=== mips_mc_ctrl ===
mips_mc_ctrl, track usage over the die:
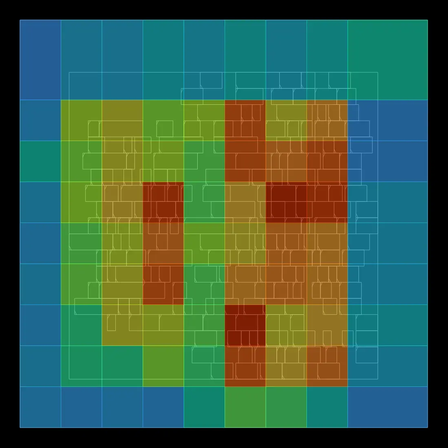

--- src/rtl/mips_mc_pkg.sv ---
// Shared types and encodings for the multi-cycle MIPS controller: state enum, opcode/funct
// values, ALU control codes and datapath mux selects.
package mips_mc_pkg;

    typedef enum logic [3:0] {
        StFetch   = 4'd0,
        StDecode  = 4'd1,
        StMemAdr  = 4'd2,
        StMemRd   = 4'd3,
        StMemWb   = 4'd4,
        StMemWr   = 4'd5,
        StRtypeEx = 4'd6,
        StAluWb   = 4'd7,
        StBeqEx   = 4'd8,
        StBneEx   = 4'd9,
        StAddiEx  = 4'd10,
        StAddiWb  = 4'd11,
        StJEx     = 4'd12,
        StTrap    = 4'd13
    } state_e;

    // AluOpNone parks alu_control at zero in states that do not use the ALU.
    typedef enum logic [1:0] {
        AluOpAdd   = 2'b00,
        AluOpSub   = 2'b01,
        AluOpFunct = 2'b10,
        AluOpNone  = 2'b11
    } aluop_e;

    localparam logic [5:0] OpRtype = 6'b000000;
    localparam logic [5:0] OpLw    = 6'b100011;
    localparam logic [5:0] OpSw    = 6'b101011;
    localparam logic [5:0] OpBeq   = 6'b000100;
    localparam logic [5:0] OpBne   = 6'b000101;
    localparam logic [5:0] OpAddi  = 6'b001000;
    localparam logic [5:0] OpJ     = 6'b000010;

    localparam logic [5:0] FnAdd = 6'b100000;
    localparam logic [5:0] FnSub = 6'b100010;
    localparam logic [5:0] FnAnd = 6'b100100;
    localparam logic [5:0] FnOr  = 6'b100101;
    localparam logic [5:0] FnSlt = 6'b101010;

    localparam logic [2:0] AluAdd = 3'b010;
    localparam logic [2:0] AluSub = 3'b110;
    localparam logic [2:0] AluAnd = 3'b000;
    localparam logic [2:0] AluOr  = 3'b001;
    localparam logic [2:0] AluSlt = 3'b111;

    localparam logic [1:0] SrcBReg   = 2'b00;
    localparam logic [1:0] SrcBFour  = 2'b01;
    localparam logic [1:0] SrcBImm   = 2'b10;
    localparam logic [1:0] SrcBImmSh = 2'b11;

    localparam logic [1:0] PcSrcAlu    = 2'b00;
    localparam logic [1:0] PcSrcAluOut = 2'b01;
    localparam logic [1:0] PcSrcJump   = 2'b10;

    function automatic logic is_mem_state(input state_e s);
        return (s == StFetch) || (s == StMemRd) || (s == StMemWr);
    endfunction

endpackage

--- src/rtl/mips_alu_dec.sv ---
// ALU decoder: maps the controller's aluop plus the R-type funct field to an ALU control code
// and flags funct values the datapath does not implement.
module mips_alu_dec
    import mips_mc_pkg::*;
#(
    parameter int unsigned ALU_CTRL_W = 3
) (
    input  aluop_e                aluop,
    input  logic [5:0]            funct,
    output logic [ALU_CTRL_W-1:0] alu_control,
    output logic                  funct_illegal
);

    logic [2:0] code;

    always_comb begin
        code          = AluAnd;
        funct_illegal = 1'b0;
        unique case (aluop)
            AluOpAdd:   code = AluAdd;
            AluOpSub:   code = AluSub;
            AluOpFunct: begin
                case (funct)
                    FnAdd:   code = AluAdd;
                    FnSub:   code = AluSub;
                    FnAnd:   code = AluAnd;
                    FnOr:    code = AluOr;
                    FnSlt:   code = AluSlt;
                    default: funct_illegal = 1'b1;
                endcase
            end
            AluOpNone:  code = AluAnd;
            default:    code = AluAnd;
        endcase
    end

    assign alu_control = ALU_CTRL_W'(code);

endmodule

--- src/rtl/mips_mc_ctrl.sv ---
// Multi-cycle MIPS main controller: Moore FSM with memory wait-state handshake, wait timeout
// and sticky illegal-instruction trap, driving the datapath and memory strobes.
module mips_mc_ctrl
    import mips_mc_pkg::*;
#(
    parameter int unsigned ALU_CTRL_W  = 3,
    parameter bit          MEM_WAIT_EN = 1'b1,
    parameter int unsigned MAX_WAIT    = 15
) (
    input  logic                  clk,
    input  logic                  reset,
    input  logic [5:0]            op,
    input  logic [5:0]            funct,
    input  logic                  zero,
    input  logic                  mem_ready,
    output logic                  pc_en,
    output logic                  iord,
    output logic                  mem_read,
    output logic                  mem_write,
    output logic                  ir_write,
    output logic                  reg_dst,
    output logic                  mem_to_reg,
    output logic                  reg_write,
    output logic                  alu_src_a,
    output logic [1:0]            alu_src_b,
    output logic [1:0]            pc_src,
    output logic [ALU_CTRL_W-1:0] alu_control,
    output logic                  illegal,
    output logic                  mem_timeout,
    output logic [3:0]            state_dbg
);

    localparam logic [7:0] MaxWait = 8'(MAX_WAIT);

    state_e     state_q, state_d;
    logic [7:0] wait_cnt_q, wait_cnt_d;
    logic       illegal_q, illegal_d;
    logic       timeout_q, timeout_d;

    aluop_e aluop;
    logic   funct_illegal;
    logic   ready;
    logic   pc_write, branch;
    logic   mem_read_c, mem_write_c, ir_write_c, reg_write_c;

    assign ready = MEM_WAIT_EN ? mem_ready : 1'b1;

    mips_alu_dec #(
        .ALU_CTRL_W (ALU_CTRL_W)
    ) u_alu_dec (
        .aluop         (aluop),
        .funct         (funct),
        .alu_control   (alu_control),
        .funct_illegal (funct_illegal)
    );

    // Kept apart from the next-state logic so funct_illegal never feeds back into its own cone.
    always_comb begin
        aluop = AluOpNone;
        case (state_q)
            StFetch, StDecode, StMemAdr, StAddiEx: aluop = AluOpAdd;
            StRtypeEx:                             aluop = AluOpFunct;
            StBeqEx, StBneEx:                      aluop = AluOpSub;
            default:                               aluop = AluOpNone;
        endcase
    end

    always_comb begin
        state_d     = state_q;
        wait_cnt_d  = wait_cnt_q;
        illegal_d   = illegal_q;
        timeout_d   = timeout_q;
        pc_write    = 1'b0;
        branch      = 1'b0;
        iord        = 1'b0;
        mem_read_c  = 1'b0;
        mem_write_c = 1'b0;
        ir_write_c  = 1'b0;
        reg_dst     = 1'b0;
        mem_to_reg  = 1'b0;
        reg_write_c = 1'b0;
        alu_src_a   = 1'b0;
        alu_src_b   = SrcBReg;
        pc_src      = PcSrcAlu;

        case (state_q)
            StFetch: begin
                mem_read_c = 1'b1;
                alu_src_b  = SrcBFour;
                if (ready) begin
                    ir_write_c = 1'b1;
                    pc_write   = 1'b1;
                    state_d    = StDecode;
                end
            end
            StDecode: begin
                alu_src_b = SrcBImmSh;
                case (op)
                    OpRtype:   state_d = StRtypeEx;
                    OpLw, OpSw: state_d = StMemAdr;
                    OpBeq:     state_d = StBeqEx;
                    OpBne:     state_d = StBneEx;
                    OpAddi:    state_d = StAddiEx;
                    OpJ:       state_d = StJEx;
                    default: begin
                        illegal_d = 1'b1;
                        state_d   = StTrap;
                    end
                endcase
            end
            StMemAdr: begin
                alu_src_a = 1'b1;
                alu_src_b = SrcBImm;
                state_d   = (op == OpSw) ? StMemWr : StMemRd;
            end
            StMemRd: begin
                iord       = 1'b1;
                mem_read_c = 1'b1;
                if (ready) state_d = StMemWb;
            end
            StMemWb: begin
                mem_to_reg  = 1'b1;
                reg_write_c = 1'b1;
                state_d     = StFetch;
            end
            StMemWr: begin
                iord        = 1'b1;
                mem_write_c = 1'b1;
                if (ready) state_d = StFetch;
            end
            StRtypeEx: begin
                alu_src_a = 1'b1;
                if (funct_illegal) begin
                    illegal_d = 1'b1;
                    state_d   = StTrap;
                end else begin
                    state_d = StAluWb;
                end
            end
            StAluWb: begin
                reg_dst     = 1'b1;
                reg_write_c = 1'b1;
                state_d     = StFetch;
            end
            StBeqEx, StBneEx: begin
                alu_src_a = 1'b1;
                pc_src    = PcSrcAluOut;
                branch    = (state_q == StBeqEx) ? zero : ~zero;
                state_d   = StFetch;
            end
            StAddiEx: begin
                alu_src_a = 1'b1;
                alu_src_b = SrcBImm;
                state_d   = StAddiWb;
            end
            StAddiWb: begin
                reg_write_c = 1'b1;
                state_d     = StFetch;
            end
            StJEx: begin
                pc_src   = PcSrcJump;
                pc_write = 1'b1;
                state_d  = StFetch;
            end
            default: state_d = StTrap;
        endcase

        // Timeout fires on the wait cycle that would push the count past MaxWait.
        if (is_mem_state(state_q)) begin
            if (ready) begin
                wait_cnt_d = '0;
            end else if (wait_cnt_q == MaxWait) begin
                wait_cnt_d = '0;
                timeout_d  = 1'b1;
                state_d    = StTrap;
            end else begin
                wait_cnt_d = wait_cnt_q + 8'd1;
            end
        end
    end

    always_ff @(posedge clk) begin
        if (reset) begin
            state_q    <= StFetch;
            wait_cnt_q <= '0;
            illegal_q  <= 1'b0;
            timeout_q  <= 1'b0;
        end else begin
            state_q    <= state_d;
            wait_cnt_q <= wait_cnt_d;
            illegal_q  <= illegal_d;
            timeout_q  <= timeout_d;
        end
    end

    assign pc_en       = ~reset & (pc_write | branch);
    assign mem_read    = ~reset & mem_read_c;
    assign mem_write   = ~reset & mem_write_c;
    assign ir_write    = ~reset & ir_write_c;
    assign reg_write   = ~reset & reg_write_c;
    assign illegal     = illegal_q;
    assign mem_timeout = timeout_q;
    assign state_dbg   = state_q;

endmodule
--- config.mk ---
export PLATFORM = sky130hd
export DESIGN_NAME = mips_mc_ctrl
export DESIGN_NICKNAME = d
export VERILOG_FILES = /design/src/rtl/mips_mc_pkg.sv /design/src/rtl/mips_alu_dec.sv /design/src/rtl/mips_mc_ctrl.sv
export SDC_FILE = /design/constraint.sdc
export NUM_CORES = 1
export LEC_CHECK = 0
export ABC_AREA = 0
export ABC_CLOCK_PERIOD_IN_PS = 4400
export CAP_MARGIN = 20
export CORE_MARGIN = 8
export CORE_UTILIZATION = 45
export DETAILED_ROUTE_END_ITERATION = 12
export PLACE_DENSITY = 0.85
export SLEW_MARGIN = 20
export SYNTH_ARGS = -nofsm -noshare
export SYNTH_HDL_FRONTEND = slang
export SYNTH_SLANG_ARGS = --single-unit
export TNS_END_PERCENT = 5
--- constraint.sdc ---
create_clock -name clk -period 4.4 [get_ports clk]
set_input_delay 0.66 -clock clk [delete_from_list [all_inputs] [get_ports clk]]
set_output_delay 0.66 -clock clk [all_outputs]
set_load 0.02 [all_outputs]
=== io_responder ===
## src/rtl/io_responder_pkg.sv

```systemverilog
// Shared port map, control/status bit positions and timer control layout for io_responder.
// Latency: n/a (constants and types only).
// Backpressure: n/a.
package io_responder_pkg;

    // CPU port addresses
    localparam logic [7:0] PORT_SW     = 8'h20;
    localparam logic [7:0] PORT_BTN    = 8'h21;
    localparam logic [7:0] PORT_LED    = 8'h40;
    localparam logic [7:0] PORT_RLD_LO = 8'h80;
    localparam logic [7:0] PORT_RLD_HI = 8'h81;
    localparam logic [7:0] PORT_CTRL   = 8'h82;
    localparam logic [7:0] PORT_STAT   = 8'h83;
    localparam logic [7:0] PORT_MASK   = 8'h84;

    // Timer control bit indices
    localparam int CTRL_EN   = 0;
    localparam int CTRL_AUTO = 1;

    // Interrupt status bit indices: timer at bit0, button n at bit n+1
    localparam int STAT_TMR  = 0;
    localparam int STAT_BTN0 = 1;

    // Packed so that en lands on CTRL_EN and auto_rl on CTRL_AUTO
    typedef struct packed {
        logic auto_rl;
        logic en;
    } tmr_ctrl_t;

    // Control register as seen by a CPU read: unused bits read 0
    function automatic logic [7:0] ctrl_rd(input tmr_ctrl_t c);
        return {6'b0, c};
    endfunction

endpackage

```

## src/rtl/io_responder_btn_sync.sv

```systemverilog
// btn_sync_edge: 2-flop synchronizer plus rising-edge detector, one lane per button.
// Latency: btn_sync 2 edges after input; btn_rise asserted for 1 cycle alongside first synced high.
// Backpressure: none; free-running.
// Ports: clk, rst (sync active-high), btn_async[W] in, btn_sync[W] out, btn_rise[W] out.
module btn_sync_edge #(
    parameter int W = 4
) (
    input  logic         clk,
    input  logic         rst,
    input  logic [W-1:0] btn_async,
    output logic [W-1:0] btn_sync,
    output logic [W-1:0] btn_rise
);

    logic [W-1:0] s1;
    logic [W-1:0] s2;
    logic [W-1:0] s3;   // previous synced value, for edge detection

    always_ff @(posedge clk) begin
        if (rst) begin
            s1 <= '0;
            s2 <= '0;
            s3 <= '0;
        end else begin
            s1 <= btn_async;
            s2 <= s1;
            s3 <= s2;
        end
    end

    assign btn_sync = s2;
    assign btn_rise = s2 & ~s3;

endmodule

```

## src/rtl/io_responder.sv

```systemverilog
// CPU I/O responder: switches/buttons/LEDs, 16-bit reload timer and W1C interrupt status/mask.
// Latency: writes visible next cycle; in_port is combinational from port_id and registers only.
// Backpressure: none; every io_strb write is accepted on its edge.
// Ports: clk, rst, port_id, out_port, io_strb (CPU side), in_port, interrupt (to CPU),
//        switches, buttons (async board inputs), leds (LED drive).
module io_responder
    import io_responder_pkg::*;
#(
    parameter int NUM_BTN = 4
) (
    input  logic               clk,
    input  logic               rst,
    input  logic [7:0]         port_id,
    input  logic [7:0]         out_port,
    input  logic               io_strb,
    output logic [7:0]         in_port,
    output logic               interrupt,
    input  logic [7:0]         switches,
    input  logic [NUM_BTN-1:0] buttons,
    output logic [7:0]         leds
);

    logic [7:0]         sw_s1;
    logic [7:0]         sw_s2;
    logic [NUM_BTN-1:0] btn_sync;
    logic [NUM_BTN-1:0] btn_rise;

    logic [7:0]         rld_lo;
    logic [7:0]         rld_hi;
    tmr_ctrl_t          ctrl;
    logic [15:0]        counter;
    logic [NUM_BTN:0]   status;
    logic [7:0]         mask;

    logic               wr_ctrl;
    logic               wr_stat;
    logic               tmr_evt;
    logic [NUM_BTN:0]   stat_set;
    logic [NUM_BTN:0]   stat_clr;

    btn_sync_edge #(.W(NUM_BTN)) u_btn (
        .clk       (clk),
        .rst       (rst),
        .btn_async (buttons),
        .btn_sync  (btn_sync),
        .btn_rise  (btn_rise)
    );

    assign wr_ctrl = io_strb && (port_id == PORT_CTRL);
    assign wr_stat = io_strb && (port_id == PORT_STAT);

    // A control write on the same edge overrides the expiry so no event fires
    assign tmr_evt  = ctrl.en && (counter == 16'd0) && !wr_ctrl;
    assign stat_set = {btn_rise, tmr_evt};
    assign stat_clr = wr_stat ? out_port[NUM_BTN:0] : '0;

    always_ff @(posedge clk) begin
        if (rst) begin
            sw_s1   <= '0;
            sw_s2   <= '0;
            leds    <= '0;
            rld_lo  <= '0;
            rld_hi  <= '0;
            ctrl    <= '0;
            counter <= '0;
            status  <= '0;
            mask    <= '0;
        end else begin
            sw_s1 <= switches;
            sw_s2 <= sw_s1;

            if (io_strb && port_id == PORT_LED)    leds   <= out_port;
            if (io_strb && port_id == PORT_RLD_LO) rld_lo <= out_port;
            if (io_strb && port_id == PORT_RLD_HI) rld_hi <= out_port;
            if (io_strb && port_id == PORT_MASK)   mask   <= out_port;

            if (wr_ctrl) begin
                ctrl.en      <= out_port[CTRL_EN];
                ctrl.auto_rl <= out_port[CTRL_AUTO];
                if (out_port[CTRL_EN])
                    counter <= {rld_hi, rld_lo};
            end else if (ctrl.en) begin
                if (counter != 16'd0)
                    counter <= counter - 16'd1;
                else if (ctrl.auto_rl)
                    counter <= {rld_hi, rld_lo};
                else
                    ctrl.en <= 1'b0;
            end

            // Set has priority over a coincident clear
            status <= (status & ~stat_clr) | stat_set;
        end
    end

    assign interrupt = |(status & mask[NUM_BTN:0]);

    always_comb begin
        logic [7:0] rd_btn;
        logic [7:0] rd_stat;
        rd_btn                 = '0;
        rd_btn[NUM_BTN-1:0]    = btn_sync;
        rd_stat                = '0;
        rd_stat[NUM_BTN:0]     = status;
        in_port                = 8'h00;
        case (port_id)
            PORT_SW:     in_port = sw_s2;
            PORT_BTN:    in_port = rd_btn;
            PORT_LED:    in_port = leds;
            PORT_RLD_LO: in_port = rld_lo;
            PORT_RLD_HI: in_port = rld_hi;
            PORT_CTRL:   in_port = ctrl_rd(ctrl);
            PORT_STAT:   in_port = rd_stat;
            PORT_MASK:   in_port = mask;
            default:     in_port = 8'h00;
        endcase
    end

endmodule

```

## config.mk

```make
export PLATFORM = sky130hd
export DESIGN_NAME = io_responder
export DESIGN_NICKNAME = d
export VERILOG_FILES = /design/src/rtl/io_responder_pkg.sv /design/src/rtl/io_responder_btn_sync.sv /design/src/rtl/io_responder.sv
export SDC_FILE = /design/constraint.sdc
export NUM_CORES = 1
export LEC_CHECK = 0
export CORE_MARGIN = 2
export CORE_UTILIZATION = 45
export CTS_BUF_LIST = sky130_fd_sc_hd__clkbuf_8
export DETAILED_ROUTE_END_ITERATION = 7
export PLACE_DENSITY = 0.67
export SETUP_SLACK_MARGIN = 0.4
export SYNTH_ARGS = -nofsm -noshare
export SYNTH_HDL_FRONTEND = slang
export SYNTH_SLANG_ARGS = --single-unit
```

## constraint.sdc

```tcl
create_clock -name clk -period 7.2 [get_ports clk]
set_input_delay 1.44 -clock clk [delete_from_list [all_inputs] [get_ports clk]]
set_output_delay 1.44 -clock clk [all_outputs]
set_load 0.03 [all_outputs]
```

mips_mc_ctrl, cell classes on the final placement:
(6 px per µm) Fill, decap, tap and diode cells in gray.
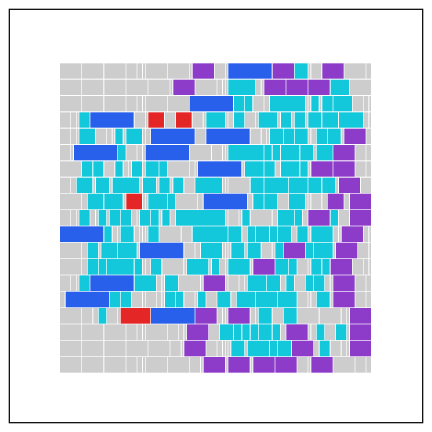
Red stands for clock drivers and dummy loads, cells 4, share of their area 2.3%. Purple stands for remaining buffers and delay cells, cells 38, share of their area 24%. Blue stands for registers, cells 14, share of their area 18%. Cyan stands for remaining logic cells, cells 140, share of their area 56%.

mips_mc_ctrl, drive-strength map:
(6 px per µm)
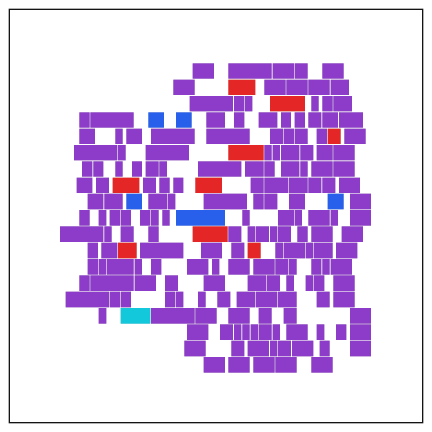
Cyan stands for x6 and larger, cells 1, share 0.51%, most used clkbuf_8. Blue stands for x3 and x4, cells 5, share 2.6%, most used clkbuf_4. Red stands for x2, cells 9, share 4.6%. Purple stands for x1 and smaller, cells 181, share 92%, most used clkdlybuf4s50_1.

Notes on 'track usage over the die' of mips_mc_ctrl above:
grt met2 use: 26.5%
All-Layer GR Usage: 14.6%
M3 GR Usage: 2.91%

==> Slide: Implementation Results, mips_mc_ctrl <==
Implementation Results

Placement
  • Placed Cells: 223

Power and ir drop
  • Psw: approximately 0.23 mW
  • Final Power: 0.555 mW
  • Combinational power share: 51.2%

Floorplan
  • Chip area: 0.00471 mm²
  • Fp util: 46.4%

Synthesis
  • Yosys xor share: between 1 and 1.5%
  • Seq share, synth: 22.5%
  • Yosys warning count: 0
  • Synth cell count leaders: nor2_1, nand2_1, dfxtp_1
  • Area fraction in mux cells: less than 1%
  • Top area cell types: dfxtp_1, nor2_1, a21oi_1, nand2_1, nor3_1

Job
  • Log Warnings: 26

STA
  • Period utilisation layout: 71.3%
  • Slew Viols, Final: 0

Worst setup path
  • Crit path launch type: primary input

Finish
  • Register area: 280 µm²
  • Layout clock buffer count: 4

Clock network
  • Postcts setup bufs: 0
  • CTS resizes: 0

Run status
  • Status: finished clean
io_responder, selected gate families:
(4 px per µm)
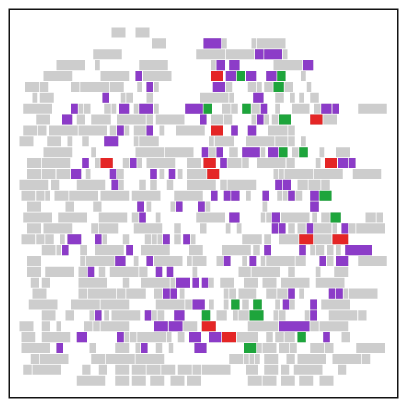
Purple stands for aoi and oai cells, cells 106. Red stands for non-inverting ao/oa cells, cells 11. Green stands for and/or cells, cells 16.

==> Slide: Implementation Results, io_responder <==
Implementation Results

Worst hold path
  • Hold/Removal Path Class: reg -> reg
  • Worst hold start: u_btn.s1[2]
  • WHS Endpoint: u_btn.btn_sync[2]

Floorplan
  • Fp util: ~47%
  • Die width: just under 100 µm
  • Ports: 48

Run status
  • Status: finished clean

Power and ir drop
  • Combinational power: 0.0507 mW
  • Max power group: registers
  • Clk pwr: 0.307 mW
  • Peak supply drop: roughly 130 µV
  • Leakage: 1.57 nW

Synthesis
  • Adder Area Share: 0.646%
  • Cell Type Count: 53
  • Yosys top cell by instances: dfxtp_1
  • Area fraction in mux cells: 3.10%
  • Dominant combinational family: simple AND/OR/NAND/NOR gates
  • Syn Nets: between 400 and 500

GRT
  • Initial antenna violation count: 0
  • Largest net degree at the start of global routing: 76
  • Total grt overflow: 0

Worst setup path
  • Critical Path Source: port_id[6]
  • Worst r2r src: counter[0]
  • CP bufs+invs: 2

Clock network
  • Clock sinks: roughly 83
  • CTS max path bufs: 2
  • Post-CTS Hold Fix Bufs: 0

Finish
  • Biggest Area Class: logic gates
  • Layout clock buffer count: 9
  • Max reg flops: 16
  • Flop count: 83
  • Nets: 530

Placement
  • Post-place setup slack: 1.29 ns

Routing
  • Top routing layer used: met4
  • DR WL/cell: 17.8 µm
  • Post-route DRC: 0
  • Via count: 3,637
  • DRT Pass-1 Iters: 8

Job
  • Log Warnings: 27

==> notes/layouts.md <==
Pictures saved along the way, in no particular order.

Metal 3.
image #1
(4 px per µm)
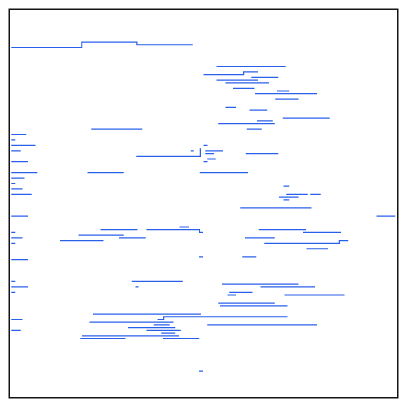
image #2
(6 px per µm)
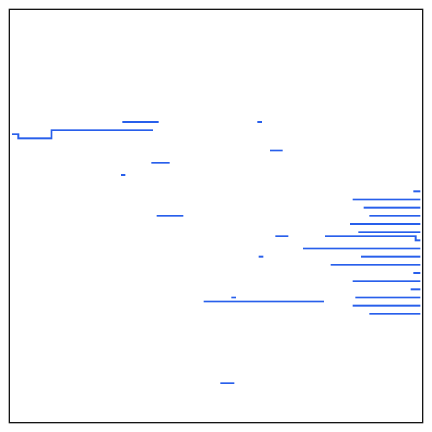
io_responder -> image #1
mips_mc_ctrl -> image #2
- largest die: image #1

Key to image #1:
The layer holds 6.6% of the routed length. The layer carries 719 µm of wire. The wires run mostly horizontal. 70 nets have wire on it.


=== div_sequencer_flat ===
div_sequencer_flat, selected gate families:
(3 px per µm)
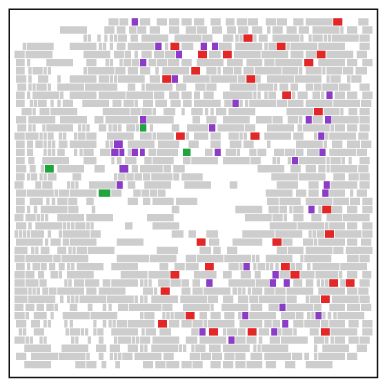

[src/rtl/div_sequencer_if.sv]
// Request/result handshake plus divider command/status bundle for div_sequencer.
// slave is the sequencer's view; master is the client plus divider side.
interface div_sequencer_if #(
    parameter int unsigned args_width = 32
);
    logic                  req_valid;
    logic                  req_ready;
    logic                  req_sgn;
    logic [args_width-1:0] req_num;
    logic [args_width-1:0] req_denom;
    logic [3:0]            req_tag;

    logic                  res_valid;
    logic                  res_ready;
    logic [args_width-1:0] res_quot;
    logic [args_width-1:0] res_rem;
    logic [3:0]            res_tag;
    logic                  res_div_by_zero;

    logic                  div_enable;
    logic                  div_unsgn_or_sgn;
    logic [args_width-1:0] div_num;
    logic [args_width-1:0] div_denom;
    logic [args_width-1:0] div_quot;
    logic [args_width-1:0] div_rem;
    logic                  div_can_accept_cmd;
    logic                  div_data_ready;

    modport slave (
        input  req_valid, req_sgn, req_num, req_denom, req_tag, res_ready,
        input  div_quot, div_rem, div_can_accept_cmd, div_data_ready,
        output req_ready, res_valid, res_quot, res_rem, res_tag, res_div_by_zero,
        output div_enable, div_unsgn_or_sgn, div_num, div_denom
    );

    modport master (
        output req_valid, req_sgn, req_num, req_denom, req_tag, res_ready,
        output div_quot, div_rem, div_can_accept_cmd, div_data_ready,
        input  req_ready, res_valid, res_quot, res_rem, res_tag, res_div_by_zero,
        input  div_enable, div_unsgn_or_sgn, div_num, div_denom
    );
endinterface

[src/rtl/div_sequencer.sv]
// Single-outstanding divide sequencer: bypasses x/0 and MIN/-1 in 1 edge, else divider latency + 2 edges.
// Result is held in HOLD until res_ready; a new request is accepted only from IDLE, one cycle later.
module div_sequencer #(
    parameter int unsigned args_width = 32
) (
    input  logic            clk,
    input  logic            rst_n,
    div_sequencer_if.slave  bus
);
    if (args_width < 8 || args_width > 128) begin : g_width_check
        $error("div_sequencer: args_width must be within 8..128");
    end

    localparam logic [args_width-1:0] MIN_NEG  = {1'b1, {(args_width-1){1'b0}}};
    localparam logic [args_width-1:0] ALL_ONES = '1;

    typedef enum logic [2:0] {
        IDLE,
        ISSUE,
        WAIT_BUSY,
        WAIT_DONE,
        HOLD
    } state_t;

    state_t                state_q, state_d;
    logic                  sgn_q, sgn_d;
    logic [args_width-1:0] num_q, num_d;
    logic [args_width-1:0] denom_q, denom_d;
    logic [3:0]            tag_q, tag_d;
    logic [args_width-1:0] quot_q, quot_d;
    logic [args_width-1:0] rem_q, rem_d;
    logic                  dbz_q, dbz_d;
    logic                  div_enable;

    always_ff @(posedge clk or negedge rst_n) begin
        if (!rst_n) begin
            state_q <= IDLE;
            sgn_q   <= 1'b0;
            num_q   <= '0;
            denom_q <= '0;
            tag_q   <= '0;
            quot_q  <= '0;
            rem_q   <= '0;
            dbz_q   <= 1'b0;
        end else begin
            state_q <= state_d;
            sgn_q   <= sgn_d;
            num_q   <= num_d;
            denom_q <= denom_d;
            tag_q   <= tag_d;
            quot_q  <= quot_d;
            rem_q   <= rem_d;
            dbz_q   <= dbz_d;
        end
    end

    always_comb begin
        state_d    = state_q;
        sgn_d      = sgn_q;
        num_d      = num_q;
        denom_d    = denom_q;
        tag_d      = tag_q;
        quot_d     = quot_q;
        rem_d      = rem_q;
        dbz_d      = dbz_q;
        div_enable = 1'b0;

        case (state_q)
            IDLE: begin
                if (bus.req_valid) begin
                    sgn_d   = bus.req_sgn;
                    num_d   = bus.req_num;
                    denom_d = bus.req_denom;
                    tag_d   = bus.req_tag;
                    if (bus.req_denom == '0) begin
                        quot_d  = ALL_ONES;
                        rem_d   = bus.req_num;
                        dbz_d   = 1'b1;
                        state_d = HOLD;
                    end else if (bus.req_sgn && bus.req_num == MIN_NEG && bus.req_denom == ALL_ONES) begin
                        quot_d  = bus.req_num;
                        rem_d   = '0;
                        dbz_d   = 1'b0;
                        state_d = HOLD;
                    end else begin
                        state_d = ISSUE;
                    end
                end
            end
            ISSUE: begin
                if (bus.div_can_accept_cmd) begin
                    div_enable = 1'b1;
                    state_d    = WAIT_BUSY;
                end
            end
            // data_ready may still be asserted from an earlier command; wait for busy first.
            WAIT_BUSY: begin
                if (!bus.div_can_accept_cmd) begin
                    state_d = WAIT_DONE;
                end
            end
            WAIT_DONE: begin
                if (bus.div_can_accept_cmd && bus.div_data_ready) begin
                    quot_d  = bus.div_quot;
                    rem_d   = bus.div_rem;
                    dbz_d   = 1'b0;
                    state_d = HOLD;
                end
            end
            HOLD: begin
                if (bus.res_ready) begin
                    state_d = IDLE;
                end
            end
            default: state_d = IDLE;
        endcase
    end

    assign bus.req_ready        = (state_q == IDLE);
    assign bus.res_valid        = (state_q == HOLD);
    assign bus.res_quot         = quot_q;
    assign bus.res_rem          = rem_q;
    assign bus.res_tag          = tag_q;
    assign bus.res_div_by_zero  = dbz_q;
    assign bus.div_enable       = div_enable;
    assign bus.div_unsgn_or_sgn = sgn_q;
    assign bus.div_num          = num_q;
    assign bus.div_denom        = denom_q;
endmodule

[src/flat_wrapper.sv]
// flat-port wrapper written by rule: the top's interface ports become plain ports
module div_sequencer_flat 
#(
    parameter int unsigned args_width = 32
)
  (clk, rst_n, bus_req_valid, bus_req_sgn, bus_req_num, bus_req_denom, bus_req_tag, bus_res_ready, bus_div_quot, bus_div_rem, bus_div_can_accept_cmd, bus_div_data_ready, bus_req_ready, bus_res_valid, bus_res_quot, bus_res_rem, bus_res_tag, bus_res_div_by_zero, bus_div_enable, bus_div_unsgn_or_sgn, bus_div_num, bus_div_denom);
  div_sequencer_if #(.args_width(args_width)) bus_i ();
  input  logic clk;
  input  logic rst_n;
  input wire logic [$bits(bus_i.req_valid)-1:0] bus_req_valid;
  input wire logic [$bits(bus_i.req_sgn)-1:0] bus_req_sgn;
  input wire logic [$bits(bus_i.req_num)-1:0] bus_req_num;
  input wire logic [$bits(bus_i.req_denom)-1:0] bus_req_denom;
  input wire logic [$bits(bus_i.req_tag)-1:0] bus_req_tag;
  input wire logic [$bits(bus_i.res_ready)-1:0] bus_res_ready;
  input wire logic [$bits(bus_i.div_quot)-1:0] bus_div_quot;
  input wire logic [$bits(bus_i.div_rem)-1:0] bus_div_rem;
  input wire logic [$bits(bus_i.div_can_accept_cmd)-1:0] bus_div_can_accept_cmd;
  input wire logic [$bits(bus_i.div_data_ready)-1:0] bus_div_data_ready;
  output wire logic [$bits(bus_i.req_ready)-1:0] bus_req_ready;
  output wire logic [$bits(bus_i.res_valid)-1:0] bus_res_valid;
  output wire logic [$bits(bus_i.res_quot)-1:0] bus_res_quot;
  output wire logic [$bits(bus_i.res_rem)-1:0] bus_res_rem;
  output wire logic [$bits(bus_i.res_tag)-1:0] bus_res_tag;
  output wire logic [$bits(bus_i.res_div_by_zero)-1:0] bus_res_div_by_zero;
  output wire logic [$bits(bus_i.div_enable)-1:0] bus_div_enable;
  output wire logic [$bits(bus_i.div_unsgn_or_sgn)-1:0] bus_div_unsgn_or_sgn;
  output wire logic [$bits(bus_i.div_num)-1:0] bus_div_num;
  output wire logic [$bits(bus_i.div_denom)-1:0] bus_div_denom;
  assign bus_i.req_valid = bus_req_valid;
  assign bus_i.req_sgn = bus_req_sgn;
  assign bus_i.req_num = bus_req_num;
  assign bus_i.req_denom = bus_req_denom;
  assign bus_i.req_tag = bus_req_tag;
  assign bus_i.res_ready = bus_res_ready;
  assign bus_i.div_quot = bus_div_quot;
  assign bus_i.div_rem = bus_div_rem;
  assign bus_i.div_can_accept_cmd = bus_div_can_accept_cmd;
  assign bus_i.div_data_ready = bus_div_data_ready;
  assign bus_req_ready = bus_i.req_ready;
  assign bus_res_valid = bus_i.res_valid;
  assign bus_res_quot = bus_i.res_quot;
  assign bus_res_rem = bus_i.res_rem;
  assign bus_res_tag = bus_i.res_tag;
  assign bus_res_div_by_zero = bus_i.res_div_by_zero;
  assign bus_div_enable = bus_i.div_enable;
  assign bus_div_unsgn_or_sgn = bus_i.div_unsgn_or_sgn;
  assign bus_div_num = bus_i.div_num;
  assign bus_div_denom = bus_i.div_denom;
  div_sequencer #(.args_width(args_width)) u_core (.clk(clk), .rst_n(rst_n), .bus(bus_i));
endmodule
[config.mk]
export PLATFORM = sky130hd
export DESIGN_NAME = div_sequencer_flat
export DESIGN_NICKNAME = d
export VERILOG_FILES = /design/src/rtl/div_sequencer_if.sv /design/src/rtl/div_sequencer.sv /design/src/flat_wrapper.sv
export SDC_FILE = /design/constraint.sdc
export NUM_CORES = 1
export LEC_CHECK = 0
export CORE_UTILIZATION = 42
export DETAILED_ROUTE_END_ITERATION = 10
export PLACE_DENSITY = 0.86
export SYNTH_ARGS = -nofsm -noshare
export SYNTH_HDL_FRONTEND = slang
export SYNTH_SLANG_ARGS = --single-unit
export TNS_END_PERCENT = 10
[constraint.sdc]
create_clock -name clk -period 2.1 [get_ports clk]
set_input_delay 0.42 -clock clk [delete_from_list [all_inputs] [get_ports clk]]
set_output_delay 0.42 -clock clk [all_outputs]
set_load 0.01 [all_outputs]
=== min_list_collector ===
**src/rtl/min_list_pkg.sv**
```systemverilog
// min_list_pkg
//   Shared types and helpers for the min-list collector.
//   - state_t  : collector FSM encoding (IDLE / COLLECT / DRAIN)
//   - widths   : LLR_W, Q_W, IDXA_W, IDXI_W and the packed entry width ENTRY_W
//   - entry_t  : one survivor {llr, q, index_a, index_i}
//   - pack_entry / unpack_entry : convert between fields and the flat RAM word
package min_list_pkg;

  localparam int LLR_W   = 6;
  localparam int Q_W     = 7;
  localparam int IDXA_W  = 6;
  localparam int IDXI_W  = 6;
  localparam int ENTRY_W = LLR_W + Q_W + IDXA_W + IDXI_W;

  typedef enum logic [1:0] {
    ST_IDLE    = 2'd0,
    ST_COLLECT = 2'd1,
    ST_DRAIN   = 2'd2
  } state_t;

  typedef struct packed {
    logic [LLR_W-1:0]  llr;
    logic [Q_W-1:0]    q;
    logic [IDXA_W-1:0] index_a;
    logic [IDXI_W-1:0] index_i;
  } entry_t;

  function automatic logic [ENTRY_W-1:0] pack_entry(
    input logic [LLR_W-1:0]  llr,
    input logic [Q_W-1:0]    q,
    input logic [IDXA_W-1:0] index_a,
    input logic [IDXI_W-1:0] index_i
  );
    return {llr, q, index_a, index_i};
  endfunction

  function automatic entry_t unpack_entry(input logic [ENTRY_W-1:0] word);
    entry_t e;
    e = entry_t'(word);
    return e;
  endfunction

endpackage

```
**src/rtl/min_list_ram.sv**
```systemverilog
// min_list_ram
//   Survivor storage: DEPTH x WIDTH register file, one synchronous write
//   port and one asynchronous read port. Storage is not reset; the
//   collector never reads an entry it has not written in the current frame.
// Ports
//   clk      in   clock
//   wr_en    in   write strobe
//   wr_addr  in   write address
//   wr_data  in   write data
//   rd_addr  in   read address
//   rd_data  out  read data (combinational)
module min_list_ram #(
  parameter int DEPTH = 16,
  parameter int WIDTH = 25,
  parameter int AW    = $clog2(DEPTH)
) (
  input  logic             clk,
  input  logic             wr_en,
  input  logic [AW-1:0]    wr_addr,
  input  logic [WIDTH-1:0] wr_data,
  input  logic [AW-1:0]    rd_addr,
  output logic [WIDTH-1:0] rd_data
);

  logic [WIDTH-1:0] mem [DEPTH];

  always_ff @(posedge clk) begin
    if (wr_en) begin
      mem[wr_addr] <= wr_data;
    end
  end

  assign rd_data = mem[rd_addr];

endmodule

```
**src/rtl/min_list_collector.sv**
```systemverilog
// min_list_collector
//   Takes the ascending-LLR candidate stream from the min sorter, keeps the
//   first occurrence of each GF symbol (later ones have larger LLR and are
//   discarded), buffers up to DEPTH survivors and replays them in arrival
//   order on a valid/ready port toward the check-node update.
//
//   Optional feature macro: MIN_LIST_NORM_EN
//     defined   : out_llr is normalised to the first survivor's LLR
//                 (stored - base, clamped at 0), so the first output reads 0
//     undefined : out_llr is the stored LLR, no base register
//
// Ports
//   clk, reset            clock, synchronous active-high reset
//   in_valid / in_ready   candidate beat handshake (beats while in_ready=0 are dropped)
//   in_last               final candidate of the frame
//   in_llr, in_q, in_index_a, in_index_i   candidate fields
//   out_valid / out_ready survivor replay handshake
//   out_llr, out_q, out_index_a, out_index_i, out_last   survivor fields
//   out_count             survivors in the current frame
//   err_trunc             sticky: more than DEPTH unique symbols this frame
//   err_drop              sticky: beat offered while in_ready was low
//
// state   | meaning
// IDLE    | waiting for first beat of a frame, dedup bitmap clear
// COLLECT | accepting beats, deduplicating and storing survivors
// DRAIN   | replaying survivors, input side blocked
module min_list_collector
  import min_list_pkg::*;
#(
  parameter int DEPTH = 16,
  parameter int CNT_W = $clog2(DEPTH + 1)
) (
  input  logic              clk,
  input  logic              reset,
  input  logic              in_valid,
  input  logic              in_last,
  input  logic [LLR_W-1:0]  in_llr,
  input  logic [Q_W-1:0]    in_q,
  input  logic [IDXA_W-1:0] in_index_a,
  input  logic [IDXI_W-1:0] in_index_i,
  output logic              in_ready,
  output logic              out_valid,
  input  logic              out_ready,
  output logic [LLR_W-1:0]  out_llr,
  output logic [Q_W-1:0]    out_q,
  output logic [IDXA_W-1:0] out_index_a,
  output logic [IDXI_W-1:0] out_index_i,
  output logic              out_last,
  output logic [CNT_W-1:0]  out_count,
  output logic              err_trunc,
  output logic              err_drop
);

  localparam int AW = $clog2(DEPTH);

  state_t             state;
  logic [CNT_W-1:0]   count;
  logic [AW-1:0]      rd_ptr;
  logic [2**Q_W-1:0]  bitmap;

  logic               take_beat;
  logic               sym_seen;
  logic               room;
  logic               accept;
  logic [CNT_W-1:0]   count_nxt;
  logic [ENTRY_W-1:0] wr_data;
  logic [AW-1:0]      rd_addr;
  logic [ENTRY_W-1:0] rd_data;
  entry_t             rd_entry;
  entry_t             head_entry;
  logic               drain_fire;
  logic [LLR_W-1:0]   head_llr_out;
  logic [LLR_W-1:0]   next_llr_out;

`ifdef MIN_LIST_NORM_EN
  logic [LLR_W-1:0]   base;
  logic [LLR_W-1:0]   base_eff;

  function automatic logic [LLR_W-1:0] norm_llr(
    input logic [LLR_W-1:0] llr,
    input logic [LLR_W-1:0] ref_llr
  );
    return (llr >= ref_llr) ? (llr - ref_llr) : '0;
  endfunction
`endif

  always_comb begin
    take_beat  = in_valid && (state != ST_DRAIN);
    sym_seen   = bitmap[in_q];
    room       = (count < CNT_W'(DEPTH));
    accept     = take_beat && !sym_seen && room;
    count_nxt  = accept ? (count + CNT_W'(1)) : count;
    wr_data    = pack_entry(in_llr, in_q, in_index_a, in_index_i);
    // Outside DRAIN the read port looks at entry 0 so the first survivor can
    // be registered on the in_last beat; inside DRAIN it looks one ahead.
    rd_addr    = (state == ST_DRAIN) ? (rd_ptr + AW'(1)) : '0;
    rd_entry   = unpack_entry(rd_data);
    // A single-beat frame writes entry 0 in the same cycle it must be
    // presented, so bypass the RAM when nothing is stored yet.
    head_entry = (count == '0) ? unpack_entry(wr_data) : rd_entry;
    drain_fire = (state == ST_DRAIN) && out_valid && out_ready;
  end

`ifdef MIN_LIST_NORM_EN
  assign base_eff     = (count == '0) ? in_llr : base;
  assign head_llr_out = norm_llr(head_entry.llr, base_eff);
  assign next_llr_out = norm_llr(rd_entry.llr, base);
`else
  assign head_llr_out = head_entry.llr;
  assign next_llr_out = rd_entry.llr;
`endif

  min_list_ram #(
    .DEPTH (DEPTH),
    .WIDTH (ENTRY_W),
    .AW    (AW)
  ) u_ram (
    .clk     (clk),
    .wr_en   (accept),
    .wr_addr (count[AW-1:0]),
    .wr_data (wr_data),
    .rd_addr (rd_addr),
    .rd_data (rd_data)
  );

  always_ff @(posedge clk) begin
    if (reset) begin
      state       <= ST_IDLE;
      count       <= '0;
      rd_ptr      <= '0;
      bitmap      <= '0;
      in_ready    <= 1'b1;
      out_valid   <= 1'b0;
      out_last    <= 1'b0;
      out_llr     <= '0;
      out_q       <= '0;
      out_index_a <= '0;
      out_index_i <= '0;
      err_trunc   <= 1'b0;
      err_drop    <= 1'b0;
`ifdef MIN_LIST_NORM_EN
      base        <= '0;
`endif
    end else begin
      case (state)
        ST_IDLE, ST_COLLECT: begin
          if (in_valid) begin
            // Flags from the previous frame stay visible until this frame starts.
            if (state == ST_IDLE) begin
              err_trunc <= 1'b0;
              err_drop  <= 1'b0;
            end
            if (accept) begin
              bitmap[in_q] <= 1'b1;
              count        <= count_nxt;
`ifdef MIN_LIST_NORM_EN
              if (count == '0) begin
                base <= in_llr;
              end
`endif
            end else if (!sym_seen) begin
              err_trunc <= 1'b1;
            end
            if (in_last) begin
              state       <= ST_DRAIN;
              in_ready    <= 1'b0;
              out_valid   <= 1'b1;
              out_last    <= (count_nxt == CNT_W'(1));
              out_llr     <= head_llr_out;
              out_q       <= head_entry.q;
              out_index_a <= head_entry.index_a;
              out_index_i <= head_entry.index_i;
            end else begin
              state <= ST_COLLECT;
            end
          end
        end

        ST_DRAIN: begin
          if (in_valid) begin
            err_drop <= 1'b1;
          end
          if (drain_fire) begin
            if (out_last) begin
              state     <= ST_IDLE;
              in_ready  <= 1'b1;
              out_valid <= 1'b0;
              out_last  <= 1'b0;
              bitmap    <= '0;
              count     <= '0;
              rd_ptr    <= '0;
            end else begin
              rd_ptr      <= rd_ptr + AW'(1);
              out_last    <= ((CNT_W'(rd_ptr) + CNT_W'(2)) == count);
              out_llr     <= next_llr_out;
              out_q       <= rd_entry.q;
              out_index_a <= rd_entry.index_a;
              out_index_i <= rd_entry.index_i;
            end
          end
        end

        default: begin
          state <= ST_IDLE;
        end
      endcase
    end
  end

  assign out_count = count;

endmodule

```
**config.mk**
```make
export PLATFORM = sky130hd
export DESIGN_NAME = min_list_collector
export DESIGN_NICKNAME = d
export VERILOG_FILES = /design/src/rtl/min_list_pkg.sv /design/src/rtl/min_list_ram.sv /design/src/rtl/min_list_collector.sv
export SDC_FILE = /design/constraint.sdc
export NUM_CORES = 1
export LEC_CHECK = 0
export CORE_ASPECT_RATIO = 0.8
export CORE_MARGIN = 2
export CORE_UTILIZATION = 30
export DETAILED_ROUTE_END_ITERATION = 10
export GPL_TIMING_DRIVEN = 0
export SLEW_MARGIN = 30
export SYNTH_ARGS = -nofsm -noshare
export SYNTH_HDL_FRONTEND = slang
export SYNTH_HIERARCHICAL = 1
export SYNTH_SLANG_ARGS = --single-unit
```
**constraint.sdc**
```tcl
create_clock -name clk -period 9.7 [get_ports clk]
set_clock_uncertainty 0.05 [all_clocks]
set_input_delay 1.94 -clock clk [delete_from_list [all_inputs] [get_ports clk]]
set_output_delay 1.94 -clock clk [all_outputs]
set_load 0.02 [all_outputs]
```
=== rptr_empty_level ===
$ cat src/rtl/rptr_empty_level.sv
// Read-side pointer and status block for an asynchronous FIFO.
// Keeps the binary and Gray read pointers with a wrap bit, and synchronizes
// the Gray write pointer into rclk. From these it derives empty,
// almost-empty, occupancy level and a sticky underflow flag.
module rptr_empty_level #(
  parameter int AddrWidth      = 4,
  parameter int SyncStages     = 2,
  parameter int AlmostEmptyThr = 2
) (
  input  logic                 rclk,
  input  logic                 rrst_n,
  input  logic                 rinc,
  input  logic [AddrWidth:0]   wptr_i,
  input  logic                 rclr_err_i,
  output logic [AddrWidth-1:0] raddr_o,
  output logic [AddrWidth:0]   rptr_o,
  output logic                 rempty_o,
  output logic                 raempty_o,
  output logic [AddrWidth:0]   rlevel_o,
  output logic                 runderflow_o
);

  localparam int PtrW = AddrWidth + 1;
  localparam logic [PtrW-1:0] AeThr = PtrW'(AlmostEmptyThr);

  // Write-pointer synchronizer chain; stage SyncStages-1 is the usable copy.
  logic [PtrW-1:0] sync_q [SyncStages];

  logic [PtrW-1:0] rbin_q,     rbin_d;
  logic [PtrW-1:0] rptr_q,     rptr_d;
  logic [PtrW-1:0] rlevel_q,   rlevel_d;
  logic            rempty_q,   rempty_d;
  logic            raempty_q,  raempty_d;
  logic            runder_q,   runder_d;

  logic [PtrW-1:0] wq;
  logic [PtrW-1:0] wbin;
  logic            rd_en;

  assign wq = sync_q[SyncStages-1];

  // Shift the Gray write pointer through the synchronizer, no logic between stages.
  // NOTE: sequential state uses non-blocking (<=) so every stage samples the pre-edge value of its neighbour.
  always_ff @(posedge rclk or negedge rrst_n) begin
    if (!rrst_n) begin
      // NOTE: the synchronizer is a flop array, not a memory, so it is reset like any other state.
      for (int i = 0; i < SyncStages; i++) sync_q[i] <= '0;
    end else begin
      sync_q[0] <= wptr_i;
      for (int i = 1; i < SyncStages; i++) sync_q[i] <= sync_q[i-1];
    end
  end

  // Next read pointer, Gray conversions, empty/level/underflow computation.
  always_comb begin
    // NOTE: every output of this block is assigned first so no path can infer a latch.
    rbin_d    = rbin_q;
    rptr_d    = rptr_q;
    rlevel_d  = rlevel_q;
    rempty_d  = rempty_q;
    raempty_d = raempty_q;
    runder_d  = runder_q;
    wbin      = wq;

    // A read is accepted only while the registered empty flag is low.
    rd_en  = rinc & ~rempty_q;
    rbin_d = rbin_q + {{AddrWidth{1'b0}}, rd_en};
    rptr_d = (rbin_d >> 1) ^ rbin_d;

    // Gray-to-binary of the synchronized write pointer, MSB downwards.
    for (int i = PtrW - 2; i >= 0; i--) wbin[i] = wbin[i+1] ^ wq[i];

    // Empty compares against the post-read pointer, so draining the last
    // word raises empty on the same edge the read is taken.
    rempty_d  = (rptr_d == wq);
    rlevel_d  = wbin - rbin_d;
    raempty_d = (rlevel_d <= AeThr);

    // Sticky underflow: set beats clear when both happen in one cycle.
    runder_d  = (rinc & rempty_q) | (runder_q & ~rclr_err_i);
  end

  // Read-domain state registers; reset reports an empty FIFO.
  always_ff @(posedge rclk or negedge rrst_n) begin
    if (!rrst_n) begin
      rbin_q    <= '0;
      rptr_q    <= '0;
      rlevel_q  <= '0;
      rempty_q  <= 1'b1;
      raempty_q <= 1'b1;
      runder_q  <= 1'b0;
    end else begin
      rbin_q    <= rbin_d;
      rptr_q    <= rptr_d;
      rlevel_q  <= rlevel_d;
      rempty_q  <= rempty_d;
      raempty_q <= raempty_d;
      runder_q  <= runder_d;
    end
  end

  assign raddr_o      = rbin_q[AddrWidth-1:0];
  assign rptr_o       = rptr_q;
  assign rempty_o     = rempty_q;
  assign raempty_o    = raempty_q;
  assign rlevel_o     = rlevel_q;
  assign runderflow_o = runder_q;

endmodule

$ cat config.mk
export PLATFORM = sky130hd
export DESIGN_NAME = rptr_empty_level
export DESIGN_NICKNAME = d
export VERILOG_FILES = /design/src/rtl/rptr_empty_level.sv
export SDC_FILE = /design/constraint.sdc
export NUM_CORES = 1
export LEC_CHECK = 0
export CORE_UTILIZATION = 30
export DETAILED_ROUTE_END_ITERATION = 8
export PLACE_DENSITY_LB_ADDON = 0.15
export SLEW_MARGIN = 25
export SYNTH_ARGS = -nofsm -noshare
export SYNTH_HDL_FRONTEND = slang
export SYNTH_SLANG_ARGS = --single-unit
$ cat constraint.sdc
create_clock -name rclk -period 4.7 [get_ports rclk]
set_input_delay 0.47 -clock rclk [delete_from_list [all_inputs] [get_ports rclk]]
set_output_delay 0.47 -clock rclk [all_outputs]
set_load 0.1 [all_outputs]
=== stream_mux_4x1_flat ===
### src/rtl/stream_mux_4x1_if.sv
// Handshake bundle for the 4:1 packet stream mux: four input streams plus one
// output stream carrying a 2-bit source tag.
interface stream_mux_4x1_if #(
  parameter int W = 8
);
  logic [3:0]     in_valid;
  logic [3:0]     in_last;
  logic [4*W-1:0] in_data;
  logic [3:0]     in_ready;
  logic           out_valid;
  logic           out_ready;
  logic [W-1:0]   out_data;
  logic           out_last;
  logic [1:0]     out_sel;

  modport master (
    output in_valid, in_last, in_data, out_ready,
    input  in_ready, out_valid, out_data, out_last, out_sel
  );

  modport slave (
    input  in_valid, in_last, in_data, out_ready,
    output in_ready, out_valid, out_data, out_last, out_sel
  );
endinterface

### src/rtl/stream_mux_4x1.sv
// Round-robin 4:1 packet stream mux; the grant is held for a whole packet and
// the output is a single registered beat tagged with its source channel.
module stream_mux_4x1 #(
    parameter int W     = 8,
    parameter int CNT_W = 16
) (
    input  logic             clk,
    input  logic             rst,
    stream_mux_4x1_if.slave  bus,
    output logic             busy,
    output logic [CNT_W-1:0] pkt_cnt
);

    typedef enum logic {IDLE, BUSY} state_t;

    state_t           state_q;
    logic [1:0]       grant_q;
    logic [1:0]       rr_ptr_q;
    logic             out_valid_q;
    logic             out_last_q;
    logic [W-1:0]     out_data_q;
    logic [1:0]       out_sel_q;
    logic             busy_q;
    logic [CNT_W-1:0] pkt_cnt_q;

    logic [1:0]       pick_d;
    logic [1:0]       idx_d;
    logic             found_d;
    logic [3:0]       in_ready_d;
    logic             xfer_d;
    logic [W-1:0]     g_data_d;
    logic             g_last_d;

    // First requester at or after rr_ptr, wrapping modulo 4.
    always_comb begin
        found_d = 1'b0;
        pick_d  = rr_ptr_q;
        idx_d   = rr_ptr_q;
        for (int unsigned i = 0; i < 4; i++) begin
            idx_d = rr_ptr_q + 2'(i);
            if (!found_d && bus.in_valid[idx_d]) begin
                found_d = 1'b1;
                pick_d  = idx_d;
            end
        end
    end

    // Only the granted slice is ever read, so X on other channels stays contained.
    always_comb begin
        in_ready_d = '0;
        if (state_q == BUSY)
            in_ready_d[grant_q] = !out_valid_q || bus.out_ready;
        xfer_d   = (state_q == BUSY) && bus.in_valid[grant_q] && in_ready_d[grant_q];
        g_data_d = bus.in_data[grant_q*W +: W];
        g_last_d = bus.in_last[grant_q];
    end

    always_ff @(posedge clk or posedge rst) begin
        if (rst) begin
            state_q     <= IDLE;
            grant_q     <= '0;
            rr_ptr_q    <= '0;
            out_valid_q <= 1'b0;
            out_last_q  <= 1'b0;
            out_data_q  <= '0;
            out_sel_q   <= '0;
            busy_q      <= 1'b0;
            pkt_cnt_q   <= '0;
        end else begin
            if (out_valid_q && bus.out_ready && out_last_q)
                pkt_cnt_q <= pkt_cnt_q + CNT_W'(1);

            if (xfer_d) begin
                out_valid_q <= 1'b1;
                out_data_q  <= g_data_d;
                out_last_q  <= g_last_d;
                out_sel_q   <= grant_q;
            end else if (bus.out_ready) begin
                out_valid_q <= 1'b0;
            end

            case (state_q)
                IDLE: begin
                    if (found_d) begin
                        grant_q <= pick_d;
                        state_q <= BUSY;
                        busy_q  <= 1'b1;
                    end
                end
                BUSY: begin
                    if (xfer_d && g_last_d) begin
                        state_q  <= IDLE;
                        rr_ptr_q <= grant_q + 2'd1;
                        busy_q   <= 1'b0;
                    end
                end
                default: state_q <= IDLE;
            endcase
        end
    end

    assign bus.in_ready  = in_ready_d;
    assign bus.out_valid = out_valid_q;
    assign bus.out_data  = out_data_q;
    assign bus.out_last  = out_last_q;
    assign bus.out_sel   = out_sel_q;
    assign busy          = busy_q;
    assign pkt_cnt       = pkt_cnt_q;

endmodule
### src/flat_wrapper.sv
// flat-port wrapper written by rule: the top's interface ports become plain ports
module stream_mux_4x1_flat 
#(
    parameter int W     = 8,
    parameter int CNT_W = 16
)
  (clk, rst, busy, pkt_cnt, bus_in_valid, bus_in_last, bus_in_data, bus_out_ready, bus_in_ready, bus_out_valid, bus_out_data, bus_out_last, bus_out_sel);
  stream_mux_4x1_if #(.W(W)) bus_i ();
  input  logic clk;
  input  logic rst;
  output logic busy;
  output logic [CNT_W-1:0] pkt_cnt;
  input wire logic [$bits(bus_i.in_valid)-1:0] bus_in_valid;
  input wire logic [$bits(bus_i.in_last)-1:0] bus_in_last;
  input wire logic [$bits(bus_i.in_data)-1:0] bus_in_data;
  input wire logic [$bits(bus_i.out_ready)-1:0] bus_out_ready;
  output wire logic [$bits(bus_i.in_ready)-1:0] bus_in_ready;
  output wire logic [$bits(bus_i.out_valid)-1:0] bus_out_valid;
  output wire logic [$bits(bus_i.out_data)-1:0] bus_out_data;
  output wire logic [$bits(bus_i.out_last)-1:0] bus_out_last;
  output wire logic [$bits(bus_i.out_sel)-1:0] bus_out_sel;
  assign bus_i.in_valid = bus_in_valid;
  assign bus_i.in_last = bus_in_last;
  assign bus_i.in_data = bus_in_data;
  assign bus_i.out_ready = bus_out_ready;
  assign bus_in_ready = bus_i.in_ready;
  assign bus_out_valid = bus_i.out_valid;
  assign bus_out_data = bus_i.out_data;
  assign bus_out_last = bus_i.out_last;
  assign bus_out_sel = bus_i.out_sel;
  stream_mux_4x1 #(.W(W), .CNT_W(CNT_W)) u_core (.clk(clk), .rst(rst), .bus(bus_i), .busy(busy), .pkt_cnt(pkt_cnt));
endmodule
### config.mk
export PLATFORM = sky130hd
export DESIGN_NAME = stream_mux_4x1_flat
export DESIGN_NICKNAME = d
export VERILOG_FILES = /design/src/rtl/stream_mux_4x1_if.sv /design/src/rtl/stream_mux_4x1.sv /design/src/flat_wrapper.sv
export SDC_FILE = /design/constraint.sdc
export NUM_CORES = 1
export LEC_CHECK = 0
export CORE_ASPECT_RATIO = 0.9
export CORE_MARGIN = 2
export CORE_UTILIZATION = 40
export DETAILED_ROUTE_END_ITERATION = 12
export PLACE_DENSITY_LB_ADDON = 0.1
export SKIP_LAST_GASP = 1
export SLEW_MARGIN = 40
export SYNTH_ARGS = -nofsm -noshare
export SYNTH_HDL_FRONTEND = slang
export SYNTH_SLANG_ARGS = --single-unit
export TNS_END_PERCENT = 10
### constraint.sdc
create_clock -name clk -period 2.3 [get_ports clk]
set_input_delay 0.345 -clock clk [delete_from_list [all_inputs] [get_ports clk]]
set_output_delay 0.345 -clock clk [all_outputs]
set_load 0.02 [all_outputs]

==> notes/layouts.md <==
Pictures saved along the way, in no particular order.

Drive-strength map.
shot_01.png
(6 px per µm)
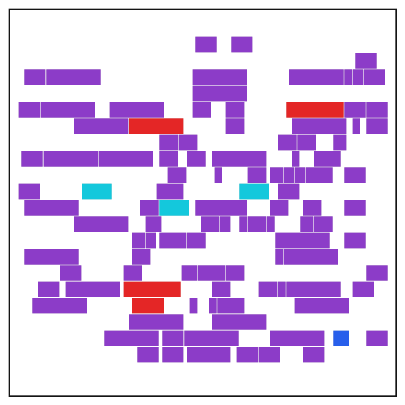
shot_02.png
(3 px per µm)
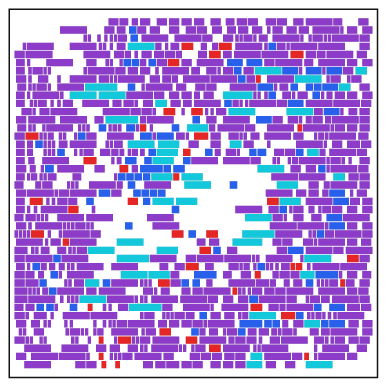
shot_03.png
(4 px per µm)
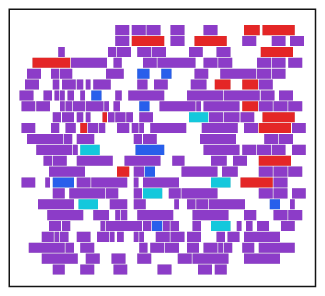
Of these, smallest die: shot_01.png
Of these, fewest cells: shot_01.png
- rptr_empty_level = shot_01.png
- div_sequencer_flat = shot_02.png
- stream_mux_4x1_flat = shot_03.png

rptr_empty_level, cell classes on the final placement:
(6 px per µm) Fill, decap, tap and diode cells in gray.
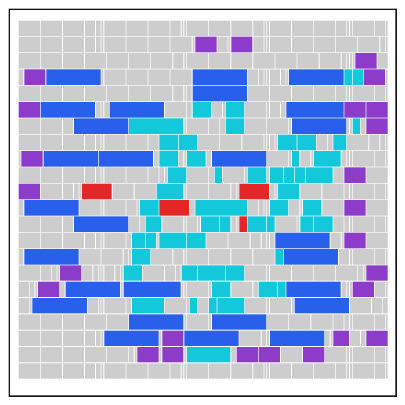
Purple stands for remaining buffers and delay cells, cells 26, share of their area 18%. Cyan stands for remaining logic cells, cells 54, share of their area 32%. Red stands for clock drivers and dummy loads, cells 4, share of their area 3.1%. Blue stands for registers, cells 27, share of their area 47%.
core area: 0.00369 mm²
fin area: 0.00151 mm²
flop share of the area: 44.9%
Post-Route Utilization: 40.9%
row count: 22

==> Slide: Implementation Results, rptr_empty_level <==
Implementation Results

Finish
  • Filler Cell Count: approximately 360
  • Register area: a little under 700 µm²
  • Multi-In Gates: 47
  • Area grow syn2layout: 29.9%
  • Comb area: between 400 and 500 µm²

Routing
  • Vias per inst: 4.04
  • Top routing layer used: met4
  • DR WL/cell: between 10 and 15 µm
  • DRT Pass-1 Iters: 4
  • First DRT Iteration DRCs: 37

Synthesis
  • Synth Area in Compound Gates: 5.17%
  • Yosys stat chip area: ~0.0012 mm²
  • Yosys top cell by instances: dfrtp_1
  • Post-Syn Instances: 83
  • Area fraction in mux cells: 0%

Worst setup path
  • Critical path arrival: 2.96 ns
  • Worst r2r src: wq[4]
  • CP Cell Sequence: xor3_2 > xor2_1 > xnor2_1 > ha_1 > inv_1 > fa_1 > a31oi_1 > xnor2_1 > a2111oi_2
  • Worst Setup End Kind: register

Run status
  • Status: finished clean

GRT
  • Grt met2 use: 14.7%
  • All-Layer GR Usage: under 10%

Worst hold path
  • WHS Endpoint: wq[1]
  • Worst hold start: sync_q[6]

STA
  • Final worst slack: 1.91 ns
  • Slew Viols, Final: 0

Clock network
  • CTS Root Buffer Type: clkbuf_8
  • Total CTS buffers: 3

Job
  • Log Warnings: 27

Placement
  • Placed Cells: about 160

Floorplan
  • Ports: 26
  • Chip area: 0.00413 mm²
  • # Taps: 48
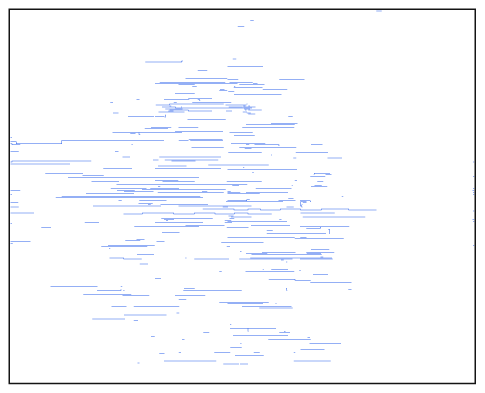
min_list_collector: metal 3
(1.5 px per µm)
The layer carries 4,660 µm of wire. The longest straight run is 98.0 µm.

==> Slide: Implementation Results, min_list_collector <==
Implementation Results

GRT
  • Grt met2 use: between 20% and 30%
  • Most Crowded Layer GR: met2
  • Met1 Usage GRT: between 20% and 30%

Floorplan
  • Die width: 310 µm

Synthesis
  • Flops & latches, synth: around 570
  • Number of enable flip-flop cells: 400
  • Yosys top cell by instances: edfxtp_1
  • Primary FF master, synth: edfxtp_1
  • Syn Nets: about 1,500
  • Cell Type Count: 61
  • Simple-Gate Area Share: 6.87%
  • FFs w/ async S/R, synth: 0%

Run status
  • Status: finished clean

Job
  • Log Warnings: 27

Worst setup path
  • CP max stage delay: 0.83 ns
  • Critical path depth in cells: 14
  • Worst-path fanout max: 17

Finish
  • Top cells excl fill/tap: edfxtp_1, nand2_1, dfxtp_1
  • Commonest non-fill, non-tap cell in the layout: edfxtp_1
  • Reg with most FFs: u_ram/mem
  • Multi-In Gates: roughly 780

STA
  • Setup TNS: 0 ns
  • Period utilisation layout: a little over two thirds
  • Final worst slack: between 2 and 3 ns

Clock network
  • H-tree levels: 2
  • Skew-Pair Late Insertion Delay: 0.63 ns

Worst hold path
  • Worst Hold Depth: 2

Routing
  • Wl on met1: 26,100 µm
  • Post-detailed-route count of antenna-violating nets: 0
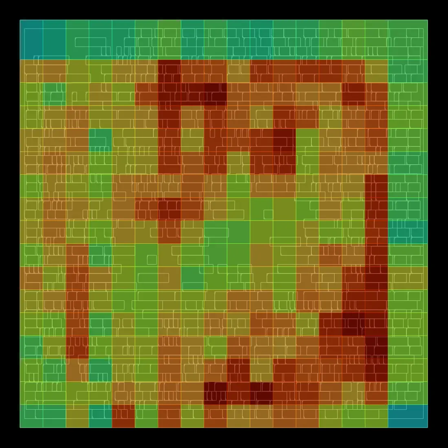
div_sequencer_flat: track usage over the die
All-Layer GR Usage: 30.3%
Post-Route Utilization: 75.5%
met1 Usage GRT: 34.9%
M3 GR Usage: 8.41%
DR WL/cell: 19.5 µm

div_sequencer_flat, metal 3:
(4 px per µm)
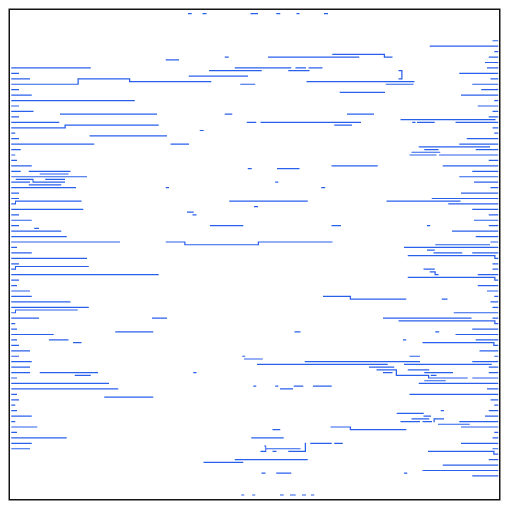
The wires run mostly horizontal. The longest straight run is 36.6 µm. The layer holds 9.1% of the routed length. The layer carries 2,020 µm of wire. 225 nets have wire on it.
WL final: 22,300 µm
via count: 6,101

Notes on 'selected gate families' of div_sequencer_flat above:
Purple stands for aoi and oai cells, cells 39. Green stands for and/or cells, cells 4. Red stands for non-inverting ao/oa cells, cells 32.
logic share of the area: 23.9%
tally of non-filler cells in the final layout: 1,144
commonest non-fill, non-tap cell in the layout: nand2_1

==> Slide: Implementation Results, div_sequencer_flat <==
Implementation Results

Run status
  • Status: finished with violations
  • Failing checks: negative setup slack

Worst hold path
  • Hold/Removal Path Class: in -> reg

Clock network
  • CTS resizes: 109
  • Clk slew on worst S/H paths: 0.06 ns
  • CTS tree: yes

Routing
  • Met3 wire len: 2020 µm
  • Wl on met1: 8330 µm

STA
  • Unrepaired setup endpoints after global routing: true
  • Period utilisation layout: 101%
  • Final worst slack: -0.0250 ns
  • Final Setup Violations: 22

Worst setup path
  • Critical Path Source: bus_req_num[7]
  • Crit path launch type: primary input

Synthesis
  • Yosys cell count: 602
  • Seq share, synth: between 50% and 60%

GRT
  • First-pass GRT wire length: 33,600 µm
  • Initial antenna violation count: 0

Finish
  • Flop count: approximately 140
  • Fin area: 0.0106 mm²
  • Layout clock buffer count: 20
stream_mux_4x1_flat, selected gate families:
(4 px per µm)
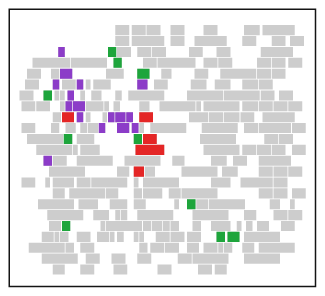
Green stands for and/or cells, cells 10. Red stands for non-inverting ao/oa cells, cells 5, where center. Purple stands for aoi and oai cells, cells 16.

stream_mux_4x1_flat, metal 3:
(6 px per µm)
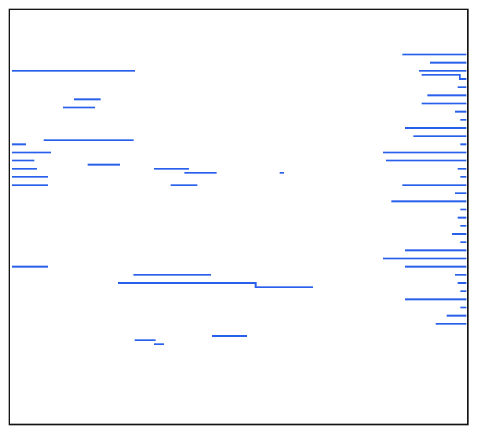
The longest straight run is 22.8 µm. The layer carries 333 µm of wire. The wires run mostly horizontal. The layer holds 7.3% of the routed length. 53 nets have wire on it.

==> Slide: Implementation Results, stream_mux_4x1_flat <==
Implementation Results

Run status
  • Status: finished clean

STA
  • Fmax: 0.452 GHz

Job
  • Log Warnings: 30

Routing
  • Vias per inst: 5.17
  • DR WL/cell: 15.1 µm
  • DRT Pass-1 Iters: 4

Worst setup path
  • R2R Path End: u_core.bus.out_data[1]
  • Slowest-stage cell, CP: clkdlybuf4s50_1

Synthesis
  • Synth cell count leaders: dfrtp_1, nand2_1, xnor2_1
  • Yosys cell count: 156
  • Cell Area, Synth: 0.00188 mm²
  • Avg Inst Size Synth: approximately 12 µm²

Floorplan
  • Die Y: a little under 70 µm
  • Core area: 0.00449 mm²

Finish
  • Non-Clock Buffer Count: between 80 and 90
  • Ant diodes: 0
  • NonClk Buf Share: 28.5%
  • Max reg flops: 16
  • Register area: 852 µm²
  • Area grow syn2layout: 48.8%

Clock network
  • Clk slew on worst S/H paths: 0.07 ns


==> screenshots <==
Cell classes on the final placement.
Plate I
(3 px per µm) Fill, decap, tap and diode cells in gray.
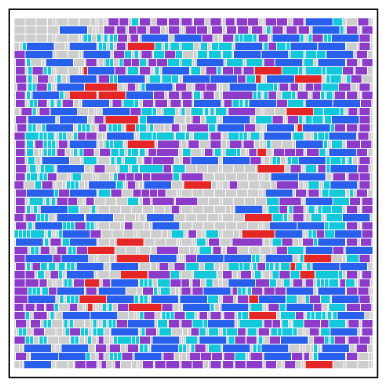
Plate II
(4 px per µm) Fill, decap, tap and diode cells in gray.
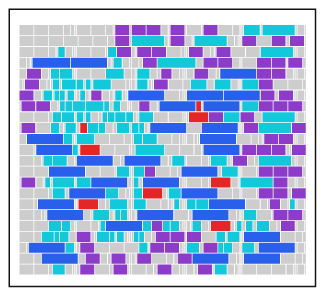
Plate III
(4 px per µm) Fill, decap, tap and diode cells in gray.
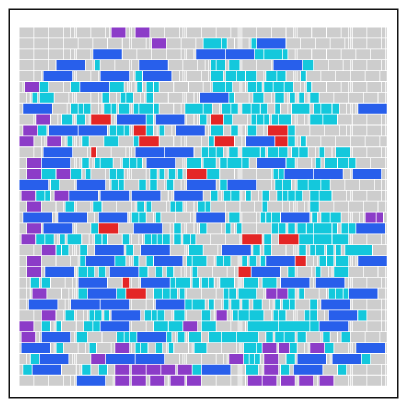
Plate IV
(1 px per µm) Fill, decap, tap and diode cells in gray.
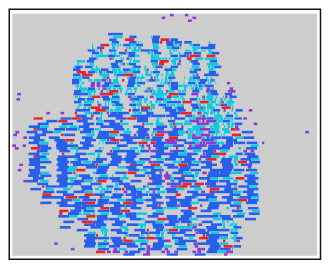
io_responder is Plate III.
stream_mux_4x1_flat is Plate II.
min_list_collector is Plate IV.
div_sequencer_flat is Plate I.
- smallest die: Plate II
- largest die: Plate IV

Key to Plate III:
Red stands for clock drivers and dummy loads, cells 16, share of their area 4.0%. Cyan stands for remaining logic cells, cells 351, share of their area 47%. Blue stands for registers, cells 83, share of their area 38%. Purple stands for remaining buffers and delay cells, cells 52, share of their area 11%.


==> notes/layouts.md <==
Pictures saved along the way, in no particular order.

Track usage over the die.
panel A
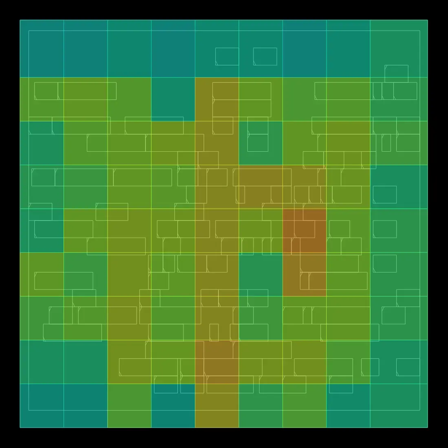
panel B
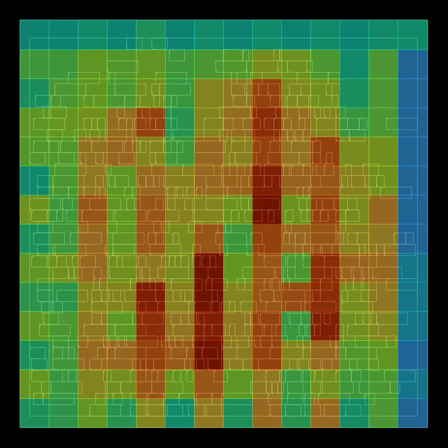
panel C
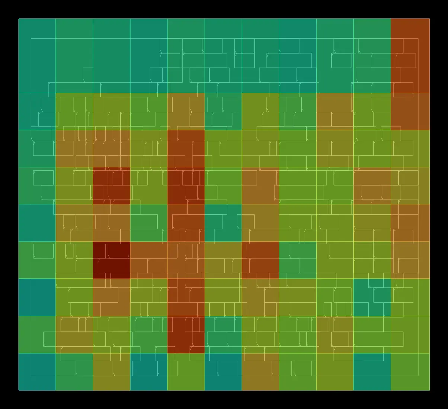
panel D
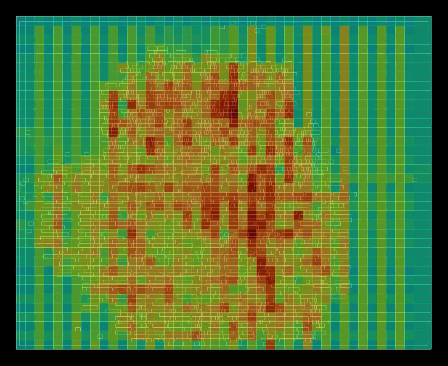
panel B: io_responder
panel D: min_list_collector
panel C: stream_mux_4x1_flat
panel A: rptr_empty_level

No activity file was given, so power comes from the tool's default toggle rates.
